######## design 1 ########
==> design_1/met2.png <==
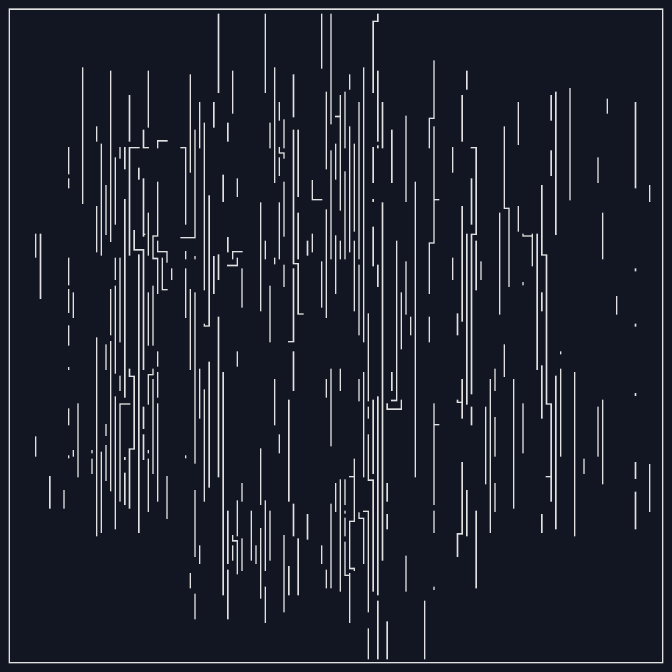
==> design_1/density.png <==
6 x 6 tiles, from white (low) to dark blue (high), 0 to 100% covered.
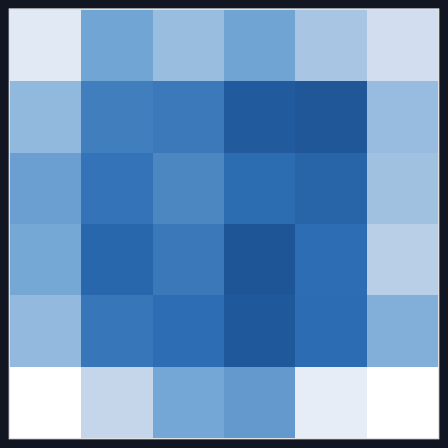
**src/rtl/serial_subtractor_if.sv**
```systemverilog
// Start/done handshake and operand/result bundle between a controlling FSM
// and the bit-serial subtractor.
interface serial_subtractor_if #(
  parameter int WIDTH = 8
);
  logic             start;
  logic [WIDTH-1:0] a;
  logic [WIDTH-1:0] b;
  logic             busy;
  logic             done;
  logic [WIDTH-1:0] diff;
  logic             borrow_out;
  logic             overflow;

  modport master (
    output start, a, b,
    input  busy, done, diff, borrow_out, overflow
  );

  modport slave (
    input  start, a, b,
    output busy, done, diff, borrow_out, overflow
  );
endinterface

```
**src/rtl/serial_subtractor.sv**
```systemverilog
// Bit-serial two's-complement subtractor: diff = a - b, LSB first, one bit per
// clock through a single full-adder cell (a + ~b + carry) with a carry flop.
//
// state | meaning
// IDLE  | waiting for start; results from the last operation held
// RUN   | one bit processed per clock, WIDTH clocks total
// DONE  | one-cycle done pulse; start here is accepted back-to-back
module serial_subtractor #(
  parameter int WIDTH = 8
) (
  input  logic                 clk,
  input  logic                 rst_n,
  serial_subtractor_if.slave   bus
);

  localparam int CW = $clog2(WIDTH) + 1;

  typedef enum logic [1:0] {
    IDLE = 2'd0,
    RUN  = 2'd1,
    DONE = 2'd2
  } state_t;

  state_t           state;
  logic [WIDTH-1:0] sa;
  logic [WIDTH-1:0] sb;
  logic [WIDTH-2:0] res;
  logic             carry;
  logic [CW-1:0]    cnt;
  logic             msb_a;
  logic             msb_b;

  logic             busy_q;
  logic             done_q;
  logic [WIDTH-1:0] diff_q;
  logic             borrow_q;
  logic             overflow_q;

  logic             sum_bit;
  logic             carry_nx;
  logic             nb;
  logic [WIDTH-1:0] res_shift;

  // Full-adder cell on the current LSBs, with b inverted for subtraction.
  always_comb begin
    nb        = ~sb[0];
    sum_bit   = sa[0] ^ nb ^ carry;
    carry_nx  = (sa[0] & nb) | (sa[0] & carry) | (nb & carry);
    res_shift = {sum_bit, res};
  end

  always_ff @(posedge clk or negedge rst_n) begin
    if (!rst_n) begin
      state      <= IDLE;
      sa         <= '0;
      sb         <= '0;
      res        <= '0;
      carry      <= 1'b0;
      cnt        <= '0;
      msb_a      <= 1'b0;
      msb_b      <= 1'b0;
      busy_q     <= 1'b0;
      done_q     <= 1'b0;
      diff_q     <= '0;
      borrow_q   <= 1'b0;
      overflow_q <= 1'b0;
    end else begin
      case (state)
        IDLE, DONE: begin
          done_q <= 1'b0;
          if (bus.start) begin
            sa     <= bus.a;
            sb     <= bus.b;
            carry  <= 1'b1;
            cnt    <= '0;
            msb_a  <= bus.a[WIDTH-1];
            msb_b  <= bus.b[WIDTH-1];
            busy_q <= 1'b1;
            state  <= RUN;
          end else begin
            busy_q <= 1'b0;
            state  <= IDLE;
          end
        end

        RUN: begin
          sa    <= sa >> 1;
          sb    <= sb >> 1;
          carry <= carry_nx;
          res   <= res_shift[WIDTH-1:1];
          cnt   <= cnt + 1'b1;
          if (cnt == CW'(WIDTH - 1)) begin
            // Last bit: publish results together with the done pulse.
            state      <= DONE;
            busy_q     <= 1'b0;
            done_q     <= 1'b1;
            diff_q     <= res_shift;
            borrow_q   <= ~carry_nx;
            overflow_q <= (msb_a != msb_b) && (sum_bit != msb_a);
          end
        end

        default: begin
          state  <= IDLE;
          busy_q <= 1'b0;
          done_q <= 1'b0;
        end
      endcase
    end
  end

  assign bus.busy       = busy_q;
  assign bus.done       = done_q;
  assign bus.diff       = diff_q;
  assign bus.borrow_out = borrow_q;
  assign bus.overflow   = overflow_q;

endmodule

```
**src/flat_wrapper.sv**
```systemverilog
// flat-port wrapper written by rule: the top's interface ports become plain ports
module serial_subtractor_flat 
#(
  parameter int WIDTH = 8
)
  (clk, rst_n, bus_start, bus_a, bus_b, bus_busy, bus_done, bus_diff, bus_borrow_out, bus_overflow);
  serial_subtractor_if #(.WIDTH(WIDTH)) bus_i ();
  input  logic clk;
  input  logic rst_n;
  input wire logic [$bits(bus_i.start)-1:0] bus_start;
  input wire logic [$bits(bus_i.a)-1:0] bus_a;
  input wire logic [$bits(bus_i.b)-1:0] bus_b;
  output wire logic [$bits(bus_i.busy)-1:0] bus_busy;
  output wire logic [$bits(bus_i.done)-1:0] bus_done;
  output wire logic [$bits(bus_i.diff)-1:0] bus_diff;
  output wire logic [$bits(bus_i.borrow_out)-1:0] bus_borrow_out;
  output wire logic [$bits(bus_i.overflow)-1:0] bus_overflow;
  assign bus_i.start = bus_start;
  assign bus_i.a = bus_a;
  assign bus_i.b = bus_b;
  assign bus_busy = bus_i.busy;
  assign bus_done = bus_i.done;
  assign bus_diff = bus_i.diff;
  assign bus_borrow_out = bus_i.borrow_out;
  assign bus_overflow = bus_i.overflow;
  serial_subtractor #(.WIDTH(WIDTH)) u_core (.clk(clk), .rst_n(rst_n), .bus(bus_i));
endmodule
```
**config.mk**
```make
export PLATFORM = sky130hd
export DESIGN_NAME = serial_subtractor_flat
export DESIGN_NICKNAME = d
export VERILOG_FILES = /design/src/rtl/serial_subtractor_if.sv /design/src/rtl/serial_subtractor.sv /design/src/flat_wrapper.sv
export SDC_FILE = /design/constraint.sdc
export NUM_CORES = 1
export LEC_CHECK = 0
export CORE_MARGIN = 2
export CORE_UTILIZATION = 51
export CTS_BUF_LIST = sky130_fd_sc_hd__clkbuf_8
export DETAILED_ROUTE_END_ITERATION = 16
export PLACE_DENSITY = 0.77
export REMOVE_ABC_BUFFERS = 1
export SYNTH_ARGS = -nofsm -noshare
export SYNTH_HDL_FRONTEND = slang
export SYNTH_SLANG_ARGS = --single-unit
```
**constraint.sdc**
```tcl
create_clock -name clk -period 2.64 [get_ports clk]
set_input_delay 0.792 -clock clk [delete_from_list [all_inputs] [get_ports clk]]
set_output_delay 0.792 -clock clk [all_outputs]
set_load 0.01 [all_outputs]
```
==> run summary <==
Implementation results. Total area of multi-input combinational cells landed at 683 um^2. Per the detail_route report, routed wire per instance is 13.7 um. In the final layout, multi-input gates take up a little under a third of the cell area. The largest total area in the synthesized netlist belongs to sky130_fd_sc_hd__dfrtp_1.

After clock tree synthesis, the repair step resized 0 gates. Per the CTS log, the buffer count on the longest clock path is 2. Data arrival time of the critical path landed at approximately 1.3 ns. The clock tree has to reach 43 sinks.

Global routing consumed, on the met2 layer, ~31% of the routing resources. Static leakage landed at around 1.1 nW. Initial antenna violation count landed at 0. Relative to the synthesized area, the layout overhead comes to 21.9%. Cell count after synthesis landed at roughly 160. HPWL after detailed placement landed at roughly 2300 um. Max-slew check failures listed in the final report amount to 0. The flow ran to the end, and the final reports show no timing, DRC or antenna violations. Sequential cells were found to cover a little under 60% of the synthesized design area. Maximum VDD drop landed at 0.000538 V. The number of multi-input combinational cells in the layout is about 110.
## Picture notes: design_1/met2.png
wire length on this layer = 1,660 um
main direction = vertical
share of all routed wire = 50%

## Picture notes: design_1/density.png
tiles over 75% full = 28%
mean over tiles = 53%
nearly empty tiles = 5.6%
fullest tile = 85%
densest ninth of the die = center
Initial Util: 54.2%
final core utilization: 66.0%


######## design 2 ########
==> design_2/met2.png <==
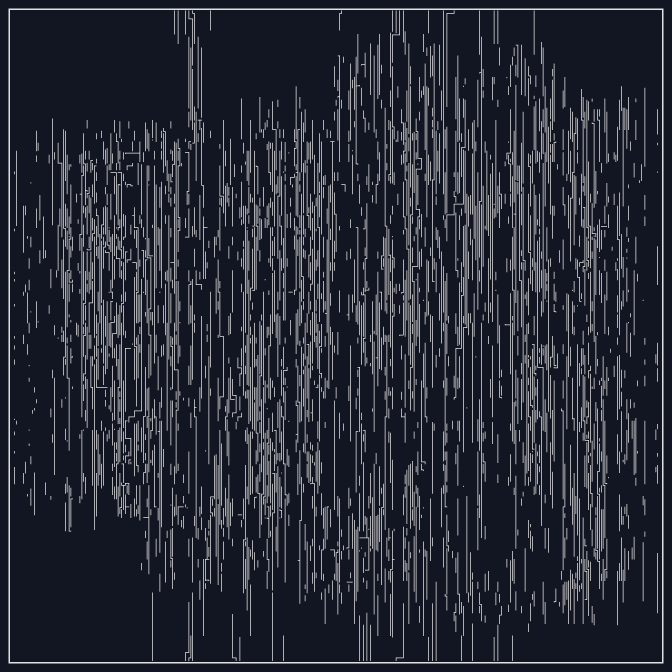
==> design_2/density.png <==
17 x 17 tiles, from white (low) to dark blue (high), 0 to 100% covered.
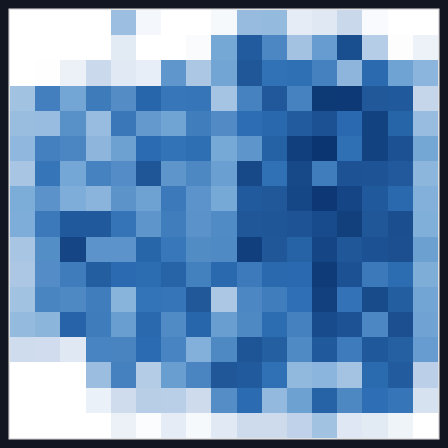
## config.mk

```make
export PLATFORM = sky130hd
export DESIGN_NAME = fetch_unit
export DESIGN_NICKNAME = d
export VERILOG_FILES = /design/src/rtl/fetch_pkg.sv /design/src/rtl/fetch_fifo.sv /design/src/rtl/fetch_unit.sv
export SDC_FILE = /design/constraint.sdc
export NUM_CORES = 1
export LEC_CHECK = 0
export ABC_AREA = 1
export CORE_MARGIN = 3
export CORE_UTILIZATION = 40
export DETAILED_ROUTE_END_ITERATION = 10
export GPL_TIMING_DRIVEN = 1
export PLACE_DENSITY = 0.66
export SETUP_SLACK_MARGIN = 0.5
export SLEW_MARGIN = 20
export SYNTH_ARGS = -nofsm -noshare
export SYNTH_HDL_FRONTEND = slang
export SYNTH_SLANG_ARGS = --single-unit
export TNS_END_PERCENT = 20
```

## constraint.sdc

```tcl
create_clock -name clk -period 2.4 [get_ports clk]
set_clock_uncertainty 0.05 [all_clocks]
set_input_delay 0.72 -clock clk [delete_from_list [all_inputs] [get_ports clk]]
set_output_delay 0.72 -clock clk [all_outputs]
set_load 0.05 [all_outputs]
```

## src/rtl/fetch_pkg.sv

```systemverilog
// Shared constants for the RV32I instruction fetch stage.
package fetch_pkg;
  localparam int XLEN = 32;
  localparam int PC_INC = 4;
  localparam logic [31:0] NOP_INSN = 32'h0000_0013;  // ADDI x0,x0,0
endpackage

```

## src/rtl/fetch_fifo.sv

```systemverilog
// Small synchronous FIFO of packed {insn, pc} entries; head is straight from
// the entry registers.
module fetch_fifo import fetch_pkg::*; #(
  parameter  int DEPTH = 2,
  parameter  int W     = 64,
  localparam int CNT_W = $clog2(DEPTH + 1)
) (
  input  logic             clk,
  input  logic             reset,
  input  logic             push,
  input  logic [W-1:0]     push_data,
  input  logic             pop,
  input  logic             flush,
  output logic [CNT_W-1:0] count,
  output logic [W-1:0]     head
);
  localparam int PTR_W = (DEPTH > 1) ? $clog2(DEPTH) : 1;

  logic [PTR_W-1:0]          wr_ptr, rd_ptr;
  logic [DEPTH-1:0][W-1:0]   ents;

  function automatic logic [PTR_W-1:0] ptr_inc(input logic [PTR_W-1:0] p);
    return (p == PTR_W'(DEPTH - 1)) ? '0 : p + PTR_W'(1);
  endfunction

  for (genvar i = 0; i < DEPTH; i++) begin : g_ent
    logic [W-1:0] ent_q;
    always_ff @(posedge clk or negedge reset) begin
      if (!reset)                                           ent_q <= '0;
      else if (push && !flush && wr_ptr == PTR_W'(i))       ent_q <= push_data;
    end
    assign ents[i] = ent_q;
  end

  always_ff @(posedge clk or negedge reset) begin
    if (!reset) begin
      wr_ptr <= '0;
      rd_ptr <= '0;
      count  <= '0;
    end else if (flush) begin
      wr_ptr <= '0;
      rd_ptr <= '0;
      count  <= '0;
    end else begin
      if (push) wr_ptr <= ptr_inc(wr_ptr);
      if (pop)  rd_ptr <= ptr_inc(rd_ptr);
      count <= count + CNT_W'(push) - CNT_W'(pop);
    end
  end

  assign head = ents[rd_ptr];
endmodule

```

## src/rtl/fetch_unit.sv

```systemverilog
// Instruction fetch: credit-limited word requests, in-order response buffering,
// redirect flush with drop accounting for stale in-flight responses.
module fetch_unit import fetch_pkg::*; #(
  parameter int              XLEN     = fetch_pkg::XLEN,
  parameter logic [XLEN-1:0] RESET_PC = '0,
  parameter int              DEPTH    = 2
) (
  input  logic            clk,
  input  logic            reset,
  output logic            imem_req_valid,
  output logic [XLEN-1:0] imem_req_addr,
  input  logic            imem_req_ready,
  input  logic            imem_rsp_valid,
  input  logic [XLEN-1:0] imem_rsp_data,
  input  logic            redirect_valid,
  input  logic [XLEN-1:0] redirect_pc,
  output logic            out_valid,
  input  logic            out_ready,
  output logic [XLEN-1:0] out_insn,
  output logic [XLEN-1:0] out_pc
);
  localparam int CNT_W = $clog2(DEPTH + 1);

  logic [XLEN-1:0]   fetch_pc, rsp_pc, redir_pc;
  logic [CNT_W-1:0]  inflight, drop_cnt, count;
  logic              credit_ok, req_acc, push, pop;
  logic [2*XLEN-1:0] head;

  // Credits cover both in-flight requests and occupied entries, so a push
  // always finds room.
  assign credit_ok      = ({1'b0, inflight} + {1'b0, count}) < (CNT_W+1)'(DEPTH);
  assign imem_req_valid = reset && !redirect_valid && credit_ok;
  assign imem_req_addr  = fetch_pc;
  assign req_acc        = imem_req_valid && imem_req_ready;

  assign push      = imem_rsp_valid && !redirect_valid && (drop_cnt == '0);
  assign out_valid = (count != '0);
  assign pop       = out_valid && out_ready && !redirect_valid;
  assign redir_pc  = redirect_pc & ~XLEN'(3);

  fetch_fifo #(.DEPTH(DEPTH), .W(2*XLEN)) u_fifo (
    .clk       (clk),
    .reset     (reset),
    .push      (push),
    .push_data ({imem_rsp_data, rsp_pc}),
    .pop       (pop),
    .flush     (redirect_valid),
    .count     (count),
    .head      (head)
  );

  assign {out_insn, out_pc} = head;

  always_ff @(posedge clk or negedge reset) begin
    if (!reset) begin
      fetch_pc <= RESET_PC;
      rsp_pc   <= RESET_PC;
      inflight <= '0;
      drop_cnt <= '0;
    end else begin
      inflight <= inflight + CNT_W'(req_acc) - CNT_W'(imem_rsp_valid);
      if (redirect_valid) begin
        fetch_pc <= redir_pc;
        rsp_pc   <= redir_pc;
        // Every request still outstanding after this edge is stale, whether
        // or not an earlier redirect had already marked it.
        drop_cnt <= inflight - CNT_W'(imem_rsp_valid);
      end else begin
        if (req_acc) fetch_pc <= fetch_pc + XLEN'(PC_INC);
        if (imem_rsp_valid) begin
          if (drop_cnt != '0) drop_cnt <= drop_cnt - CNT_W'(1);
          else                rsp_pc   <= rsp_pc + XLEN'(PC_INC);
        end
      end
    end
  end
endmodule

```

==> run summary <==
Implementation results. Transition time of the tightest slew-check pin landed at 0.564 ns. OpenSTA lists the critical path startpoint as u_fifo.count[0]. Wire segments on met3 add up to roughly 1800 um in the final route. For this run, combinational gates with multiple inputs come to 972. The checks that failed: negative setup slack. The critical path runs through a total of 7 cells. The startpoint identified for the worst register-to-register timing path is u_fifo.count[0]. In the routed design, unresolved DRC markers number 0. Power per unit of standard cell area landed at ~1200 mW/mm^2. The script extracted a net switching power of slightly below 8 mW. The fraction of final cell area spent on non-clock buffers in this run is roughly a fifth.

Setup slack on the critical path of the routed design comes to -0.282 ns. In this run, power in combinational logic comes to around 9.6 mW. Static leakage landed at 7.44 nW. The clock tree has to reach 192 sinks. The flow ran to the end, but the final reports show violations. Final-report setup violation count landed at 4.

The worst setup path is launched from a register. Setup repair after global routing could not meet its margin everywhere. Entering global routing, the biggest net connects between 90 and 100 pins. Summing all non-filler instances in the final layout gives an area of roughly 0.015 mm^2. Cell count in the Yosys report landed at 1,359. The final layout contains routed wiring with a total length of approximately 30,000 um. The clock passes through at most 2 buffers.

Measured against its own limit, the worst slew margin works out to a little over three fifths. Number of violations of the max-capacitance limit landed at 0. Summed over all nets, wire length on met2 after detailed routing comes to between 10,000 and 15,000 um.

Global-route met2 utilization landed at 36.8%. Combined area of all synthesized cells landed at between 0.01 and 0.015 mm^2. The highest layer touched by signal routing is met4. Number of buffers inserted during clock tree synthesis landed at 17. Counting only logic cells after layout, the most numerous master is sky130_fd_sc_hd__nand2_1.

Area fraction in xor and xnor cells landed at 0.606%. Pre-CTS worst setup slack landed at -0.0582 ns. The clock tree synthesis step divided the H-tree into 4 levels.

The worst setup path is captured at a primary output. The congestion estimate from routability-driven global placement came to around 0.89. In this run the biggest area consumer among cell types represents roughly 47% of the synthesized area.

Number of cell rows landed at around 57. The routed design shows a wire length per standard cell of ~16 um. Inverter tally of the final layout excluding the clock network landed at roughly 140. In the synthesized netlist the async set-or-reset flop fraction comes to 100%. By instance count, the leading cell after synthesis is sky130_fd_sc_hd__nand2_1.
About design_2/met2.png:
main direction = vertical
wire length on this layer = 14,500 um
longest straight run = 54.4 um
nets with wire on the layer = 1,314

About design_2/density.png:
densest ninth of the die = middle right
fullest tile = 98%
nearly empty tiles = 10%
tiles over 75% full = 30%


######## design 3 ########
===== config.mk =====
export PLATFORM = sky130hd
export DESIGN_NAME = ppm_frame_rx
export DESIGN_NICKNAME = d
export VERILOG_FILES = /design/src/rtl/ppm_frame_rx.sv
export SDC_FILE = /design/constraint.sdc
export NUM_CORES = 1
export LEC_CHECK = 0
export CORE_UTILIZATION = 55
export DETAILED_ROUTE_END_ITERATION = 10
export PLACE_DENSITY = 0.89
export SYNTH_ARGS = -nofsm -noshare
export SYNTH_HDL_FRONTEND = slang
export SYNTH_SLANG_ARGS = --single-unit

===== constraint.sdc =====
create_clock -name CLK_IN -period 3.6 [get_ports CLK_IN]
set_clock_uncertainty 0.1 [all_clocks]
set_input_delay 0.36 -clock CLK_IN [delete_from_list [all_inputs] [get_ports CLK_IN]]
set_output_delay 0.36 -clock CLK_IN [all_outputs]
set_load 0.05 [all_outputs]

===== src/rtl/ppm_frame_rx.sv =====
// Pulse-position frame receiver: wake pulses, an N_BITS payload (optionally
// followed by an even-parity symbol), then an arm/scan/fire loop with timeouts.
module ppm_frame_rx #(
  parameter int N_BITS       = 4,
  parameter int WAKE_PULSES  = 3,
  parameter int SHORT_MAX    = 4,
  parameter int LONG_MIN     = 6,
  parameter int TIMEOUT      = 10,
  parameter int SCAN_TIMEOUT = 0,
  parameter int PARITY       = 0
) (
  input  logic              CLK_IN,
  input  logic              rst_n,
  input  logic              DATA_IN,
  output logic [3:0]        state,
  output logic [N_BITS-1:0] amplitude,
  output logic              amp_valid,
  output logic              fire,
  output logic              frame_err,
  output logic              timeout,
  output logic              GLED5,
  output logic              RLED1,
  output logic              RLED2,
  output logic              RLED3,
  output logic              RLED4
);
  localparam int TOT  = N_BITS + PARITY;
  localparam int GMAX = (SCAN_TIMEOUT > TIMEOUT) ? SCAN_TIMEOUT : TIMEOUT;
  localparam int CW   = $clog2(GMAX + 1);
  // A marker bit rides above the received bits; reaching bit TOT means the frame is full.
  localparam logic [TOT:0] SHIFT_EMPTY = {{TOT{1'b0}}, 1'b1};

  typedef enum logic [3:0] {
    S_IDLE  = 4'd0,
    S_WAKE  = 4'd1,
    S_DATA  = 4'd3,
    S_SYM_B = 4'd4,
    S_SYM_C = 4'd5,
    S_ARM   = 4'd7,
    S_SCAN  = 4'd8,
    S_FIRE  = 4'd9
  } state_t;

  typedef enum logic [1:0] {G_SHORT = 2'd0, G_LONG = 2'd1, G_ERR = 2'd2} gap_t;

  state_t              r_state, w_state_nxt;
  gap_t                r_g1, w_g1_nxt, w_class;
  logic                r_d_q;
  logic [CW-1:0]       r_gap;
  logic [3:0]          r_wake, w_wake_nxt;
  logic [TOT:0]        r_shift, w_shift_nxt, w_word;
  logic [N_BITS-1:0]   r_amp, w_amp_nxt;
  logic                r_amp_valid, w_valid_nxt;
  logic                r_frame_err, w_ferr_nxt;
  logic                r_timeout, w_tout_nxt;
  logic                r_fire;
  logic                w_pulse, w_sym_ok, w_bit, w_tmo;

  function automatic logic f_even_parity_ok(input logic [TOT-1:0] word);
    return (PARITY == 0) || (^word == 1'b0);
  endfunction

  assign w_pulse = DATA_IN & ~r_d_q;

  // Edge-detect register and saturating gap counter
  always_ff @(posedge CLK_IN or negedge rst_n) begin
    if (!rst_n) begin
      r_d_q <= 1'b0;
      r_gap <= '0;
    end else begin
      r_d_q <= DATA_IN;
      if (w_pulse) begin
        r_gap <= CW'(1);
      end else if (r_gap != CW'(GMAX)) begin
        r_gap <= r_gap + CW'(1);
      end else begin
        r_gap <= r_gap;
      end
    end
  end

  // Gap classification and timeout thresholds for the current state
  always_comb begin
    w_class = G_ERR;
    w_tmo   = 1'b0;
    if (r_gap <= CW'(SHORT_MAX)) begin
      w_class = G_SHORT;
    end else if ((r_gap >= CW'(LONG_MIN)) && (r_gap < CW'(TIMEOUT))) begin
      w_class = G_LONG;
    end else begin
      w_class = G_ERR;
    end
    case (r_state)
      S_WAKE, S_DATA, S_SYM_B, S_SYM_C, S_ARM: w_tmo = (r_gap == CW'(TIMEOUT));
      S_SCAN, S_FIRE: w_tmo = (SCAN_TIMEOUT != 0) && (r_gap == CW'(SCAN_TIMEOUT));
      default:        w_tmo = 1'b0;
    endcase
  end

  // Next-state and datapath decisions; a pulse takes priority over a timeout
  always_comb begin
    w_state_nxt = r_state;
    w_wake_nxt  = r_wake;
    w_shift_nxt = r_shift;
    w_g1_nxt    = r_g1;
    w_amp_nxt   = r_amp;
    w_valid_nxt = r_amp_valid;
    w_ferr_nxt  = 1'b0;
    w_tout_nxt  = 1'b0;
    w_sym_ok    = ((r_g1 == G_SHORT) && (w_class == G_LONG)) ||
                  ((r_g1 == G_LONG) && (w_class == G_SHORT));
    w_bit       = (r_g1 == G_LONG);
    w_word      = {r_shift[TOT-1:0], w_bit};
    if (w_pulse) begin
      case (r_state)
        S_IDLE: begin
          w_wake_nxt = 4'd1;
          if (WAKE_PULSES == 1) w_state_nxt = S_DATA;
          else                  w_state_nxt = S_WAKE;
        end
        S_WAKE: begin
          w_wake_nxt = r_wake + 4'd1;
          if ((r_wake + 4'd1) == 4'(WAKE_PULSES)) w_state_nxt = S_DATA;
          else                                     w_state_nxt = S_WAKE;
        end
        S_DATA: begin
          if (r_shift[TOT]) begin
            w_state_nxt = S_ARM;
            w_shift_nxt = SHIFT_EMPTY;
          end else begin
            w_state_nxt = S_SYM_B;
          end
        end
        S_SYM_B: begin
          w_g1_nxt    = w_class;
          w_state_nxt = S_SYM_C;
        end
        S_SYM_C: begin
          if (!w_sym_ok || (w_word[TOT] && !f_even_parity_ok(w_word[TOT-1:0]))) begin
            w_ferr_nxt  = 1'b1;
            w_state_nxt = S_IDLE;
            w_shift_nxt = SHIFT_EMPTY;
          end else if (w_word[TOT]) begin
            w_amp_nxt   = w_word[TOT-1 -: N_BITS];
            w_valid_nxt = 1'b1;
            w_shift_nxt = w_word;
            w_state_nxt = S_DATA;
          end else begin
            w_shift_nxt = w_word;
            w_state_nxt = S_DATA;
          end
        end
        S_ARM:   w_state_nxt = S_SCAN;
        S_SCAN:  w_state_nxt = S_FIRE;
        S_FIRE:  w_state_nxt = S_SCAN;
        default: w_state_nxt = S_IDLE;
      endcase
    end else if (w_tmo) begin
      w_state_nxt = S_IDLE;
      w_tout_nxt  = 1'b1;
      w_shift_nxt = SHIFT_EMPTY;
    end else begin
      w_state_nxt = r_state;
    end
  end

  // State, payload and status registers
  always_ff @(posedge CLK_IN or negedge rst_n) begin
    if (!rst_n) begin
      r_state     <= S_IDLE;
      r_wake      <= 4'd0;
      r_shift     <= SHIFT_EMPTY;
      r_g1        <= G_SHORT;
      r_amp       <= '0;
      r_amp_valid <= 1'b0;
      r_frame_err <= 1'b0;
      r_timeout   <= 1'b0;
      r_fire      <= 1'b0;
    end else begin
      r_state     <= w_state_nxt;
      r_wake      <= w_wake_nxt;
      r_shift     <= w_shift_nxt;
      r_g1        <= w_g1_nxt;
      r_amp       <= w_amp_nxt;
      r_amp_valid <= w_valid_nxt;
      r_frame_err <= w_ferr_nxt;
      r_timeout   <= w_tout_nxt;
      r_fire      <= (w_state_nxt == S_FIRE);
    end
  end

  assign state     = r_state;
  assign amplitude = r_amp;
  assign amp_valid = r_amp_valid;
  assign fire      = r_fire;
  assign frame_err = r_frame_err;
  assign timeout   = r_timeout;
  assign GLED5     = r_amp_valid;
  assign RLED1     = r_state[0];
  assign RLED2     = r_state[1];
  assign RLED3     = r_state[2];
  assign RLED4     = r_state[3];
endmodule


==> design_3/met2.png <==
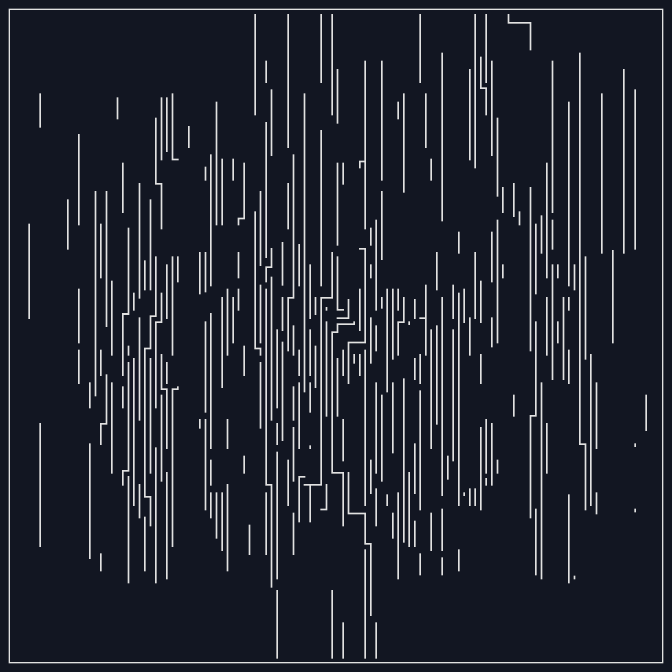
main direction = vertical
longest straight run = 32.6 um
nets with wire on the layer = 143
share of all routed wire = 51%
wire length on this layer = 1,510 um

==> design_3/final_congestion.png <==
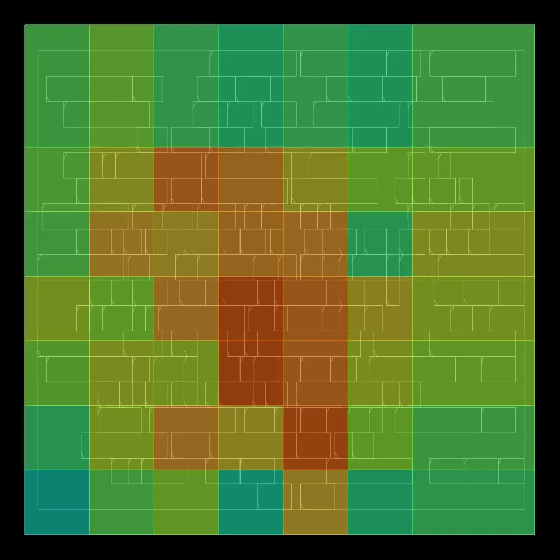
final core utilization: 68.1%
gr busiest metal: met2
post-detailed-route wirelength per cell: 15.4 um
met3 demand-to-capacity share in global routing: 2.50%

==> run summary <==
Implementation results. Detailed-route via count landed at roughly 1,100. The run finished with clean final reports. Number of tap cells inserted landed at 30. Number of cell rows landed at 18. Share of the yosys chip area belonging to registers landed at between 40 and 50%.

For this block, wires on met1 add up to between 1000 and 1500 um. The critical path crosses 5 cells after its start point. Data arrival time of the critical path landed at 2.51 ns. Among cell families on the critical path, the largest total delay comes from simple AND/OR/NAND/NOR gates. Global route total overflow landed at 0. The congestion estimate from routability-driven global placement came to between 0.9 and 1. Max-slew violation total from the final report landed at 0.

Final count of hold timing violations landed at 0. The initial antenna violation count is 0. Overall routed net length landed at 2950 um. In this run the tightest slew margin relative to its limit is 59.9%. The commonest register cell is sky130_fd_sc_hd__dfrtp_1. Once placement finished, the instance area stood at 0.00168 mm^2. Share of cell area taken by muxes after synthesis landed at ~5.1%. The script parses the final routing iteration and logs DRC violations as 0. Minimum setup slack in the final design landed at roughly 1.2 ns. Yosys attributes the largest share of cell area to sky130_fd_sc_hd__dfrtp_1 (45%), sky130_fd_sc_hd__ha_1 (3.3%), sky130_fd_sc_hd__buf_4 (3.0%). For the clock group, total power comes out at a little over 0.2 mW. STA reports the tightest min-delay check as being of type input port to asynchronous set/reset pin. Clock latency at the later pin of the worst-skew pair landed at around 0.33 ns. Relative area of non-clock buffer cells in the final design landed at 11.4%. Count of flip-flops with a built-in enable after synthesis landed at 0. Area fraction in xor and xnor cells landed at under 10%.

######## design 4 ########
===== config.mk =====
export PLATFORM = sky130hd
export DESIGN_NAME = mem_arbiter_flat
export DESIGN_NICKNAME = d
export VERILOG_FILES = /design/src/rtl/mem_arbiter_pkg.sv /design/src/rtl/mem_arbiter_if.sv /design/src/rtl/mem_arbiter_rr_pick2.sv /design/src/rtl/mem_arbiter.sv /design/src/flat_wrapper.sv
export SDC_FILE = /design/constraint.sdc
export NUM_CORES = 1
export LEC_CHECK = 0
export ABC_AREA = 1
export CAP_MARGIN = 20
export CORE_AREA = 2 2 118 120
export CTS_BUF_LIST = sky130_fd_sc_hd__clkbuf_8
export CTS_CLUSTER_SIZE = 28
export DETAILED_ROUTE_END_ITERATION = 7
export DIE_AREA = 0 0 120 122
export PLACE_DENSITY_LB_ADDON = 0.2
export SYNTH_ARGS = -nofsm -noshare
export SYNTH_HDL_FRONTEND = slang
export SYNTH_SLANG_ARGS = --single-unit
export TNS_END_PERCENT = 1

===== constraint.sdc =====
create_clock -name clk -period 1.6 [get_ports clk]
set_input_delay 0.32 -clock clk [delete_from_list [all_inputs] [get_ports clk]]
set_output_delay 0.32 -clock clk [all_outputs]
set_load 0.1 [all_outputs]

===== src/rtl/mem_arbiter_pkg.sv =====
// Shared types and constants for the IF/LS memory arbiter.
package mem_arb_pkg;

   typedef enum logic {ARB_IDLE, ARB_RESP} arb_state_t;
   typedef enum logic {OWN_IF, OWN_LS} arb_owner_t;

   localparam logic [2:0] F3_B  = 3'b000;
   localparam logic [2:0] F3_H  = 3'b001;
   localparam logic [2:0] F3_W  = 3'b010;
   localparam logic [2:0] F3_BU = 3'b100;
   localparam logic [2:0] F3_HU = 3'b101;

endpackage


===== src/rtl/mem_arbiter_if.sv =====
// Request/response bus between the core front-end/LSU, the arbiter and memory.
interface mem_arbiter_if;

   logic        if_req_valid;
   logic        if_req_ready;
   logic [31:0] if_req_addr;
   logic        if_rsp_valid;
   logic [31:0] if_rsp_data;

   logic        ls_req_valid;
   logic        ls_req_ready;
   logic        ls_req_we;
   logic [2:0]  ls_req_funct3;
   logic [31:0] ls_req_addr;
   logic [31:0] ls_req_wdata;
   logic        ls_rsp_valid;
   logic [31:0] ls_rsp_data;

   logic        mem_write_mem;
   logic [2:0]  mem_funct3;
   logic [31:0] mem_write_address;
   logic [31:0] mem_write_data;
   logic [31:0] mem_read_address;
   logic [31:0] mem_read_data;

   // Arbiter side
   modport slave (
      input  if_req_valid, if_req_addr,
      input  ls_req_valid, ls_req_we, ls_req_funct3, ls_req_addr, ls_req_wdata,
      input  mem_read_data,
      output if_req_ready, if_rsp_valid, if_rsp_data,
      output ls_req_ready, ls_rsp_valid, ls_rsp_data,
      output mem_write_mem, mem_funct3, mem_write_address, mem_write_data,
      output mem_read_address
   );

   // Requesters and memory side
   modport master (
      output if_req_valid, if_req_addr,
      output ls_req_valid, ls_req_we, ls_req_funct3, ls_req_addr, ls_req_wdata,
      output mem_read_data,
      input  if_req_ready, if_rsp_valid, if_rsp_data,
      input  ls_req_ready, ls_rsp_valid, ls_rsp_data,
      input  mem_write_mem, mem_funct3, mem_write_address, mem_write_data,
      input  mem_read_address
   );

endinterface


===== src/rtl/mem_arbiter_rr_pick2.sv =====
// Two-way picker: round-robin on contention, or fixed priority to req[1].
module rr_pick2 #(
   parameter bit RR_FAIR = 1'b1
) (
   input  logic [1:0] req,      // [0] = IF, [1] = LS
   input  logic       last_hi,  // 1 when req[1] won the previous grant
   output logic [1:0] gnt       // one-hot
);

   // Single requester wins outright; on a tie, the one not granted last
   // time wins when fair, otherwise req[1] always wins.
   always_comb begin
      gnt = 2'b00;
      case (req)
         2'b01:   gnt = 2'b01;
         2'b10:   gnt = 2'b10;
         2'b11:   gnt = (RR_FAIR && last_hi) ? 2'b01 : 2'b10;
         default: gnt = 2'b00;
      endcase
   end

endmodule


===== src/rtl/mem_arbiter.sv =====
// Shares one synchronous-read memory between instruction fetch and the LSU.
// Reads take two cycles (issue, then response with address/funct3 held so
// the memory's combinational byte/half extraction sees the same controls);
// stores complete in their accept cycle.
module mem_arbiter #(
   parameter bit RR_FAIR = 1'b1
) (
   input  logic         clk,
   input  logic         rst_n,
   mem_arbiter_if.slave bus
);
   import mem_arb_pkg::*;

   arb_state_t  state, state_nxt;
   arb_owner_t  owner, owner_nxt;
   arb_owner_t  last_grant, last_grant_nxt;
   logic [31:0] lat_addr, lat_addr_nxt;
   logic [2:0]  lat_f3, lat_f3_nxt;
   logic [1:0]  req, gnt;

   // New requests are only considered while no response is outstanding.
   assign req = (state == ARB_IDLE) ? {bus.ls_req_valid, bus.if_req_valid} : 2'b00;

   rr_pick2 #(.RR_FAIR(RR_FAIR)) u_pick (
      .req     (req),
      .last_hi (last_grant == OWN_LS),
      .gnt     (gnt)
   );

   // State and latched read controls; last_grant resets to LS so IF wins the first tie.
   always_ff @(posedge clk or negedge rst_n) begin
      if (!rst_n) begin
         state      <= ARB_IDLE;
         owner      <= OWN_IF;
         last_grant <= OWN_LS;
         lat_addr   <= 32'd0;
         lat_f3     <= F3_W;
      end else begin
         state      <= state_nxt;
         owner      <= owner_nxt;
         last_grant <= last_grant_nxt;
         lat_addr   <= lat_addr_nxt;
         lat_f3     <= lat_f3_nxt;
      end
   end

   // Next state, handshakes and memory-port drive.
   always_comb begin
      state_nxt             = state;
      owner_nxt             = owner;
      last_grant_nxt        = last_grant;
      lat_addr_nxt          = lat_addr;
      lat_f3_nxt            = lat_f3;
      bus.if_req_ready      = 1'b0;
      bus.if_rsp_valid      = 1'b0;
      bus.if_rsp_data       = 32'd0;
      bus.ls_req_ready      = 1'b0;
      bus.ls_rsp_valid      = 1'b0;
      bus.ls_rsp_data       = 32'd0;
      bus.mem_write_mem     = 1'b0;
      bus.mem_funct3        = F3_W;
      bus.mem_write_address = 32'd0;
      bus.mem_write_data    = 32'd0;
      bus.mem_read_address  = 32'd0;

      case (state)
         ARB_IDLE: begin
            if (gnt[0]) begin
               bus.if_req_ready     = 1'b1;
               bus.mem_read_address = bus.if_req_addr;
               bus.mem_funct3       = F3_W;
               lat_addr_nxt         = bus.if_req_addr;
               lat_f3_nxt           = F3_W;
               owner_nxt            = OWN_IF;
               last_grant_nxt       = OWN_IF;
               state_nxt            = ARB_RESP;
            end else if (gnt[1]) begin
               bus.ls_req_ready = 1'b1;
               bus.mem_funct3   = bus.ls_req_funct3;
               last_grant_nxt   = OWN_LS;
               if (bus.ls_req_we) begin
                  bus.mem_write_mem     = 1'b1;
                  bus.mem_write_address = bus.ls_req_addr;
                  bus.mem_write_data    = bus.ls_req_wdata;
               end else begin
                  bus.mem_read_address = bus.ls_req_addr;
                  lat_addr_nxt         = bus.ls_req_addr;
                  lat_f3_nxt           = bus.ls_req_funct3;
                  owner_nxt            = OWN_LS;
                  state_nxt            = ARB_RESP;
               end
            end
         end
         ARB_RESP: begin
            bus.mem_read_address = lat_addr;
            bus.mem_funct3       = lat_f3;
            if (owner == OWN_IF) begin
               bus.if_rsp_valid = 1'b1;
               bus.if_rsp_data  = bus.mem_read_data;
            end else begin
               bus.ls_rsp_valid = 1'b1;
               bus.ls_rsp_data  = bus.mem_read_data;
            end
            state_nxt = ARB_IDLE;
         end
         default: state_nxt = ARB_IDLE;
      endcase
   end

endmodule


===== src/flat_wrapper.sv =====
// flat-port wrapper written by rule: the top's interface ports become plain ports
module mem_arbiter_flat import mem_arb_pkg::*;
#(
   parameter bit RR_FAIR = 1'b1
)
  (clk, rst_n, bus_if_req_valid, bus_if_req_addr, bus_ls_req_valid, bus_ls_req_we, bus_ls_req_funct3, bus_ls_req_addr, bus_ls_req_wdata, bus_mem_read_data, bus_if_req_ready, bus_if_rsp_valid, bus_if_rsp_data, bus_ls_req_ready, bus_ls_rsp_valid, bus_ls_rsp_data, bus_mem_write_mem, bus_mem_funct3, bus_mem_write_address, bus_mem_write_data, bus_mem_read_address);
  mem_arbiter_if bus_i ();
  input  logic clk;
  input  logic rst_n;
  input wire logic [$bits(bus_i.if_req_valid)-1:0] bus_if_req_valid;
  input wire logic [$bits(bus_i.if_req_addr)-1:0] bus_if_req_addr;
  input wire logic [$bits(bus_i.ls_req_valid)-1:0] bus_ls_req_valid;
  input wire logic [$bits(bus_i.ls_req_we)-1:0] bus_ls_req_we;
  input wire logic [$bits(bus_i.ls_req_funct3)-1:0] bus_ls_req_funct3;
  input wire logic [$bits(bus_i.ls_req_addr)-1:0] bus_ls_req_addr;
  input wire logic [$bits(bus_i.ls_req_wdata)-1:0] bus_ls_req_wdata;
  input wire logic [$bits(bus_i.mem_read_data)-1:0] bus_mem_read_data;
  output wire logic [$bits(bus_i.if_req_ready)-1:0] bus_if_req_ready;
  output wire logic [$bits(bus_i.if_rsp_valid)-1:0] bus_if_rsp_valid;
  output wire logic [$bits(bus_i.if_rsp_data)-1:0] bus_if_rsp_data;
  output wire logic [$bits(bus_i.ls_req_ready)-1:0] bus_ls_req_ready;
  output wire logic [$bits(bus_i.ls_rsp_valid)-1:0] bus_ls_rsp_valid;
  output wire logic [$bits(bus_i.ls_rsp_data)-1:0] bus_ls_rsp_data;
  output wire logic [$bits(bus_i.mem_write_mem)-1:0] bus_mem_write_mem;
  output wire logic [$bits(bus_i.mem_funct3)-1:0] bus_mem_funct3;
  output wire logic [$bits(bus_i.mem_write_address)-1:0] bus_mem_write_address;
  output wire logic [$bits(bus_i.mem_write_data)-1:0] bus_mem_write_data;
  output wire logic [$bits(bus_i.mem_read_address)-1:0] bus_mem_read_address;
  assign bus_i.if_req_valid = bus_if_req_valid;
  assign bus_i.if_req_addr = bus_if_req_addr;
  assign bus_i.ls_req_valid = bus_ls_req_valid;
  assign bus_i.ls_req_we = bus_ls_req_we;
  assign bus_i.ls_req_funct3 = bus_ls_req_funct3;
  assign bus_i.ls_req_addr = bus_ls_req_addr;
  assign bus_i.ls_req_wdata = bus_ls_req_wdata;
  assign bus_i.mem_read_data = bus_mem_read_data;
  assign bus_if_req_ready = bus_i.if_req_ready;
  assign bus_if_rsp_valid = bus_i.if_rsp_valid;
  assign bus_if_rsp_data = bus_i.if_rsp_data;
  assign bus_ls_req_ready = bus_i.ls_req_ready;
  assign bus_ls_rsp_valid = bus_i.ls_rsp_valid;
  assign bus_ls_rsp_data = bus_i.ls_rsp_data;
  assign bus_mem_write_mem = bus_i.mem_write_mem;
  assign bus_mem_funct3 = bus_i.mem_funct3;
  assign bus_mem_write_address = bus_i.mem_write_address;
  assign bus_mem_write_data = bus_i.mem_write_data;
  assign bus_mem_read_address = bus_i.mem_read_address;
  mem_arbiter #(.RR_FAIR(RR_FAIR)) u_core (.clk(clk), .rst_n(rst_n), .bus(bus_i));
endmodule

==> design_4/gate_families.png <==
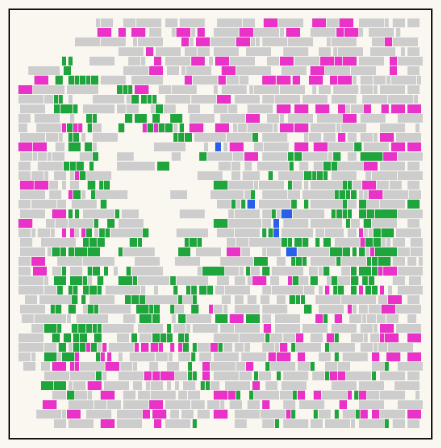
NOR gates -> magenta  # cells 164, most used nor2_4, where spread over the die
NAND gates -> green  # cells 276, most used nand2_1
inverting AOI/OAI gates -> blue  # cells 6, most used a21oi_1

==> design_4/final_congestion.png <==
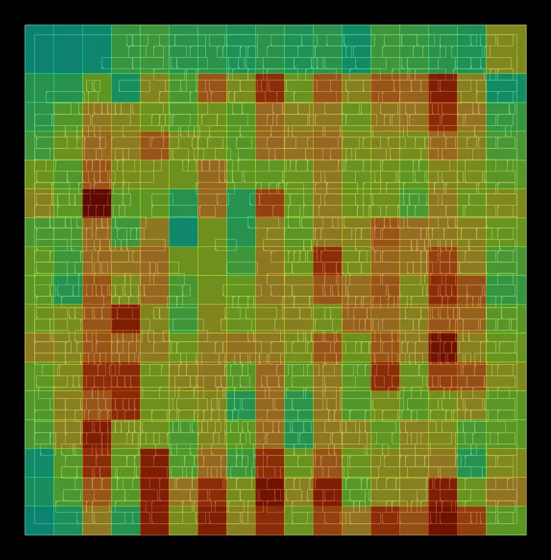
Total Routing Usage GR: 24.2%
final core utilization: 77.0%
post-detailed-route wirelength per cell: 15.5 um
met3 demand-to-capacity share in global routing: 4.92%
global routing met2 resource utilization: 44.7%

==> run summary <==
Implementation results. The analysis attributes to net switching a power of just over 7 mW. The final timing report counts setup violations totalling between 150 and 200. Cell count in the Yosys report landed at about 640. Final routed DRC violation total landed at 0. Number of violations of the max-capacitance limit landed at 0. After layout, the clock buffer instance count stands at 5.

Weighted congestion reported at the end of routability-driven placement landed at a little over 0.8. The final reports fail on negative setup slack. Static leakage landed at 4.76 nW. The run finished, with violations left.

Minimum setup slack in the final design landed at -0.475 ns. The most common logic cells in the final layout are sky130_fd_sc_hd__buf_12 (186), sky130_fd_sc_hd__clkdlybuf4s50_1 (131), sky130_fd_sc_hd__nand2_1 (116). In this run the register-to-register setup slack is 0.05 ns. Number of multi-input logic gates landed at ~450. Multi-input logic gates represent a cell area share of between 20% and 30%.
==> design_4/metal_stack.png <==
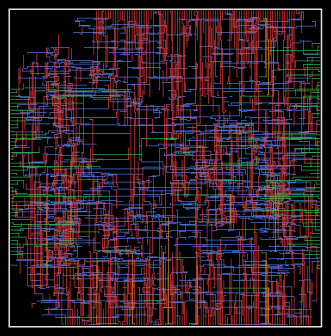
met1 -> blue  # wire length 6,920 um
met4 -> orange  # wire length 362 um
met2 -> red  # wire length 9,870 um
met3 -> green  # wire length 1,260 um


######## design 5 ########
==> design_5/metal_stack.png <==
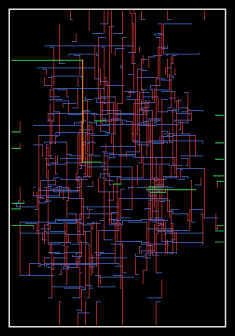
==> design_5/density.png <==
5 x 8 tiles, from white (low) to dark blue (high), 0 to 100% covered.
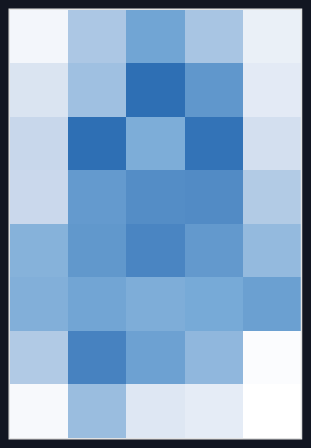
### src/rtl/bf_controller_if.sv
// Adjacency-row load bus between the external row source and bf_controller.
//
// Signals:
//   load_valid   : source has a row beat on the bus
//   load_ready   : controller is in its load phase and accepts beats
//   row_addr     : index of the row currently being written, $clog2(N) bits
//   write_enable : datapath row write strobe (a beat is accepted this cycle)
//
// Modports:
//   master : row source / datapath side (drives load_valid)
//   slave  : controller side (drives load_ready, row_addr, write_enable)
interface bf_controller_if #(
  parameter int N = 32
) ();
  localparam int ADDR_W = (N > 1) ? $clog2(N) : 1;

  logic              load_valid;
  logic              load_ready;
  logic [ADDR_W-1:0] row_addr;
  logic              write_enable;

  modport master (
    output load_valid,
    input  load_ready,
    input  row_addr,
    input  write_enable
  );

  modport slave (
    input  load_valid,
    output load_ready,
    output row_addr,
    output write_enable
  );
endinterface

### src/rtl/bf_controller.sv
// Bellman-Ford run controller.
//
// Sequences one run of the relaxation datapath: loads N adjacency rows over
// the load bus, then enables relaxation iterations until the datapath
// reports no change (converged), MAX_ITER iterations have completed, or the
// datapath raises finish.
//
// Ports:
//   clk                        : sole clock, rising edge
//   rst_global                 : synchronous active-high reset
//   start                      : begin a new run (accepted in IDLE or DONE)
//   load_bus                   : row load bus (slave side)
//   read_enable                : datapath relaxation enable
//   iteration_done             : one-cycle pulse after each iteration rollover
//   rollover_phase_counter     : datapath end-of-iteration
//   pre_rollover_phase_counter : datapath one cycle before rollover
//   finish                     : datapath termination request
//   no_change                  : no distance updated (valid with rollover)
//   busy                       : loading or running
//   done                       : run complete, held until next start
//   converged                  : run ended because nothing changed
//   iter_count                 : completed iterations of the current run
//
// All outputs are registered except load_bus.write_enable, which follows
// load_valid in the same cycle so no beat is lost.
module bf_controller #(
  parameter int N        = 32,
  parameter int ITER_W   = 11,
  parameter int MAX_ITER = 31
) (
  input  logic              clk,
  input  logic              rst_global,
  input  logic              start,
  bf_controller_if.slave    load_bus,
  output logic              read_enable,
  output logic              iteration_done,
  input  logic              rollover_phase_counter,
  input  logic              pre_rollover_phase_counter,
  input  logic              finish,
  input  logic              no_change,
  output logic              busy,
  output logic              done,
  output logic              converged,
  output logic [ITER_W-1:0] iter_count
);

  localparam int ADDR_W = (N > 1) ? $clog2(N) : 1;
  localparam logic [ADDR_W-1:0] LAST_ROW  = ADDR_W'(N - 1);
  localparam logic [ITER_W-1:0] LAST_ITER = ITER_W'(MAX_ITER - 1);
  localparam logic [ITER_W-1:0] ITER_SAT  = {ITER_W{1'b1}};

  typedef enum logic [1:0] {
    IDLE = 2'd0,
    LOAD = 2'd1,
    RUN  = 2'd2,
    DONE = 2'd3
  } state_t;

  state_t            state_reg, state_next;
  logic [ADDR_W-1:0] row_addr_reg, row_addr_next;
  logic [ITER_W-1:0] iter_count_reg, iter_count_next;
  logic              converged_reg, converged_next;
  logic              iteration_done_reg, iteration_done_next;
  logic              load_ready_reg, load_ready_next;
  logic              read_enable_reg, read_enable_next;
  logic              busy_reg, busy_next;
  logic              done_reg, done_next;
  logic              last_read_cut;

  // A beat is accepted whenever the source offers one during LOAD.
  assign load_bus.write_enable = (state_reg == LOAD) && load_bus.load_valid;

  // The relaxation enable is registered, so it is decided one cycle ahead
  // using pre_rollover: it drops for the rollover cycle of the final
  // iteration (or of an iteration being cut short by finish).
  assign last_read_cut = (state_reg == RUN) && pre_rollover_phase_counter &&
                         ((iter_count_reg == LAST_ITER) || finish);

  always_comb begin
    state_next          = state_reg;
    row_addr_next       = row_addr_reg;
    iter_count_next     = iter_count_reg;
    converged_next      = converged_reg;
    iteration_done_next = 1'b0;

    case (state_reg)
      IDLE, DONE: begin
        if (start) begin
          state_next      = LOAD;
          row_addr_next   = '0;
          iter_count_next = '0;
          converged_next  = 1'b0;
        end
      end

      LOAD: begin
        if (load_bus.load_valid) begin
          if (row_addr_reg == LAST_ROW) begin
            row_addr_next = '0;
            state_next    = RUN;
          end else begin
            row_addr_next = row_addr_reg + 1'b1;
          end
        end
      end

      RUN: begin
        if (rollover_phase_counter) begin
          iteration_done_next = 1'b1;
          if (iter_count_reg != ITER_SAT) begin
            iter_count_next = iter_count_reg + 1'b1;
          end
          // Convergence takes priority: a converged last iteration still
          // reports converged.
          if (no_change) begin
            converged_next = 1'b1;
            state_next     = DONE;
          end else if (iter_count_reg == LAST_ITER) begin
            state_next = DONE;
          end
        end
        if (finish) begin
          state_next = DONE;
        end
      end

      default: begin
        state_next = IDLE;
      end
    endcase

    load_ready_next  = (state_next == LOAD);
    busy_next        = (state_next == LOAD) || (state_next == RUN);
    done_next        = (state_next == DONE);
    read_enable_next = (state_next == RUN) && !last_read_cut;
  end

  always_ff @(posedge clk) begin
    if (rst_global) begin
      state_reg          <= IDLE;
      row_addr_reg       <= '0;
      iter_count_reg     <= '0;
      converged_reg      <= 1'b0;
      iteration_done_reg <= 1'b0;
      load_ready_reg     <= 1'b0;
      read_enable_reg    <= 1'b0;
      busy_reg           <= 1'b0;
      done_reg           <= 1'b0;
    end else begin
      state_reg          <= state_next;
      row_addr_reg       <= row_addr_next;
      iter_count_reg     <= iter_count_next;
      converged_reg      <= converged_next;
      iteration_done_reg <= iteration_done_next;
      load_ready_reg     <= load_ready_next;
      read_enable_reg    <= read_enable_next;
      busy_reg           <= busy_next;
      done_reg           <= done_next;
    end
  end

  assign load_bus.load_ready = load_ready_reg;
  assign load_bus.row_addr   = row_addr_reg;
  assign read_enable         = read_enable_reg;
  assign iteration_done      = iteration_done_reg;
  assign busy                = busy_reg;
  assign done                = done_reg;
  assign converged           = converged_reg;
  assign iter_count          = iter_count_reg;

endmodule
### src/flat_wrapper.sv
// flat-port wrapper written by rule: the top's interface ports become plain ports
module bf_controller_flat 
#(
  parameter int N        = 32,
  parameter int ITER_W   = 11,
  parameter int MAX_ITER = 31
)
  (clk, rst_global, start, read_enable, iteration_done, rollover_phase_counter, pre_rollover_phase_counter, finish, no_change, busy, done, converged, iter_count, load_bus_load_valid, load_bus_load_ready, load_bus_row_addr, load_bus_write_enable);
  bf_controller_if #(.N(N)) load_bus_i ();
  input  logic clk;
  input  logic rst_global;
  input  logic start;
  output logic read_enable;
  output logic iteration_done;
  input  logic rollover_phase_counter;
  input  logic pre_rollover_phase_counter;
  input  logic finish;
  input  logic no_change;
  output logic busy;
  output logic done;
  output logic converged;
  output logic [ITER_W-1:0] iter_count;
  input wire logic [$bits(load_bus_i.load_valid)-1:0] load_bus_load_valid;
  output wire logic [$bits(load_bus_i.load_ready)-1:0] load_bus_load_ready;
  output wire logic [$bits(load_bus_i.row_addr)-1:0] load_bus_row_addr;
  output wire logic [$bits(load_bus_i.write_enable)-1:0] load_bus_write_enable;
  assign load_bus_i.load_valid = load_bus_load_valid;
  assign load_bus_load_ready = load_bus_i.load_ready;
  assign load_bus_row_addr = load_bus_i.row_addr;
  assign load_bus_write_enable = load_bus_i.write_enable;
  bf_controller #(.N(N), .ITER_W(ITER_W), .MAX_ITER(MAX_ITER)) u_core (.clk(clk), .rst_global(rst_global), .start(start), .load_bus(load_bus_i), .read_enable(read_enable), .iteration_done(iteration_done), .rollover_phase_counter(rollover_phase_counter), .pre_rollover_phase_counter(pre_rollover_phase_counter), .finish(finish), .no_change(no_change), .busy(busy), .done(done), .converged(converged), .iter_count(iter_count));
endmodule
### config.mk
export PLATFORM = sky130hd
export DESIGN_NAME = bf_controller_flat
export DESIGN_NICKNAME = d
export VERILOG_FILES = /design/src/rtl/bf_controller_if.sv /design/src/rtl/bf_controller.sv /design/src/flat_wrapper.sv
export SDC_FILE = /design/constraint.sdc
export NUM_CORES = 1
export LEC_CHECK = 0
export ABC_AREA = 1
export CAP_MARGIN = 0
export CELL_PAD_IN_SITES_DETAIL_PLACEMENT = 0
export CELL_PAD_IN_SITES_GLOBAL_PLACEMENT = 1
export CORE_ASPECT_RATIO = 1.5
export CORE_MARGIN = 1.5
export CORE_UTILIZATION = 34
export CTS_CLUSTER_DIAMETER = 120
export DETAILED_ROUTE_END_ITERATION = 12
export PLACE_DENSITY = 0.84
export SLEW_MARGIN = 10
export SYNTH_ARGS = -nofsm -noshare
export SYNTH_HDL_FRONTEND = slang
export SYNTH_SLANG_ARGS = --single-unit
### constraint.sdc
create_clock -name clk -period 2 [get_ports clk]
set_input_delay 0.4 -clock clk [delete_from_list [all_inputs] [get_ports clk]]
set_output_delay 0.4 -clock clk [all_outputs]
set_load 0.02 [all_outputs]
==> run summary <==
Implementation results. The path class of the tightest hold or removal check is register to register. Summing every instance area after synthesis gives 0.00128 mm^2. Of the post-synthesis cell area, the dominant cell type holds 37.6%. Maximum number of pins on one net before global-route repair landed at 14. Flip-flop and latch area landed at 480 um^2. Average footprint of a synthesized cell landed at approximately 7.1 um^2. Per the TritonCTS log, the buffer count is 3. Routed length on met1 landed at about 1100 um. Inverter tally of the final layout excluding the clock network landed at 36. The flow ran to the end, and the final reports show no timing, DRC or antenna violations. Timing analysis after detailed placement gives a worst setup slack of just under 0.03 ns. Maximum VDD drop landed at roughly 0.00073 V. In this design, the critical path's most frequently occurring cell is sky130_fd_sc_hd__nand2_1. The skew report gives the latency at the later pin of the worst-skew pair as around 0.27 ns. Looking at the setup timing report, the critical path kind is register to register. Global-route met2 utilization landed at between 20% and 30%. Total instance count after detailed placement landed at ~250. Once layout is done, the placed cells without fillers occupy ~0.0017 mm^2. met2 is the most crowded layer. The layout report gives the multi-input gate share of total cell area as 38.1%. Tally of filler cells in the layout landed at just under 400. Instance count on the critical path landed at 12.

Ranking logic cells in the layout by count gives the top entries sky130_fd_sc_hd__nand2_1 (36), sky130_fd_sc_hd__inv_1 (32), sky130_fd_sc_hd__clkdlybuf4s50_1 (29). For reference, the placement row count at floorplan is 27. Post-synthesis async set-or-reset flop share landed at 0%. The final timing report lists clock skew as about 0.0037 ns. The initial antenna violation count came to 0. The cell-mix breakdown from Yosys lists the adder-cell area share as under 10%. The die is between 70 and 80 um tall. Power spread over the standard cell area amounts to 1170 mW/mm^2. Number of violations of the max-capacitance limit landed at 0. STA classifies the critical path startpoint as a register. The final report lists a non-filler cell total of between 200 and 300.

Power in combinational cells landed at 1.04 mW. The biggest slice of the area belongs to multi-input combinational cells. The number of buffers and inverters on the critical path is 4. According to the timing report, the arrival time at the worst endpoint equals just under 2 ns. Relative slew slack landed at about four fifths.
About design_5/metal_stack.png:
met1 -> blue  # wire length 1,140 um
met3 -> green  # wire length 72.8 um
met2 -> red  # wire length 1,490 um
met4 -> orange  # wire length 25.2 um
via count: 1,218
Total Routing Usage GR: 14.5%
post-detailed-route wirelength per cell: 10.6 um
sum of routed wire length over all layers: 2730 um

About design_5/density.png:
mean over tiles = 40%
emptiest ninth of the die = lower right
fullest tile = 75%
nearly empty tiles = 5.0%
Initial Util: 35.0%
floorplan core area: 0.00365 mm^2
final core utilization: 46.8%


######## design 6 ########
==> design_6/final_congestion.png <==
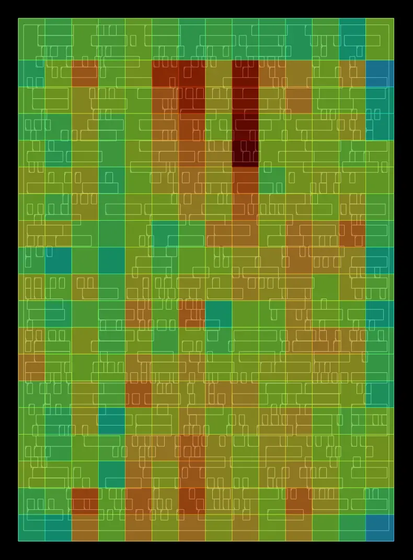
==> design_6/metal_stack.png <==
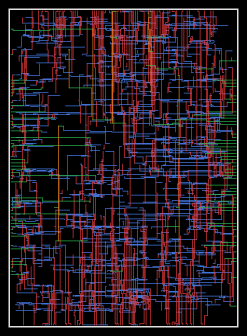
[src/rtl/regseq_pkg.sv]
// Shared types and defaults for the register-file operand-fetch / write-back sequencer.
package regseq_pkg;

  localparam int DATA_W_DEF = 32;
  localparam int ADDR_W_DEF = 5;
  localparam int ZERO_ADDR  = 0;

  typedef enum logic [2:0] {
    S_IDLE     = 3'd0,
    S_READ_A   = 3'd1,
    S_READ_B   = 3'd2,
    S_ISSUE    = 3'd3,
    S_WAIT_RES = 3'd4,
    S_WRITE    = 3'd5
  } state_e;

endpackage

[src/rtl/regfile_sequencer.sv]
// Sole master of a single-ported register file: fetches rs1/rs2 over two cycles,
// hands them to execute with valid/ready, then writes the result back to rd.
module regfile_sequencer
  import regseq_pkg::*;
#(
  parameter int DATA_W   = DATA_W_DEF,
  parameter int ADDR_W   = ADDR_W_DEF,
  parameter bit ZERO_REG = 1'b1
) (
  input  logic              clk,
  input  logic              rst_n,
  input  logic              req_valid,
  output logic              req_ready,
  input  logic [ADDR_W-1:0] req_rs1,
  input  logic [ADDR_W-1:0] req_rs2,
  input  logic [ADDR_W-1:0] req_rd,
  input  logic              req_wb,
  output logic              op_valid,
  input  logic              op_ready,
  output logic [DATA_W-1:0] op_a,
  output logic [DATA_W-1:0] op_b,
  input  logic              res_valid,
  input  logic [DATA_W-1:0] res_data,
  output logic [ADDR_W-1:0] rf_addr,
  output logic              rf_we,
  output logic [DATA_W-1:0] rf_wdata,
  input  logic [DATA_W-1:0] rf_rdata,
  output logic              busy
);

  state_e            state_q, state_d;
  logic [ADDR_W-1:0] rs1_q, rs1_d;
  logic [ADDR_W-1:0] rs2_q, rs2_d;
  logic [ADDR_W-1:0] rd_q, rd_d;
  logic              wb_q, wb_d;
  logic [DATA_W-1:0] op_a_q, op_a_d;
  logic [DATA_W-1:0] op_b_q, op_b_d;
  logic [DATA_W-1:0] wdata_q, wdata_d;
  // Registered "out of reset" flag keeps req_ready low during reset without
  // a combinational path from rst_n to the output.
  logic              init_q;

  function automatic logic is_zero_reg(input logic [ADDR_W-1:0] addr);
    return ZERO_REG && (addr == ADDR_W'(ZERO_ADDR));
  endfunction

  function automatic logic [DATA_W-1:0] read_value(input logic [ADDR_W-1:0] addr,
                                                   input logic [DATA_W-1:0] data);
    return is_zero_reg(addr) ? '0 : data;
  endfunction

  always_ff @(posedge clk or negedge rst_n) begin
    if (!rst_n) begin
      state_q <= S_IDLE;
      rs1_q   <= '0;
      rs2_q   <= '0;
      rd_q    <= '0;
      wb_q    <= 1'b0;
      op_a_q  <= '0;
      op_b_q  <= '0;
      wdata_q <= '0;
      init_q  <= 1'b0;
    end else begin
      state_q <= state_d;
      rs1_q   <= rs1_d;
      rs2_q   <= rs2_d;
      rd_q    <= rd_d;
      wb_q    <= wb_d;
      op_a_q  <= op_a_d;
      op_b_q  <= op_b_d;
      wdata_q <= wdata_d;
      init_q  <= 1'b1;
    end
  end

  always_comb begin
    state_d = state_q;
    rs1_d   = rs1_q;
    rs2_d   = rs2_q;
    rd_d    = rd_q;
    wb_d    = wb_q;
    op_a_d  = op_a_q;
    op_b_d  = op_b_q;
    wdata_d = wdata_q;
    unique case (state_q)
      S_IDLE: begin
        if (req_valid && init_q) begin
          rs1_d   = req_rs1;
          rs2_d   = req_rs2;
          rd_d    = req_rd;
          wb_d    = req_wb;
          state_d = S_READ_A;
        end
      end
      S_READ_A: begin
        op_a_d  = read_value(rs1_q, rf_rdata);
        state_d = S_READ_B;
      end
      S_READ_B: begin
        op_b_d  = read_value(rs2_q, rf_rdata);
        state_d = S_ISSUE;
      end
      S_ISSUE: begin
        if (op_ready) begin
          state_d = wb_q ? S_WAIT_RES : S_IDLE;
        end
      end
      S_WAIT_RES: begin
        if (res_valid) begin
          wdata_d = res_data;
          state_d = S_WRITE;
        end
      end
      S_WRITE: begin
        state_d = S_IDLE;
      end
      default: begin
        state_d = S_IDLE;
      end
    endcase
  end

  // Outputs depend only on registered state and latched fields.
  always_comb begin
    req_ready = 1'b0;
    op_valid  = 1'b0;
    rf_addr   = '0;
    rf_we     = 1'b0;
    busy      = (state_q != S_IDLE);
    unique case (state_q)
      S_IDLE:   req_ready = init_q;
      S_READ_A: rf_addr   = rs1_q;
      S_READ_B: rf_addr   = rs2_q;
      S_ISSUE:  op_valid  = 1'b1;
      S_WRITE: begin
        rf_addr = rd_q;
        rf_we   = !is_zero_reg(rd_q);
      end
      default: ;
    endcase
  end

  assign op_a     = op_a_q;
  assign op_b     = op_b_q;
  assign rf_wdata = wdata_q;

endmodule

[config.mk]
export PLATFORM = sky130hd
export DESIGN_NAME = regfile_sequencer
export DESIGN_NICKNAME = d
export VERILOG_FILES = /design/src/rtl/regseq_pkg.sv /design/src/rtl/regfile_sequencer.sv
export SDC_FILE = /design/constraint.sdc
export NUM_CORES = 1
export LEC_CHECK = 0
export ABC_AREA = 1
export CELL_PAD_IN_SITES_DETAIL_PLACEMENT = 1
export CELL_PAD_IN_SITES_GLOBAL_PLACEMENT = 2
export CORE_ASPECT_RATIO = 1.4
export CORE_MARGIN = 1
export CORE_UTILIZATION = 38
export CTS_CLUSTER_DIAMETER = 80
export DETAILED_ROUTE_END_ITERATION = 10
export DONT_BUFFER_PORTS = 1
export GPL_ROUTABILITY_DRIVEN = 1
export MAX_ROUTING_LAYER = met4
export PLACE_DENSITY_LB_ADDON = 0.1
export SYNTH_ARGS = -nofsm -noshare
export SYNTH_HDL_FRONTEND = slang
export SYNTH_SLANG_ARGS = --single-unit
[constraint.sdc]
create_clock -name clk -period 2.9 [get_ports clk]
set_clock_uncertainty 0.2 [all_clocks]
set_input_delay 0.58 -clock clk [delete_from_list [all_inputs] [get_ports clk]]
set_output_delay 0.58 -clock clk [all_outputs]
set_load 0.02 [all_outputs]
==> run summary <==
Implementation results. The run finished, with violations left. The checks that failed: negative hold slack. Endpoints failing hold in the final report were tallied at around 120. Post-synthesis async set-or-reset flop share landed at 100%. Weighted congestion reported at the end of routability-driven placement landed at approximately 0.77. After technology mapping, the gate count stands at 548.

Fraction of area in registers landed at 53.3%. The later pin in the worst-skew pair is clocked with a latency of 0.41 ns. On the worst path, the slowest cell contributes a delay of 0.46 ns.

The worst VDD IR drop from the latest analysis is about 0.00055 V. Count of buffers from port buffering landed at 0. Per the detail_route report, vias per standard cell equal 5.15. For reference, simple AND, OR, NAND and NOR cells occupy between 20% and 30% of the area reported after synthesis. Clock network area share landed at a little over a tenth. Per STA, the worst path is made up of inv_2 > nor3_2 > nand2_1 > nand3_1.

Initial antenna violation count landed at 0. Relative area change from synthesis to final layout landed at 13.6%. Fraction of final layout cells with drive strength greater than 1 landed at roughly 7.6%. The synthesis run shows the most used standard cells to be sky130_fd_sc_hd__nand2_1 (216), sky130_fd_sc_hd__dfrtp_1 (116), sky130_fd_sc_hd__nand3_1 (89). Y dimension of the die landed at around 130 um. Power dissipated by switching net loads landed at 3.33 mW. Wire length on met2 landed at approximately 6400 um.

sky130_fd_sc_hd__dfrtp_1 takes more of the synthesized area than any other cell. Max-slew violation total from the final report landed at 0. The filler cells instantiated in the layout total 1,446.

The net count of the finished layout is 628. Total core area landed at roughly 0.012 mm^2. Number of tap cells inserted landed at approximately 150. Reg-to-reg setup timing slack landed at around 0.8 ns. Fraction of synthesized cell area taken by the top area cell type landed at 60.5%.

For reference, the critical path is captured by rf_addr[2]. Post-CTS setup buffer count landed at 0. The worst setup path is launched from a register. Across all hold checks on the routed design, the worst slack comes to -0.337 ns. Global routing finished with a remaining overflow of 0. Instance count on the critical path landed at 4. Number of diodes added for antenna fixing landed at 0.

Relative area of non-clock buffer cells in the final design landed at less than 1%. Chip area landed at about 0.013 mm^2. In the post-synthesis netlist, the biggest area contributors are sky130_fd_sc_hd__dfrtp_1 (60%), sky130_fd_sc_hd__nand2_1 (17%), sky130_fd_sc_hd__nand3_1 (9.3%).

Buffer count excluding the clock tree in the final layout landed at 6. In this run switching power makes up ~43% of total power. Of the total synthesized cell area, the portion taken by AND-OR and OR-AND cells is roughly 3.7%. Pre-CTS worst setup slack landed at 0.762 ns.

Per the detail_route log, the uppermost layer with routed signals is met4.
Notes on design_6/final_congestion.png above:
final core utilization: 44.3%
met3 demand-to-capacity share in global routing: 6.11%
Total Routing Usage GR: 20.8%
global routing met2 resource utilization: 34.4%

Notes on design_6/metal_stack.png above:
met2 -> red  # wire length 6,450 um
met4 -> orange  # wire length 278 um
met3 -> green  # wire length 870 um
met1 -> blue  # wire length 5,110 um


######## design 7 ########
--- src/rtl/dma_job_arbiter_if.sv ---
// dma_job_arbiter_if: requester, engine and completion signals of the DMA job
// arbiter, bundled into one interface.
//   req_valid/req_ready   per-requester job handshake (ready is a one-hot grant)
//   req_sa/req_len        packed 32-bit start address / byte length per requester
//   cfg_dma_*             job handed to the burst-partition engine
//   cur_id, busy          index of the held job, arbiter-not-idle flag
//   done_valid/id/zero    one-cycle completion report
// Modports: master = arbiter side, slave = requesters + engine side.
interface dma_job_arbiter_if #(
   parameter int NREQ = 4,
   parameter int IDW  = $clog2(NREQ)
);
   logic [NREQ-1:0]    req_valid;
   logic [NREQ-1:0]    req_ready;
   logic [NREQ*32-1:0] req_sa;
   logic [NREQ*32-1:0] req_len;
   logic               cfg_dma_valid;
   logic               cfg_dma_ready;
   logic [31:0]        cfg_dma_sa;
   logic [31:0]        cfg_dma_len;
   logic [IDW-1:0]     cur_id;
   logic               busy;
   logic               done_valid;
   logic [IDW-1:0]     done_id;
   logic               done_zero;

   modport master (
      input  req_valid, req_sa, req_len, cfg_dma_ready,
      output req_ready, cfg_dma_valid, cfg_dma_sa, cfg_dma_len,
             cur_id, busy, done_valid, done_id, done_zero
   );

   modport slave (
      output req_valid, req_sa, req_len, cfg_dma_ready,
      input  req_ready, cfg_dma_valid, cfg_dma_sa, cfg_dma_len,
             cur_id, busy, done_valid, done_id, done_zero
   );
endinterface

--- src/rtl/dma_job_arbiter.sv ---
// dma_job_arbiter: round-robin scheduler sharing one burst-partition engine
// between NREQ DMA requesters. Grants one requester at a time, captures its
// start address/length, issues the job to the engine, waits for the engine to
// return idle and reports completion. Jobs shorter than one AXI word are
// retired locally without touching the engine.
// Ports:
//   clk      rising-edge clock
//   reset_n  asynchronous active-low reset (shared with the engine)
//   bus      dma_job_arbiter_if.master (requester handshake, engine job
//            interface, cur_id/busy status, done report)
// All outputs are registered except bus.req_ready.
module dma_job_arbiter #(
   parameter  int NREQ      = 4,
   parameter  int AXI_DW    = 128,
   localparam int AXI_BYTES = AXI_DW / 8,
   localparam int L         = $clog2(AXI_BYTES),
   localparam int IDW       = $clog2(NREQ)
) (
   input  logic                clk,
   input  logic                reset_n,
   dma_job_arbiter_if.master   bus
);

   typedef enum logic [1:0] {
      S_IDLE,
      S_ISSUE,
      S_WAIT,
      S_DONE
   } state_t;

   state_t          state_q;
   logic [IDW-1:0]  rr_ptr_q;
   logic [IDW-1:0]  cur_id_q;
   logic [IDW-1:0]  done_id_q;
   logic [31:0]     sa_q;
   logic [31:0]     len_q;
   logic            cfg_valid_q;
   logic            busy_q;
   logic            done_valid_q;
   logic            done_zero_q;

   logic            win_any_d;
   logic [IDW-1:0]  win_idx_d;
   logic [31:0]     win_sa_d;
   logic [31:0]     win_len_d;
   logic [NREQ-1:0] win_onehot_d;
   logic            win_short_d;

   // Round-robin search: walk from rr_ptr+1 around the ring, first set bit wins.
   always_comb begin
      int unsigned idx;
      idx          = '0;
      win_any_d    = 1'b0;
      win_idx_d    = '0;
      win_sa_d     = '0;
      win_len_d    = '0;
      win_onehot_d = '0;
      for (int unsigned k = 1; k <= NREQ; k++) begin
         idx = 32'(rr_ptr_q) + k;
         if (idx >= 32'(NREQ)) begin
            idx = idx - 32'(NREQ);
         end
         if (!win_any_d && bus.req_valid[idx]) begin
            win_any_d         = 1'b1;
            win_idx_d         = IDW'(idx);
            win_sa_d          = bus.req_sa[idx*32 +: 32];
            win_len_d         = bus.req_len[idx*32 +: 32];
            win_onehot_d[idx] = 1'b1;
         end
      end
   end

   // Less than one full AXI word (including zero) never reaches the engine.
   assign win_short_d = (win_len_d[31:L] == '0);

   // Grant is combinational in IDLE; gated by reset so it reads 0 while held.
   assign bus.req_ready = (state_q == S_IDLE && reset_n) ? win_onehot_d : '0;

   always_ff @(posedge clk or negedge reset_n) begin
      if (!reset_n) begin
         state_q      <= S_IDLE;
         rr_ptr_q     <= IDW'(NREQ - 1);
         cur_id_q     <= '0;
         done_id_q    <= '0;
         sa_q         <= '0;
         len_q        <= '0;
         cfg_valid_q  <= 1'b0;
         busy_q       <= 1'b0;
         done_valid_q <= 1'b0;
         done_zero_q  <= 1'b0;
      end else begin
         case (state_q)
            S_IDLE: begin
               if (win_any_d) begin
                  sa_q     <= win_sa_d;
                  len_q    <= win_len_d;
                  cur_id_q <= win_idx_d;
                  rr_ptr_q <= win_idx_d;
                  busy_q   <= 1'b1;
                  if (win_short_d) begin
                     state_q      <= S_DONE;
                     done_valid_q <= 1'b1;
                     done_zero_q  <= 1'b1;
                     done_id_q    <= win_idx_d;
                  end else begin
                     state_q     <= S_ISSUE;
                     cfg_valid_q <= 1'b1;
                  end
               end
            end
            S_ISSUE: begin
               if (bus.cfg_dma_ready) begin
                  cfg_valid_q <= 1'b0;
                  state_q     <= S_WAIT;
               end
            end
            // Engine drops ready after acceptance; ready seen again here means
            // it has drained the job and is idle.
            S_WAIT: begin
               if (bus.cfg_dma_ready) begin
                  state_q      <= S_DONE;
                  done_valid_q <= 1'b1;
                  done_zero_q  <= 1'b0;
                  done_id_q    <= cur_id_q;
               end
            end
            S_DONE: begin
               done_valid_q <= 1'b0;
               done_zero_q  <= 1'b0;
               busy_q       <= 1'b0;
               state_q      <= S_IDLE;
            end
            default: state_q <= S_IDLE;
         endcase
      end
   end

   assign bus.cfg_dma_valid = cfg_valid_q;
   assign bus.cfg_dma_sa    = sa_q;
   assign bus.cfg_dma_len   = len_q;
   assign bus.cur_id        = cur_id_q;
   assign bus.busy          = busy_q;
   assign bus.done_valid    = done_valid_q;
   assign bus.done_id       = done_id_q;
   assign bus.done_zero     = done_zero_q;

endmodule

--- src/flat_wrapper.sv ---
// flat-port wrapper written by rule: the top's interface ports become plain ports
module dma_job_arbiter_flat 
#(
   parameter  int NREQ      = 4,
   parameter  int AXI_DW    = 128,
   localparam int AXI_BYTES = AXI_DW / 8,
   localparam int L         = $clog2(AXI_BYTES),
   localparam int IDW       = $clog2(NREQ)
)
  (clk, reset_n, bus_req_valid, bus_req_sa, bus_req_len, bus_cfg_dma_ready, bus_req_ready, bus_cfg_dma_valid, bus_cfg_dma_sa, bus_cfg_dma_len, bus_cur_id, bus_busy, bus_done_valid, bus_done_id, bus_done_zero);
  dma_job_arbiter_if #(.NREQ(NREQ)) bus_i ();
  input  logic clk;
  input  logic reset_n;
  input wire logic [$bits(bus_i.req_valid)-1:0] bus_req_valid;
  input wire logic [$bits(bus_i.req_sa)-1:0] bus_req_sa;
  input wire logic [$bits(bus_i.req_len)-1:0] bus_req_len;
  input wire logic [$bits(bus_i.cfg_dma_ready)-1:0] bus_cfg_dma_ready;
  output wire logic [$bits(bus_i.req_ready)-1:0] bus_req_ready;
  output wire logic [$bits(bus_i.cfg_dma_valid)-1:0] bus_cfg_dma_valid;
  output wire logic [$bits(bus_i.cfg_dma_sa)-1:0] bus_cfg_dma_sa;
  output wire logic [$bits(bus_i.cfg_dma_len)-1:0] bus_cfg_dma_len;
  output wire logic [$bits(bus_i.cur_id)-1:0] bus_cur_id;
  output wire logic [$bits(bus_i.busy)-1:0] bus_busy;
  output wire logic [$bits(bus_i.done_valid)-1:0] bus_done_valid;
  output wire logic [$bits(bus_i.done_id)-1:0] bus_done_id;
  output wire logic [$bits(bus_i.done_zero)-1:0] bus_done_zero;
  assign bus_i.req_valid = bus_req_valid;
  assign bus_i.req_sa = bus_req_sa;
  assign bus_i.req_len = bus_req_len;
  assign bus_i.cfg_dma_ready = bus_cfg_dma_ready;
  assign bus_req_ready = bus_i.req_ready;
  assign bus_cfg_dma_valid = bus_i.cfg_dma_valid;
  assign bus_cfg_dma_sa = bus_i.cfg_dma_sa;
  assign bus_cfg_dma_len = bus_i.cfg_dma_len;
  assign bus_cur_id = bus_i.cur_id;
  assign bus_busy = bus_i.busy;
  assign bus_done_valid = bus_i.done_valid;
  assign bus_done_id = bus_i.done_id;
  assign bus_done_zero = bus_i.done_zero;
  dma_job_arbiter #(.NREQ(NREQ), .AXI_DW(AXI_DW)) u_core (.clk(clk), .reset_n(reset_n), .bus(bus_i));
endmodule
--- config.mk ---
export PLATFORM = sky130hd
export DESIGN_NAME = dma_job_arbiter_flat
export DESIGN_NICKNAME = d
export VERILOG_FILES = /design/src/rtl/dma_job_arbiter_if.sv /design/src/rtl/dma_job_arbiter.sv /design/src/flat_wrapper.sv
export SDC_FILE = /design/constraint.sdc
export NUM_CORES = 1
export LEC_CHECK = 0
export ABC_AREA = 1
export CORE_UTILIZATION = 40
export DETAILED_ROUTE_END_ITERATION = 6
export DONT_BUFFER_PORTS = 1
export PLACE_DENSITY_LB_ADDON = 0.12
export SLEW_MARGIN = 20
export SYNTH_ARGS = -nofsm -noshare
export SYNTH_HDL_FRONTEND = slang
export SYNTH_SLANG_ARGS = --single-unit
--- constraint.sdc ---
create_clock -name clk -period 4.9 [get_ports clk]
set_clock_uncertainty 0.05 [all_clocks]
set_input_delay 0.49 -clock clk [delete_from_list [all_inputs] [get_ports clk]]
set_output_delay 0.49 -clock clk [all_outputs]
set_load 0.005 [all_outputs]
==> design_7/gate_families.png <==
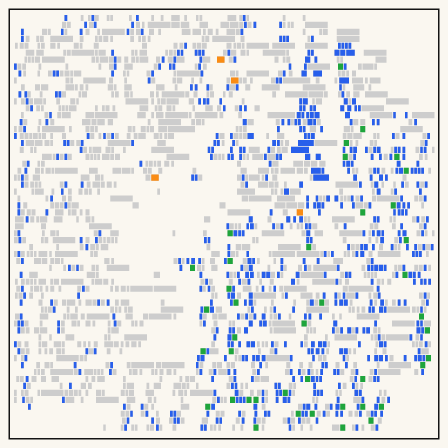
AND and OR gates -> green  # cells 41, most used and2_1
AND-OR and OR-AND gates -> orange  # cells 4, most used a22o_1
NAND gates -> blue  # cells 632, most used nand2_1, where spread over the die
most instantiated logic cell after routing: sky130_fd_sc_hd__nand2_1
combinational share of cell area: 69.2%
post-route insts no fill: 2,201

==> run summary <==
Implementation results. The global routing stage identified its most utilized layer as met2. Clock-pin slew was measured on the worst setup and hold paths at around 0.070 ns. Reg-to-reg setup timing slack landed at between 0.8 and 0.9 ns.

TritonCTS built the clock tree. Weighted congestion reported at the end of routability-driven placement landed at around 0.87. approximately 1,600 cells are multi-input combinational gates. For reference, compound AND-OR and OR-AND cells occupy between 20% and 30% of the area reported after synthesis. The area taken by multi-input combinational cells is reported as between 0.007 and 0.008 mm^2. Per the synthesis report, the dominant area consumer among library cells is sky130_fd_sc_hd__nand2_1. Fraction of synthesized cell area taken by the top area cell type landed at 18.0%. The first routing iteration left 825 violations.

STA classifies the critical path startpoint as a register. In the final layout, excluding clock buffers the buffer count is 22. The sequential power reported by the tool is around 1.4 mW. Fraction of final layout cells with drive strength greater than 1 landed at 4.41%. After routing the design area is between 0.01 and 0.015 mm^2. After layout, the clock buffer instance count stands at 12.

Tracing the worst setup path back leads to its startpoint at u_core.rr_ptr_q[1]. The cell sitting at the root of the clock tree is a sky130_fd_sc_hd__clkbuf_16. Final core utilization landed at approximately two fifths. Simple-gate area share of the yosys netlist landed at 37.3%. The timing report lists the critical path depth as 10 cells. Before antenna repair, the detailed router went through 7 iterations. Effective utilization at floorplan landed at 40.7%. Number of buffers and inverters on the critical path landed at 4. Global-route track usage on met3 landed at between 8 and 9%. Power in combinational cells landed at between 7 and 8 mW. Count of flip-flops with a built-in enable after synthesis landed at 0. The worst register-to-register path begins at u_core.rr_ptr_q[1].

The most common cell in the synthesized netlist is sky130_fd_sc_hd__nand2_1. The run finished with clean final reports. Per the detail_route report, routed wire per instance is approximately 18 um.

Chip area landed at ~0.028 mm^2. Per the detail_route report, DRC violations left total 0. Post-CTS setup buffer count landed at 0. Power attributed to the clock group landed at approximately 0.73 mW. Achievable clock frequency landed at approximately 0.23 GHz. Per the synth log, the flip-flop and latch total comes to 76. Relative area change from synthesis to final layout landed at 2.29%.

In the global route stage, overall resource usage came out at about 28%.

######## design 8 ########
==> design_8/metal_stack.png <==
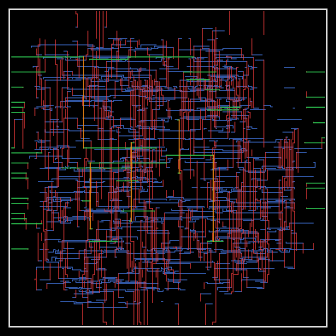
==> design_8/final_congestion.png <==
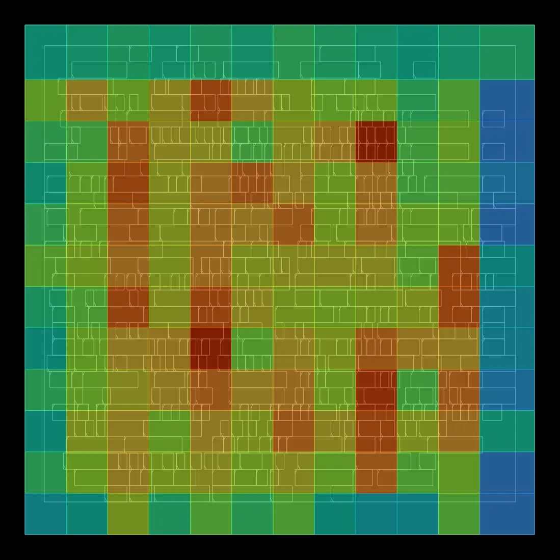
==> src/rtl/seven_seg_pkg.sv <==
// Shared 7-segment definitions: segment bit order, the hex glyph table and
// the helper that maps "lit" logic levels onto pin polarity.
package seven_seg_pkg;

  // Segment bit order on the seg bus is {g,f,e,d,c,b,a}.
  localparam int SEG_A = 0;
  localparam int SEG_G = 6;
  localparam int SEG_W = SEG_G - SEG_A + 1;

  // Glyphs in active-low form (bit clear = segment lit), indexed by nibble.
  localparam logic [SEG_W-1:0] HEX_SEG_AL [16] = '{
    7'h40, 7'h79, 7'h24, 7'h30, 7'h19, 7'h12, 7'h02, 7'h78,
    7'h00, 7'h10, 7'h08, 7'h03, 7'h46, 7'h21, 7'h06, 7'h0E
  };

  // Takes a vector where 1 means "on" and returns the pin levels.
  function automatic logic [7:0] apply_pol(input logic [7:0] lit, input bit active_low);
    return active_low ? ~lit : lit;
  endfunction

endpackage

==> src/rtl/seg7_hex_decode.sv <==
// Combinational nibble to 7-segment decoder. Output bit set = segment lit;
// blank_i forces every segment off.
module seg7_hex_decode
  import seven_seg_pkg::*;
(
  input  logic [3:0]       nibble_i,
  input  logic             blank_i,
  output logic [SEG_W-1:0] seg_lit_o
);

  always_comb begin
    seg_lit_o = '0;
    if (!blank_i) begin
      seg_lit_o = ~HEX_SEG_AL[nibble_i];
    end
  end

endmodule

==> src/rtl/scan_7seg_mux.sv <==
// Time-multiplexed multi-digit 7-segment driver with per-frame input snapshot,
// leading-zero suppression, PWM brightness and anti-ghosting dead time.
module scan_7seg_mux
  import seven_seg_pkg::*;
#(
  parameter int DIGITS           = 4,
  parameter int TICK_LOG2        = 15,
  parameter int BRIGHT_W         = 4,
  parameter int DEAD_CYCLES      = 2,
  parameter bit ANODE_ACTIVE_LOW = 1'b1,
  parameter bit SEG_ACTIVE_LOW   = 1'b1
) (
  input  logic                  clk,
  input  logic                  reset,
  input  logic [4*DIGITS-1:0]   digits,
  input  logic [DIGITS-1:0]     dots,
  input  logic [DIGITS-1:0]     blank,
  input  logic                  lz_suppress,
  input  logic [BRIGHT_W-1:0]   brightness,
  output logic [DIGITS-1:0]     an,
  output logic [SEG_W-1:0]      seg,
  output logic                  dp,
  output logic                  frame_start
);

  localparam int IDX_W = $clog2(DIGITS);
  localparam logic [DIGITS-1:0] AN_OFF    = DIGITS'(apply_pol(8'h00, ANODE_ACTIVE_LOW));
  localparam logic [7:0]        SEGDP_OFF = apply_pol(8'h00, SEG_ACTIVE_LOW);

  logic [TICK_LOG2-1:0] prescaler_q, prescaler_d;
  logic [IDX_W-1:0]     idx_q, idx_d;
  logic                 slot_end, frame_end;

  logic [4*DIGITS-1:0]  sh_digits_q;
  logic [DIGITS-1:0]    sh_dots_q;
  logic [DIGITS-1:0]    sh_blank_q;
  logic                 sh_lz_q;
  logic [BRIGHT_W-1:0]  sh_bright_q;

  logic [DIGITS-1:0]    supp_mask;
  logic                 upper_zero;
  logic [3:0]           cur_nib;
  logic                 cur_dot, cur_blank, cur_supp;
  logic                 pwm_on, past_dead, lit;
  logic [SEG_W-1:0]     seg_lit;
  logic [DIGITS-1:0]    an_lit;

  logic [DIGITS-1:0]    an_q, an_d;
  logic [SEG_W-1:0]     seg_q, seg_d;
  logic                 dp_q, dp_d;
  logic                 frame_start_q, frame_start_d;

  assign slot_end  = &prescaler_q;
  assign frame_end = slot_end && (idx_q == IDX_W'(DIGITS - 1));

  always_comb begin
    prescaler_d = prescaler_q + TICK_LOG2'(1);
    idx_d       = idx_q;
    if (slot_end) begin
      idx_d = frame_end ? '0 : idx_q + IDX_W'(1);
    end
  end

  always_ff @(posedge clk or posedge reset) begin
    if (reset) begin
      prescaler_q <= '0;
      idx_q       <= '0;
    end else begin
      prescaler_q <= prescaler_d;
      idx_q       <= idx_d;
    end
  end

  // Shadows load on the last cycle of the final slot so each frame is tear-free;
  // blank resets to all-ones so the first frame after reset stays dark.
  always_ff @(posedge clk or posedge reset) begin
    if (reset) begin
      sh_digits_q <= '0;
      sh_dots_q   <= '0;
      sh_blank_q  <= '1;
      sh_lz_q     <= 1'b0;
      sh_bright_q <= '0;
    end else if (frame_end) begin
      sh_digits_q <= digits;
      sh_dots_q   <= dots;
      sh_blank_q  <= blank;
      sh_lz_q     <= lz_suppress;
      sh_bright_q <= brightness;
    end
  end

  always_comb begin
    supp_mask  = '0;
    upper_zero = 1'b1;
    for (int i = DIGITS - 1; i >= 1; i--) begin
      upper_zero   = upper_zero && (sh_digits_q[4*i +: 4] == 4'h0);
      supp_mask[i] = sh_lz_q && upper_zero;
    end
  end

  always_comb begin
    cur_nib   = '0;
    cur_dot   = 1'b0;
    cur_blank = 1'b0;
    cur_supp  = 1'b0;
    for (int i = 0; i < DIGITS; i++) begin
      if (idx_q == IDX_W'(i)) begin
        cur_nib   = sh_digits_q[4*i +: 4];
        cur_dot   = sh_dots_q[i];
        cur_blank = sh_blank_q[i];
        cur_supp  = supp_mask[i];
      end
    end
  end

  // Brightness compares against the prescaler's top bits, so all-zero is dark.
  assign pwm_on    = (&sh_bright_q) || (prescaler_q[TICK_LOG2-1 -: BRIGHT_W] < sh_bright_q);
  assign past_dead = prescaler_q >= TICK_LOG2'(DEAD_CYCLES);
  assign lit       = past_dead && pwm_on && !cur_blank;

  seg7_hex_decode u_decode (
    .nibble_i  (cur_nib),
    .blank_i   (cur_supp || !lit),
    .seg_lit_o (seg_lit)
  );

  always_comb begin
    an_lit = '0;
    if (lit) begin
      an_lit = DIGITS'(1) << idx_q;
    end
    an_d            = DIGITS'(apply_pol(8'(an_lit), ANODE_ACTIVE_LOW));
    {dp_d, seg_d}   = apply_pol({lit && cur_dot, seg_lit}, SEG_ACTIVE_LOW);
    frame_start_d   = (prescaler_q == '0) && (idx_q == '0);
  end

  always_ff @(posedge clk or posedge reset) begin
    if (reset) begin
      an_q          <= AN_OFF;
      seg_q         <= SEGDP_OFF[SEG_W-1:0];
      dp_q          <= SEGDP_OFF[SEG_W];
      frame_start_q <= 1'b0;
    end else begin
      an_q          <= an_d;
      seg_q         <= seg_d;
      dp_q          <= dp_d;
      frame_start_q <= frame_start_d;
    end
  end

  assign an          = an_q;
  assign seg         = seg_q;
  assign dp          = dp_q;
  assign frame_start = frame_start_q;

endmodule

==> config.mk <==
export PLATFORM = sky130hd
export DESIGN_NAME = scan_7seg_mux
export DESIGN_NICKNAME = d
export VERILOG_FILES = /design/src/rtl/seven_seg_pkg.sv /design/src/rtl/seg7_hex_decode.sv /design/src/rtl/scan_7seg_mux.sv
export SDC_FILE = /design/constraint.sdc
export NUM_CORES = 1
export LEC_CHECK = 0
export ABC_AREA = 1
export ABC_CLOCK_PERIOD_IN_PS = 1900
export CAP_MARGIN = 20
export CORE_MARGIN = 3
export CORE_UTILIZATION = 49
export CTS_CLUSTER_DIAMETER = 150
export DETAILED_ROUTE_END_ITERATION = 6
export HOLD_SLACK_MARGIN = 0.06
export PLACE_DENSITY = 0.76
export SYNTH_ARGS = -nofsm -noshare
export SYNTH_HDL_FRONTEND = slang
export SYNTH_SLANG_ARGS = --single-unit
==> constraint.sdc <==
create_clock -name clk -period 1.9 [get_ports clk]
set_input_delay 0.38 -clock clk [delete_from_list [all_inputs] [get_ports clk]]
set_output_delay 0.38 -clock clk [all_outputs]
set_load 0.01 [all_outputs]
==> run summary <==
Implementation results. The flow ran to the end, and the final reports show no timing, DRC or antenna violations. Power per unit of standard cell area landed at ~570 mW/mm^2. Simple-gate area share of the yosys netlist landed at a little under a third. Initial antenna violation count landed at 0.

The number of multi-input combinational cells in the layout is between 200 and 300. Non-clock inverters in the final layout number 32. The worst setup path is launched from a register. For reference, the critical path is launched at idx_q[1]. Per the post-run analysis, buffers plus inverters along the critical path come to 2.

The tightest hold path in the finished design has a slack of ~0.44 ns. Yosys stat counts between 300 and 400 cells in the synthesized netlist. Summed over all nets, wire length on met3 after detailed routing comes to around 290 um. Counting instances in the post-synthesis netlist gives the leading cell types as sky130_fd_sc_hd__nand2_1 (129), sky130_fd_sc_hd__nand3_1 (55), sky130_fd_sc_hd__dfrtp_1 (43). Cells fill between 60% and 70% of the core in the end. Walking the worst path, the cells encountered are buf_6 > ha_4 > a21oi_2 > nand2_2 > a21boi_4 > ha_1 > inv_1 > nand2_2 > nand3_1 > nand3_1.

Number of tap cells inserted landed at about 75. For the worst reg-to-reg path, the startpoint reported by OpenROAD is idx_q[1]. Post-synthesis cell type count landed at 22. The cell type that accounts for the most area after synthesis is sky130_fd_sc_hd__dfrtp_1.

Shortest clock period the worst path allows after layout landed at 1.81 ns. Detailed-route via count landed at roughly 2,600. In the final layout, the clock buffer count is 13. Wire length on met2 landed at around 3300 um. Looking at the clock tree report, the maximum root-to-sink buffer count equals 2. Count of flip-flops with a built-in enable after synthesis landed at 0. Looking at the setup timing report, the critical path kind is register to register. In this run the number of H-tree levels came out at 3. Share of the clock period used by the worst path after layout landed at 95.5%. Cell count after synthesis landed at between 300 and 400. After synthesis, flip-flops and latches occupy approximately half of the total area.

Relative slew slack landed at between 70% and 80%. Worst clock skew landed at about 0.0076 ns. Final routed wire length divided by cell count landed at 12.9 um. Data on the critical path arrives at its endpoint at around 2.1 ns.

Buffer count excluding the clock tree in the final layout landed at roughly 66. By instance count after routing, the leading logic cell types are sky130_fd_sc_hd__nand2_1 (121), sky130_fd_sc_hd__nand3_1 (52), sky130_fd_sc_hd__clkdlybuf4s50_1 (43).
Notes on design_8/metal_stack.png above:
met2 -> red  # wire length 3,350 um
met1 -> blue  # wire length 2,950 um
met4 -> orange  # wire length 101 um
met3 -> green  # wire length 290 um

Notes on design_8/final_congestion.png above:
met1 Track Usage GR: 25.4%
met3 demand-to-capacity share in global routing: 4.66%
gr busiest metal: met2


######## design 9 ########
==> design_9/metal_stack.png <==
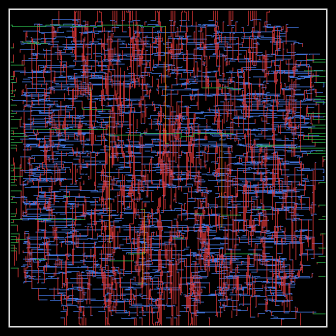
--- config.mk ---
export PLATFORM = sky130hd
export DESIGN_NAME = out_layer
export DESIGN_NICKNAME = d
export VERILOG_FILES = /design/src/rtl/bnn_pkg.sv /design/src/rtl/weight_rom_out.sv /design/src/rtl/out_layer.sv
export SDC_FILE = /design/constraint.sdc
export NUM_CORES = 1
export LEC_CHECK = 0
export CAP_MARGIN = 20
export CORE_UTILIZATION = 55
export DETAILED_ROUTE_END_ITERATION = 16
export PLACE_DENSITY_LB_ADDON = 0.12
export SLEW_MARGIN = 0
export SYNTH_ARGS = -nofsm -noshare
export SYNTH_HDL_FRONTEND = slang
export SYNTH_SLANG_ARGS = --single-unit
export TNS_END_PERCENT = 50
--- constraint.sdc ---
create_clock -name clk -period 13 [get_ports clk]
set_input_delay 3.25 -clock clk [delete_from_list [all_inputs] [get_ports clk]]
set_output_delay 3.25 -clock clk [all_outputs]
set_load 0.02 [all_outputs]
--- src/rtl/bnn_pkg.sv ---
// Shared BNN definitions: layer dimensions, arithmetic widths and the
// handshake FSM state encoding used by the output layer.
package bnn_pkg;

   localparam int NIN    = 128;
   localparam int NCLASS = 10;
   localparam int BW     = 8;
   localparam int SW     = 10;
   localparam int CW     = 4;
   localparam int PW     = $clog2(NIN + 1);

   typedef enum logic [2:0] {
      ST_WAIT     = 3'd0,
      ST_RCV      = 3'd1,
      ST_CALC     = 3'd2,
      ST_SND_WAIT = 3'd3,
      ST_SND      = 3'd4
   } state_t;

endpackage

--- src/rtl/weight_rom_out.sv ---
// Output-layer weight/bias ROM: combinational read of one class row.
// Contents are fixed at elaboration through the W3_INIT / B3_INIT parameters.
module weight_rom_out
   import bnn_pkg::*;
#(
   parameter logic [NCLASS*NIN-1:0] W3_INIT = '0,
   parameter logic [NCLASS*BW-1:0]  B3_INIT = '0
) (
   input  logic [CW-1:0]  maddress,
   output logic [NIN-1:0] mw3,
   output logic [BW-1:0]  mb3
);

   // One-hot row select; unused addresses read as zero.
   always_comb begin
      mw3 = '0;
      mb3 = '0;
      for (int i = 0; i < NCLASS; i++) begin
         mw3 = mw3 | ({NIN{maddress == CW'(i)}} & W3_INIT[i*NIN +: NIN]);
         mb3 = mb3 | ({BW{maddress == CW'(i)}} & B3_INIT[i*BW +: BW]);
      end
   end

endmodule

--- src/rtl/out_layer.sv ---
// Final BNN stage: XNOR-popcount plus bias per class, argmax over NCLASS
// classes, returned over a req/ack handshake.
module out_layer
   import bnn_pkg::*;
#(
   parameter logic [NCLASS*NIN-1:0] W3_INIT = '0,
   parameter logic [NCLASS*BW-1:0]  B3_INIT = '0
) (
   input  logic                 clk,
   input  logic                 xrst,
   input  logic [NIN-1:0]       inputs,
   input  logic                 rcv_ack,
   input  logic                 snd_req,
   output logic                 rcv_req,
   output logic                 snd_ack,
   output logic [CW-1:0]        class_id,
   output logic signed [SW-1:0] max_score
);

   function automatic logic [PW-1:0] popcount(input logic [NIN-1:0] v);
      logic [PW-1:0] cnt;
      cnt = '0;
      for (int i = 0; i < NIN; i++) cnt = cnt + PW'(v[i]);
      return cnt;
   endfunction

   state_t                r_st, w_st_nxt;
   logic [NIN-1:0]        r_inputs_mem;
   logic [CW-1:0]         r_idx, r_idx_d, r_cnt, r_best_id, r_class_id;
   logic                  r_s1_vld;
   logic signed [SW-1:0]  r_score, r_best, r_max_score;
   logic [NIN-1:0]        w_w3;
   logic [BW-1:0]         w_b3;
   logic [PW-1:0]         w_pop;
   logic signed [SW-1:0]  w_score, w_best_nxt;
   logic [CW-1:0]         w_best_id_nxt;
   logic                  w_upd, w_calc_done;

   weight_rom_out #(.W3_INIT(W3_INIT), .B3_INIT(B3_INIT)) u_rom (
      .maddress (r_idx),
      .mw3      (w_w3),
      .mb3      (w_b3)
   );

   assign w_pop       = popcount(r_inputs_mem ^ w_w3);
   assign w_score     = SW'(NIN) - {{(SW-PW){1'b0}}, w_pop} + {{(SW-BW){w_b3[BW-1]}}, w_b3};
   assign w_calc_done = (r_st == ST_CALC) && (r_cnt == CW'(NCLASS));
   // Strict compare keeps the lowest index on ties.
   assign w_upd         = (r_idx_d == '0) || (r_score > r_best);
   assign w_best_nxt    = w_upd ? r_score : r_best;
   assign w_best_id_nxt = w_upd ? r_idx_d : r_best_id;

   assign rcv_req   = (r_st == ST_WAIT);
   assign snd_ack   = (r_st == ST_SND);
   assign class_id  = r_class_id;
   assign max_score = r_max_score;

   always_ff @(posedge clk or negedge xrst) begin
      if (!xrst) r_st <= ST_WAIT;
      else       r_st <= w_st_nxt;
   end

   always_comb begin
      w_st_nxt = r_st;
      case (r_st)
         ST_WAIT:     w_st_nxt = rcv_ack ? ST_RCV : ST_WAIT;
         ST_RCV:      w_st_nxt = ST_CALC;
         ST_CALC:     w_st_nxt = w_calc_done ? ST_SND_WAIT : ST_CALC;
         ST_SND_WAIT: w_st_nxt = snd_req ? ST_SND : ST_SND_WAIT;
         ST_SND:      w_st_nxt = snd_req ? ST_SND : ST_WAIT;
         default:     w_st_nxt = ST_WAIT;
      endcase
   end

   always_ff @(posedge clk or negedge xrst) begin
      if (!xrst) begin
         r_inputs_mem <= '0;
         r_idx        <= '0;
         r_idx_d      <= '0;
         r_cnt        <= '0;
         r_s1_vld     <= 1'b0;
         r_score      <= '0;
         r_best       <= '0;
         r_best_id    <= '0;
         r_class_id   <= '0;
         r_max_score  <= '0;
      end else begin
         if (r_st == ST_RCV) r_inputs_mem <= inputs;
         r_s1_vld <= (r_st == ST_CALC) && (r_cnt < CW'(NCLASS));
         if (r_st == ST_CALC) begin
            r_score <= w_score;
            r_idx_d <= r_idx;
            r_cnt   <= w_calc_done ? '0 : r_cnt + 4'd1;
            if (w_calc_done)                 r_idx <= '0;
            else if (r_idx < CW'(NCLASS - 1)) r_idx <= r_idx + 4'd1;
         end
         if (r_s1_vld) begin
            r_best    <= w_best_nxt;
            r_best_id <= w_best_id_nxt;
         end
         // The final stage-2 result is folded in on the same edge CALC exits.
         if (w_calc_done) begin
            r_class_id  <= w_best_id_nxt;
            r_max_score <= w_best_nxt;
         end
      end
   end

endmodule

==> run summary <==
Implementation results. The run finished with clean final reports. The number of maximum-capacitance violations recorded for the run is 0. Total area of multi-input combinational cells landed at 0.00626 mm^2. The repair_antennas step left the layout with diodes totalling 0.

Fraction of final layout cells with drive strength greater than 1 landed at under 10%. Entering global routing, the biggest net connects around 240 pins. Tally of clock buffers in the finished layout landed at 19. The transition time recorded at the tightest slew-check pin is between 1 and 1.5 ns.

More flip-flops sit in one register than any other, and that register is r_inputs_mem. The worst register-to-register path ends at r_score[8]. The first detailed-routing pass took 5 iterations. Y dimension of the die landed at 150 um.

Global-route met2 utilization landed at about a third. Average footprint of a synthesized cell landed at 10.2 um^2.
About design_9/metal_stack.png:
met4 -> orange  # wire length 206 um
met3 -> green  # wire length 643 um
met1 -> blue  # wire length 10,200 um
met2 -> red  # wire length 10,200 um
post-detailed-route wirelength per cell: 13.2 um
via count: 7,886
Total Routing Usage GR: 21.2%
sum of routed wire length over all layers: 21,300 um


######## design 10 ########
`src/rtl/snes_pad_scanner.sv`:
```
// Multi-pad SNES controller scanner: drives a shared latch/clock pair,
// deserialises each pad's serial line and commits buttons, presence and
// one-cycle pressed edges at the end of every scan.
module snes_pad_scanner #(
  parameter int PADS         = 2,
  parameter int BITS         = 16,
  parameter int LATCH_CYCLES = 600,
  parameter int HALF_CYCLES  = 300,
  parameter int POLL_CYCLES  = 833333
) (
  input  logic                 clock,
  input  logic                 reset,
  input  logic                 auto_poll,
  input  logic                 start,
  input  logic [PADS-1:0]      serial_data,
  output logic                 data_latch,
  output logic                 data_clock,
  output logic [PADS*BITS-1:0] buttons,
  output logic [PADS-1:0]      present,
  output logic [PADS*BITS-1:0] pressed_edge,
  output logic                 update,
  output logic                 busy
);

  localparam int CNT_MAX = (LATCH_CYCLES > HALF_CYCLES) ? LATCH_CYCLES : HALF_CYCLES;
  localparam int CNT_W   = (CNT_MAX > 2) ? $clog2(CNT_MAX) : 1;
  localparam int POLL_W  = (POLL_CYCLES > 2) ? $clog2(POLL_CYCLES) : 1;
  localparam int K_W     = $clog2(BITS);

  typedef enum logic [2:0] {IDLE, LATCH, SHIFT_LO, SHIFT_HI, DONE} state_t;

  state_t             state_reg, state_next;
  logic [CNT_W-1:0]   cnt_reg, cnt_next;
  logic [K_W-1:0]     bit_reg, bit_next;
  logic [POLL_W-1:0]  poll_reg;
  logic [PADS-1:0]    sync1_reg, sync2_reg;
  logic               data_latch_reg, data_clock_reg, busy_reg, update_reg;
  logic               scan_start, sample_en, commit;

  // Next-state logic: phase timing, bit index and the sample/commit strobes.
  always_comb begin
    state_next = state_reg;
    cnt_next   = cnt_reg;
    bit_next   = bit_reg;
    scan_start = 1'b0;
    sample_en  = 1'b0;
    commit     = 1'b0;
    case (state_reg)
      IDLE: begin
        if (start || (auto_poll && poll_reg == '0)) begin
          scan_start = 1'b1;
          state_next = LATCH;
          cnt_next   = '0;
        end
      end
      LATCH: begin
        if (cnt_reg == CNT_W'(LATCH_CYCLES - 1)) begin
          state_next = SHIFT_LO;
          cnt_next   = '0;
          bit_next   = '0;
        end else begin
          cnt_next = cnt_reg + 1'b1;
        end
      end
      SHIFT_LO: begin
        if (cnt_reg == CNT_W'(HALF_CYCLES - 1)) begin
          sample_en  = 1'b1;
          state_next = SHIFT_HI;
          cnt_next   = '0;
        end else begin
          cnt_next = cnt_reg + 1'b1;
        end
      end
      SHIFT_HI: begin
        if (cnt_reg == CNT_W'(HALF_CYCLES - 1)) begin
          cnt_next = '0;
          if (bit_reg == K_W'(BITS - 1)) begin
            state_next = DONE;
            commit     = 1'b1;
          end else begin
            bit_next   = bit_reg + 1'b1;
            state_next = SHIFT_LO;
          end
        end else begin
          cnt_next = cnt_reg + 1'b1;
        end
      end
      DONE:    state_next = IDLE;
      default: state_next = IDLE;
    endcase
  end

  // State, counters and the registered pad-facing strobes.
  always_ff @(posedge clock or posedge reset) begin
    if (reset) begin
      state_reg      <= IDLE;
      cnt_reg        <= '0;
      bit_reg        <= '0;
      data_latch_reg <= 1'b0;
      data_clock_reg <= 1'b1;
      busy_reg       <= 1'b0;
      update_reg     <= 1'b0;
    end else begin
      state_reg      <= state_next;
      cnt_reg        <= cnt_next;
      bit_reg        <= bit_next;
      data_latch_reg <= (state_next == LATCH);
      data_clock_reg <= (state_next != SHIFT_LO);
      busy_reg       <= (state_next != IDLE);
      update_reg     <= commit;
    end
  end

  // Free-running poll counter: reloads at scan start, saturates at zero.
  always_ff @(posedge clock or posedge reset) begin
    if (reset)
      poll_reg <= '0;
    else if (scan_start)
      poll_reg <= POLL_W'(POLL_CYCLES - 1);
    else if (poll_reg != '0)
      poll_reg <= poll_reg - 1'b1;
  end

  // Two-flop synchroniser on the asynchronous pad data lines.
  always_ff @(posedge clock or posedge reset) begin
    if (reset) begin
      sync1_reg <= '1;
      sync2_reg <= '1;
    end else begin
      sync1_reg <= serial_data;
      sync2_reg <= sync1_reg;
    end
  end

  genvar gi;
  generate
    for (gi = 0; gi < PADS; gi++) begin : g_pad
      logic [BITS-1:0] shadow_reg, btn_reg, edge_reg, btn_next;
      logic            present_reg, absent;

      // A pad with nothing plugged in reads all ones in its top four bits.
      assign absent   = &shadow_reg[BITS-1:BITS-4];
      assign btn_next = absent ? {BITS{1'b1}} : shadow_reg;

      // Per-pad shift capture and end-of-scan commit.
      always_ff @(posedge clock or posedge reset) begin
        if (reset) begin
          shadow_reg  <= '1;
          btn_reg     <= '1;
          edge_reg    <= '0;
          present_reg <= 1'b0;
        end else begin
          if (sample_en)
            shadow_reg[bit_reg] <= sync2_reg[gi];
          if (commit) begin
            btn_reg     <= btn_next;
            edge_reg    <= btn_reg & ~btn_next;
            present_reg <= ~absent;
          end else begin
            edge_reg <= '0;
          end
        end
      end

      assign buttons[gi*BITS +: BITS]      = btn_reg;
      assign pressed_edge[gi*BITS +: BITS] = edge_reg;
      assign present[gi]                   = present_reg;
    end
  endgenerate

  assign data_latch = data_latch_reg;
  assign data_clock = data_clock_reg;
  assign busy       = busy_reg;
  assign update     = update_reg;

endmodule

```
`config.mk`:
```
export PLATFORM = sky130hd
export DESIGN_NAME = snes_pad_scanner
export DESIGN_NICKNAME = d
export VERILOG_FILES = /design/src/rtl/snes_pad_scanner.sv
export SDC_FILE = /design/constraint.sdc
export NUM_CORES = 1
export LEC_CHECK = 0
export ABC_AREA = 1
export CAP_MARGIN = 20
export CORE_AREA = 2 2 135 137
export CTS_CLUSTER_SIZE = 30
export DETAILED_ROUTE_END_ITERATION = 8
export DIE_AREA = 0 0 137 139
export GPL_ROUTABILITY_DRIVEN = 0
export PLACE_DENSITY = 0.63
export SYNTH_ARGS = -nofsm -noshare
export SYNTH_HDL_FRONTEND = slang
export SYNTH_SLANG_ARGS = --single-unit
export TNS_END_PERCENT = 50
```
`constraint.sdc`:
```
create_clock -name clock -period 10.62 [get_ports clock]
set_input_delay 1.062 -clock clock [delete_from_list [all_inputs] [get_ports clock]]
set_output_delay 1.062 -clock clock [all_outputs]
set_load 0.02 [all_outputs]
```
==> design_10/gate_families.png <==
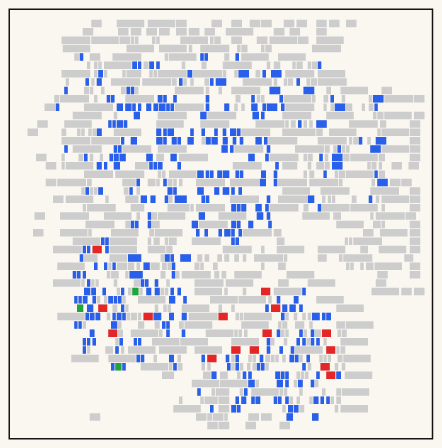
XOR/XNOR gates -> red  # cells 15, most used xor2_1
NAND gates -> blue  # cells 317, most used nand2_1
AND and OR gates -> green  # cells 3
most instantiated logic cell after routing: sky130_fd_sc_hd__nand2_1
combinational share of cell area: 31.8%

==> design_10/met2.png <==
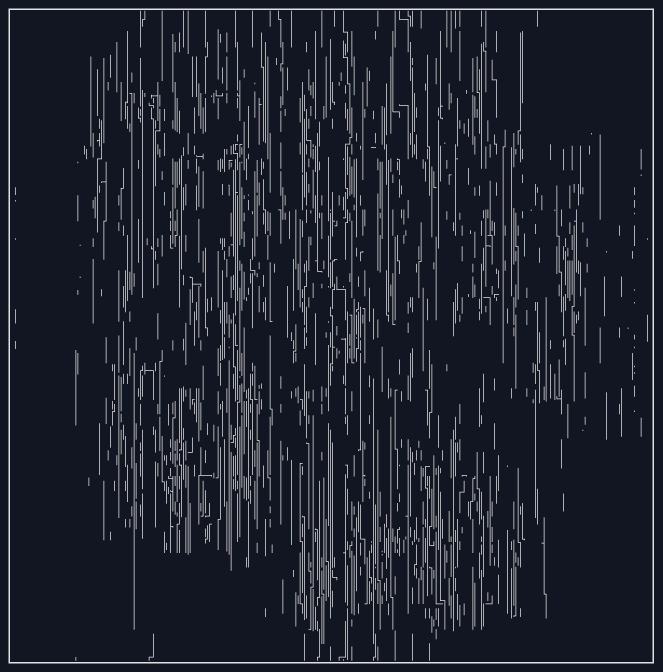
longest straight run = 58.8 um
nets with wire on the layer = 666
main direction = vertical
share of all routed wire = 46%
via count: 5,416
global routing met2 resource utilization: 25.2%

==> design_10/final_congestion.png <==
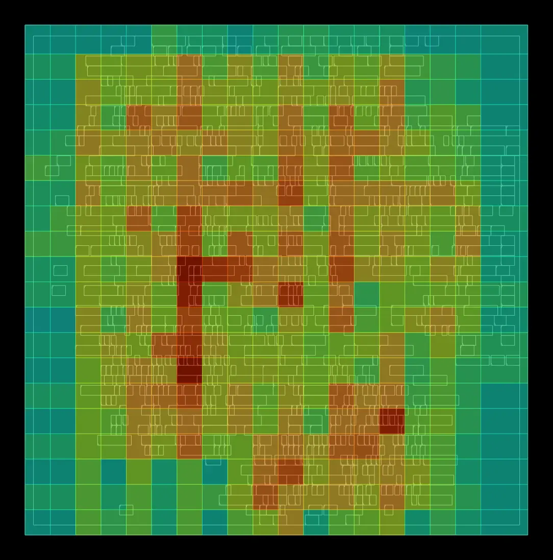
post-detailed-route wirelength per cell: 13.7 um
Total Routing Usage GR: 17.2%

==> run summary <==
Implementation results. The run finished with clean final reports. Power in combinational cells landed at approximately 0.012 mW. Once placement completed, the tool counted placed cells totaling between 1,000 and 1,500. Power dissipated by switching net loads landed at roughly 0.25 mW. Summing the areas of all compound-gate instances in the mapped netlist gives between 3 and 4% of the synthesized area. The highest clock rate this design can be run at is 0.375 GHz. Buffer count excluding the clock tree in the final layout landed at ~79.

The tree is rooted in a sky130_fd_sc_hd__clkbuf_16. Maximum buffer depth of the clock tree landed at 2. The STA report counts the stages on the worst setup path as 1. Inverter tally of the final layout excluding the clock network landed at 107. Initial antenna violation count landed at 0. Signal nets in the final route climb as high as met4. Note, the detailed placer reported a final HPWL of around 11,000 um.

Cell count in the Yosys report landed at slightly above 800. Final-report setup violation count landed at 0. In the setup report, the worst path falls into the class register to primary output. Shortest clock period the worst path allows after layout landed at around 2.7 ns. For this run, combinational gates with multiple inputs come to between 500 and 600. Sequential cells were found to cover between 50% and 60% of the synthesized design area. Data arrival time of the critical path landed at 1.61 ns. Looking at the hold checks, the worst path lands on sync2_reg[0]. Per the layout report, the design carries approximately 1,800 filler cells.

Summing over the stages, the warning tally comes to 30. Maximum VDD drop landed at approximately 0.00011 V.

######## design 11 ########
===== src/rtl/cpu_defs_pkg.sv =====
// Shared encodings for the multi-cycle CPU: opcodes, datapath select codes, FSM states, error codes.
package cpu_defs_pkg;

  localparam logic [5:0] OP_RTYPE = 6'b000000;
  localparam logic [5:0] OP_ADDI  = 6'b001000;
  localparam logic [5:0] OP_LW    = 6'b100011;
  localparam logic [5:0] OP_SW    = 6'b101011;
  localparam logic [5:0] OP_BEQ   = 6'b000100;
  localparam logic [5:0] OP_J     = 6'b000010;

  localparam logic [1:0] ALUOP_ADD   = 2'b00;
  localparam logic [1:0] ALUOP_SUB   = 2'b01;
  localparam logic [1:0] ALUOP_FUNCT = 2'b10;

  localparam logic [1:0] PCSRC_ALU    = 2'b00;
  localparam logic [1:0] PCSRC_ALUOUT = 2'b01;
  localparam logic [1:0] PCSRC_JUMP   = 2'b10;

  localparam logic [1:0] SRCB_RT      = 2'b00;
  localparam logic [1:0] SRCB_FOUR    = 2'b01;
  localparam logic [1:0] SRCB_IMM     = 2'b10;
  localparam logic [1:0] SRCB_IMM_SH2 = 2'b11;

  localparam logic [1:0] ERR_NONE    = 2'b00;
  localparam logic [1:0] ERR_ILLEGAL = 2'b01;
  localparam logic [1:0] ERR_TIMEOUT = 2'b10;

  typedef enum logic [3:0] {
    S_IDLE      = 4'd0,
    S_FETCH     = 4'd1,
    S_DECODE    = 4'd2,
    S_EXEC_R    = 4'd3,
    S_R_WB      = 4'd4,
    S_EXEC_I    = 4'd5,
    S_I_WB      = 4'd6,
    S_MEM_ADDR  = 4'd7,
    S_MEM_READ  = 4'd8,
    S_MEM_WB    = 4'd9,
    S_MEM_WRITE = 4'd10,
    S_BRANCH    = 4'd11,
    S_JUMP      = 4'd12,
    S_HALT      = 4'd15
  } state_t;

endpackage


===== src/rtl/multicycle_ctrl.sv =====
// Multi-cycle MIPS control FSM: one datapath step per state, IF/ID/EX/MEM/WB.
// Latency: CPI 3-5 plus memory wait cycles; controls are Moore except ready/zero-gated strobes.
// Backpressure: memory stalls via mem_ready_i, bounded by MEM_TIMEOUT before halting.
module multicycle_ctrl
  import cpu_defs_pkg::*;
#(
  parameter int MEM_TIMEOUT = 16,
  parameter int CNT_W       = 32
) (
  input  logic             clk_i,
  input  logic             rst_i,
  input  logic             start_i,
  input  logic [5:0]       op_i,
  input  logic             zero_i,
  input  logic             mem_ready_i,
  output logic             mem_req_o,
  output logic             mem_we_o,
  output logic             IorD_o,
  output logic             IRWrite_o,
  output logic             pc_we_o,
  output logic [1:0]       PCSource_o,
  output logic             RegDst_o,
  output logic             MemtoReg_o,
  output logic             RegWrite_o,
  output logic             ALUSrcA_o,
  output logic [1:0]       ALUSrcB_o,
  output logic [1:0]       ALUOp_o,
  output logic             halt_o,
  output logic [1:0]       err_o,
  output logic [CNT_W-1:0] retired_o,
  output logic [3:0]       state_o
);

  localparam int STALL_W = (MEM_TIMEOUT > 0) ? $clog2(MEM_TIMEOUT + 1) : 1;
  localparam logic [STALL_W-1:0] STALL_LIM = STALL_W'(MEM_TIMEOUT);

  state_t               state_q, state_d;
  logic [STALL_W-1:0]   stall_q;
  logic [1:0]           err_q, err_d;
  logic [CNT_W-1:0]     retired_q;
  logic                 retire;
  logic                 timed_out;

  // Only meaningful while a request is outstanding; ready in the limit cycle still completes.
  assign timed_out = (MEM_TIMEOUT > 0) && (stall_q == STALL_LIM) && !mem_ready_i;

  always_comb begin
    state_d    = state_q;
    err_d      = err_q;
    retire     = 1'b0;
    mem_req_o  = 1'b0;
    mem_we_o   = 1'b0;
    IorD_o     = 1'b0;
    IRWrite_o  = 1'b0;
    pc_we_o    = 1'b0;
    PCSource_o = PCSRC_ALU;
    RegDst_o   = 1'b0;
    MemtoReg_o = 1'b0;
    RegWrite_o = 1'b0;
    ALUSrcA_o  = 1'b0;
    ALUSrcB_o  = SRCB_RT;
    ALUOp_o    = ALUOP_ADD;
    halt_o     = 1'b0;

    case (state_q)
      S_IDLE: begin
        if (start_i) state_d = S_FETCH;
      end
      S_FETCH: begin
        mem_req_o = 1'b1;
        ALUSrcB_o = SRCB_FOUR;
        if (mem_ready_i) begin
          IRWrite_o = 1'b1;
          pc_we_o   = 1'b1;
          state_d   = S_DECODE;
        end else if (timed_out) begin
          state_d = S_HALT;
          err_d   = ERR_TIMEOUT;
        end
      end
      S_DECODE: begin
        // Speculatively form the branch target into ALUOut.
        ALUSrcB_o = SRCB_IMM_SH2;
        case (op_i)
          OP_RTYPE:     state_d = S_EXEC_R;
          OP_ADDI:      state_d = S_EXEC_I;
          OP_LW, OP_SW: state_d = S_MEM_ADDR;
          OP_BEQ:       state_d = S_BRANCH;
          OP_J:         state_d = S_JUMP;
          default: begin
            state_d = S_HALT;
            err_d   = ERR_ILLEGAL;
          end
        endcase
      end
      S_EXEC_R: begin
        ALUSrcA_o = 1'b1;
        ALUOp_o   = ALUOP_FUNCT;
        state_d   = S_R_WB;
      end
      S_R_WB: begin
        RegDst_o   = 1'b1;
        RegWrite_o = 1'b1;
        retire     = 1'b1;
        state_d    = S_FETCH;
      end
      S_EXEC_I: begin
        ALUSrcA_o = 1'b1;
        ALUSrcB_o = SRCB_IMM;
        state_d   = S_I_WB;
      end
      S_I_WB: begin
        RegWrite_o = 1'b1;
        retire     = 1'b1;
        state_d    = S_FETCH;
      end
      S_MEM_ADDR: begin
        ALUSrcA_o = 1'b1;
        ALUSrcB_o = SRCB_IMM;
        state_d   = (op_i == OP_LW) ? S_MEM_READ : S_MEM_WRITE;
      end
      S_MEM_READ: begin
        mem_req_o = 1'b1;
        IorD_o    = 1'b1;
        if (mem_ready_i) begin
          state_d = S_MEM_WB;
        end else if (timed_out) begin
          state_d = S_HALT;
          err_d   = ERR_TIMEOUT;
        end
      end
      S_MEM_WB: begin
        MemtoReg_o = 1'b1;
        RegWrite_o = 1'b1;
        retire     = 1'b1;
        state_d    = S_FETCH;
      end
      S_MEM_WRITE: begin
        mem_req_o = 1'b1;
        mem_we_o  = 1'b1;
        IorD_o    = 1'b1;
        if (mem_ready_i) begin
          retire  = 1'b1;
          state_d = S_FETCH;
        end else if (timed_out) begin
          state_d = S_HALT;
          err_d   = ERR_TIMEOUT;
        end
      end
      S_BRANCH: begin
        ALUSrcA_o  = 1'b1;
        ALUOp_o    = ALUOP_SUB;
        PCSource_o = PCSRC_ALUOUT;
        pc_we_o    = zero_i;
        retire     = 1'b1;
        state_d    = S_FETCH;
      end
      S_JUMP: begin
        pc_we_o    = 1'b1;
        PCSource_o = PCSRC_JUMP;
        retire     = 1'b1;
        state_d    = S_FETCH;
      end
      S_HALT: begin
        halt_o = 1'b1;
      end
      default: begin
        state_d = S_HALT;
      end
    endcase
  end

  always_ff @(posedge clk_i) begin
    if (rst_i) begin
      state_q   <= S_IDLE;
      stall_q   <= '0;
      err_q     <= ERR_NONE;
      retired_q <= '0;
    end else begin
      state_q <= state_d;
      err_q   <= err_d;
      // Any cycle without an outstanding wait restarts the count for the next access.
      if (mem_req_o && !mem_ready_i) stall_q <= stall_q + STALL_W'(1);
      else                           stall_q <= '0;
      if (retire) retired_q <= retired_q + CNT_W'(1);
    end
  end

  assign err_o     = err_q;
  assign retired_o = retired_q;
  assign state_o   = state_q;

endmodule


===== config.mk =====
export PLATFORM = sky130hd
export DESIGN_NAME = multicycle_ctrl
export DESIGN_NICKNAME = d
export VERILOG_FILES = /design/src/rtl/cpu_defs_pkg.sv /design/src/rtl/multicycle_ctrl.sv
export SDC_FILE = /design/constraint.sdc
export NUM_CORES = 1
export LEC_CHECK = 0
export ABC_AREA = 0
export CAP_MARGIN = 40
export CORE_ASPECT_RATIO = 1.4
export CORE_MARGIN = 5
export CORE_UTILIZATION = 52
export CTS_CLUSTER_DIAMETER = 100
export CTS_CLUSTER_SIZE = 40
export DETAILED_ROUTE_END_ITERATION = 8
export PLACE_DENSITY = 0.85
export SLEW_MARGIN = 20
export SYNTH_ARGS = -nofsm -noshare
export SYNTH_HDL_FRONTEND = slang
export SYNTH_SLANG_ARGS = --single-unit

===== constraint.sdc =====
create_clock -name clk_i -period 3.5 [get_ports clk_i]
set_input_delay 0.525 -clock clk_i [delete_from_list [all_inputs] [get_ports clk_i]]
set_output_delay 0.525 -clock clk_i [all_outputs]
set_load 0.01 [all_outputs]

==> design_11/met2.png <==
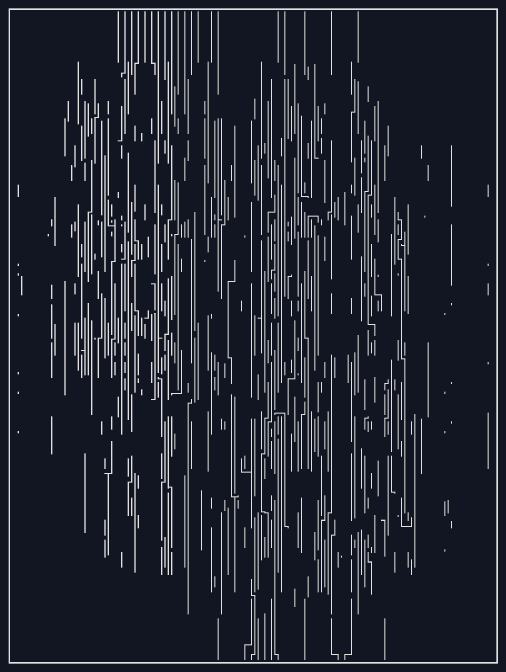
main direction = vertical
longest straight run = 29.9 um

==> run summary <==
Implementation results. Number of synthesized register bits landed at ~43. Wire length on met3 landed at slightly above 300 um. Switching share of power landed at 35.8%. In this run the clock root is driven by a sky130_fd_sc_hd__clkbuf_8. After synthesis, the share of flip-flops with an asynchronous set or reset is 0%.

CTS saw 43 sinks. Sequential power landed at between 0.6 and 0.7 mW. X dimension of the die landed at 67.1 um. Post-cts hold-fix buffer tally landed at 0. Transition time of the tightest slew-check pin landed at 0.796 ns. The flow ran to the end, and the final reports show no timing, DRC or antenna violations. Power in combinational cells landed at a little under 0.6 mW. Wire length on met2 landed at 3060 um. Instance count on the critical path landed at 4. Buffer count excluding the clock tree in the final layout landed at ~67. Flip-flop and latch area landed at between 800 and 900 um^2. The largest single stage delay on the critical path is 0.65 ns. The critical path ends at ALUSrcB_o[1].

The top cell types in the final layout, fill and taps aside, are sky130_fd_sc_hd__clkdlybuf4s50_1 (64), sky130_fd_sc_hd__nor2_1 (44), sky130_fd_sc_hd__dfxtp_1 (43). Initial antenna violation count landed at 0. The share of the core area taken by cells at floorplan is ~53%. Maximum VDD drop landed at between 0.0003 and 0.0004 V. The worst setup path is launched from a register. Number of cell rows landed at 29. The launch point of the worst min-delay path is recorded as stall_q[0]. In this build the clock could be raised as far as 0.357 GHz. Setup repair after global routing left no endpoint under its margin. First-pass GRT wire length landed at around 9500 um. Fraction of final layout cells with drive strength greater than 1 landed at roughly 7.4%.
==> design_11/gate_families.png <==
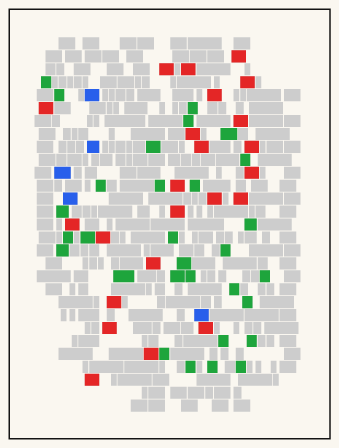
AND and OR gates -> green  # cells 30, most used or3_1
XOR/XNOR gates -> red  # cells 23, most used xor2_1
AND-OR and OR-AND gates -> blue  # cells 5



==> layout pictures side by side <==
Logic cells by family.
shot_01.png
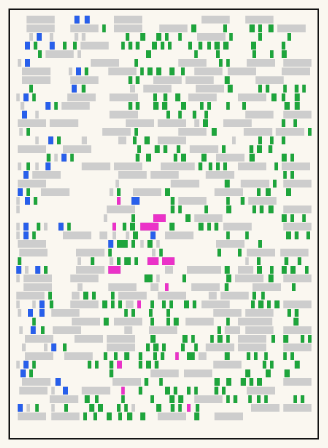
shot_02.png
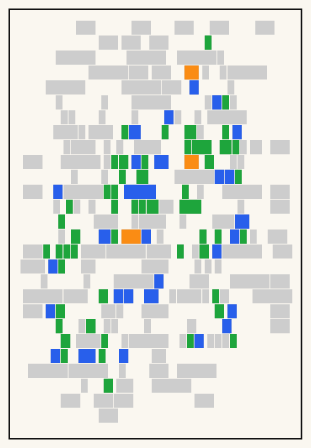
shot_03.png
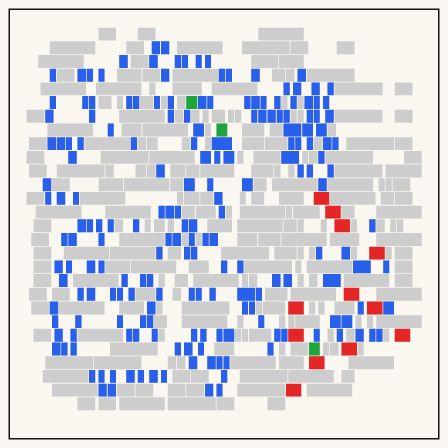
shot_04.png
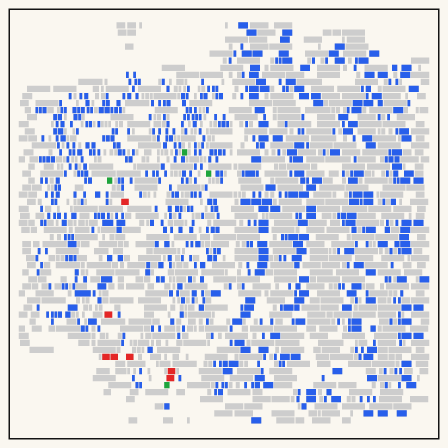
shot_05.png
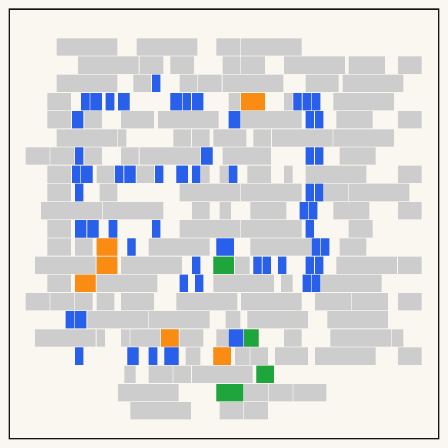
shot_06.png
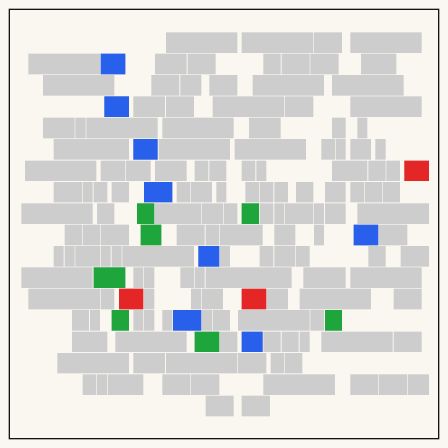
design 2: shot_04.png
design 3: shot_06.png
design 6: shot_01.png
design 5: shot_02.png
design 1: shot_05.png
design 8: shot_03.png


==> screenshots <==
Met2 routing.
Plate I
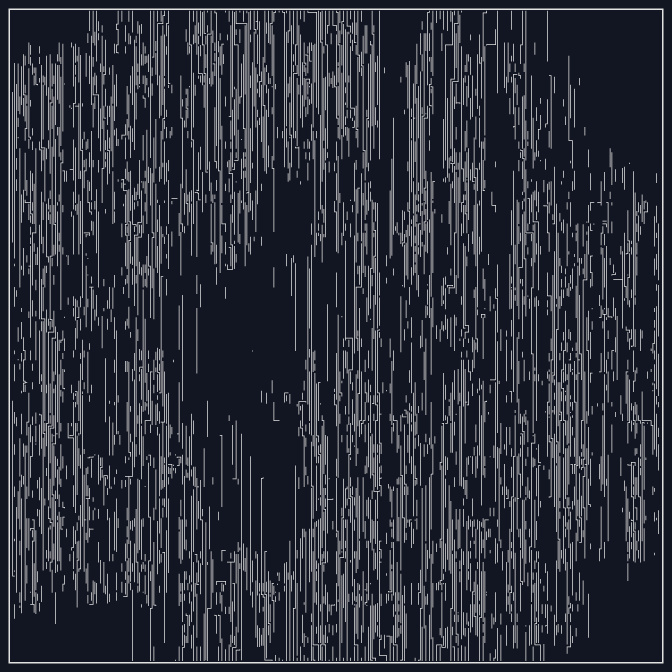
Plate II
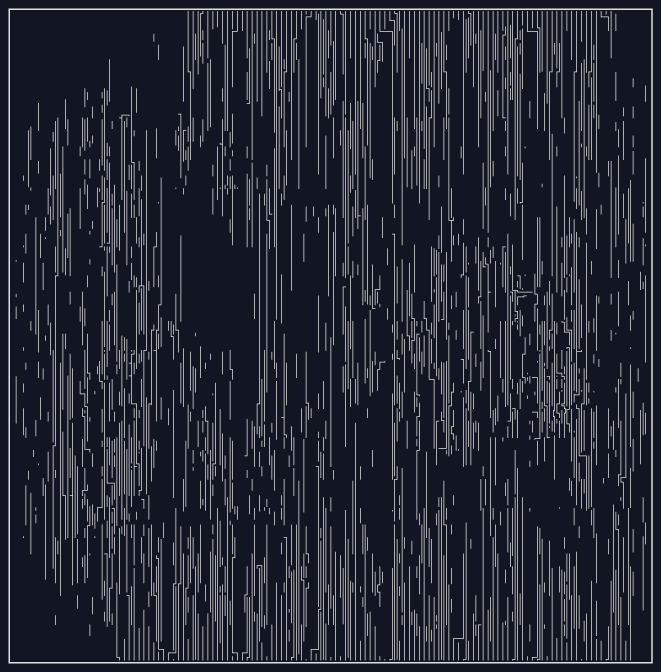
Plate III
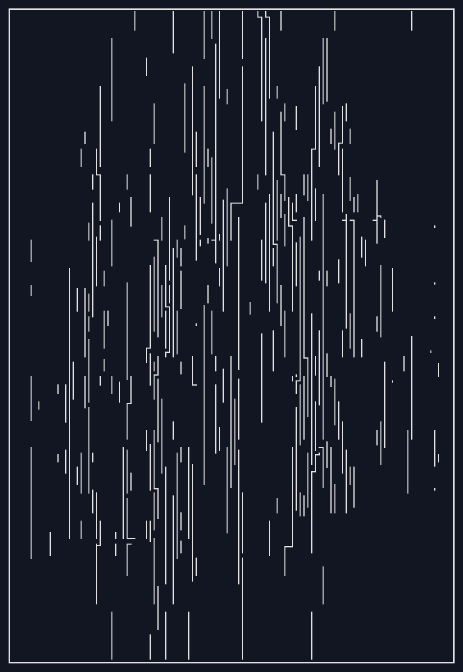
Plate IV
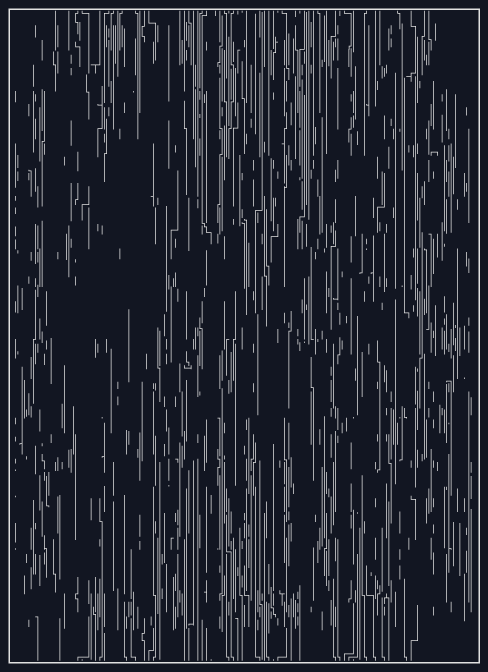
Plate V
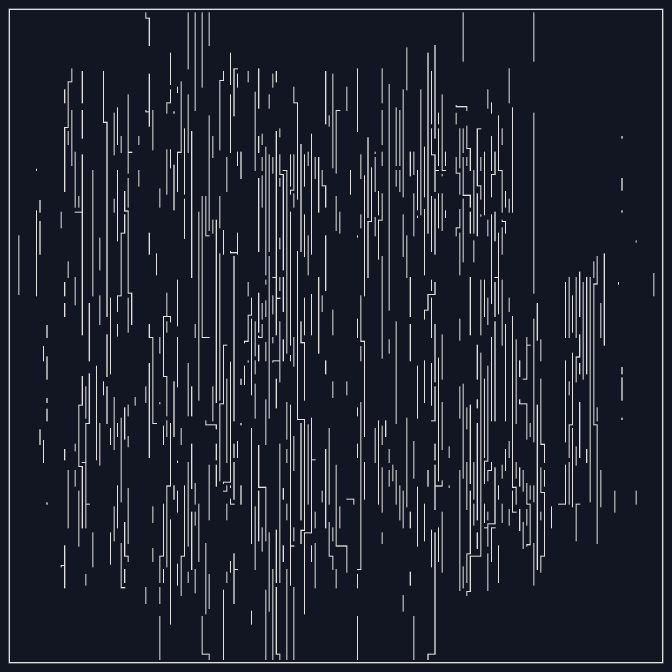
Plate VI
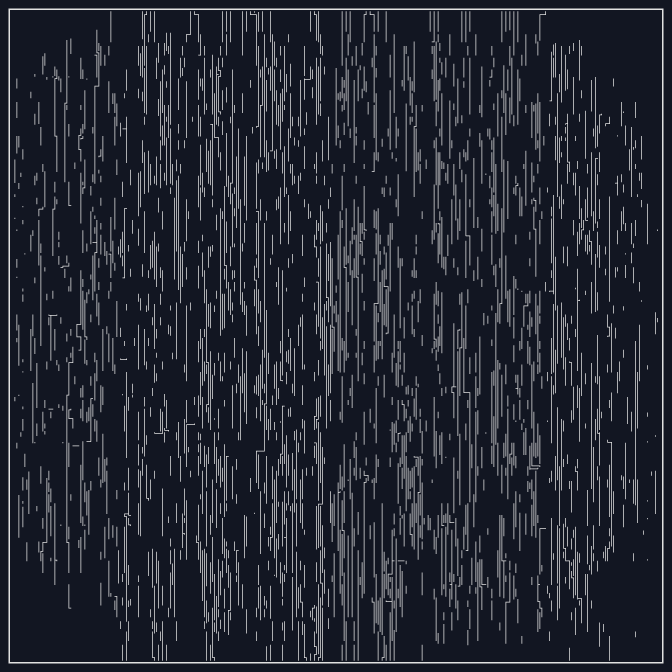
Plate III is design 5.
Plate IV is design 6.
Plate V is design 8.
Plate VI is design 9.
Plate II is design 4.
Plate I is design 7.

Key to Plate IV:
nets with wire on the layer = 506
longest straight run = 48.6 um
share of all routed wire = 51%
main direction = vertical
wire length on this layer = 6,450 um

Power and IR drop assume default switching activity.
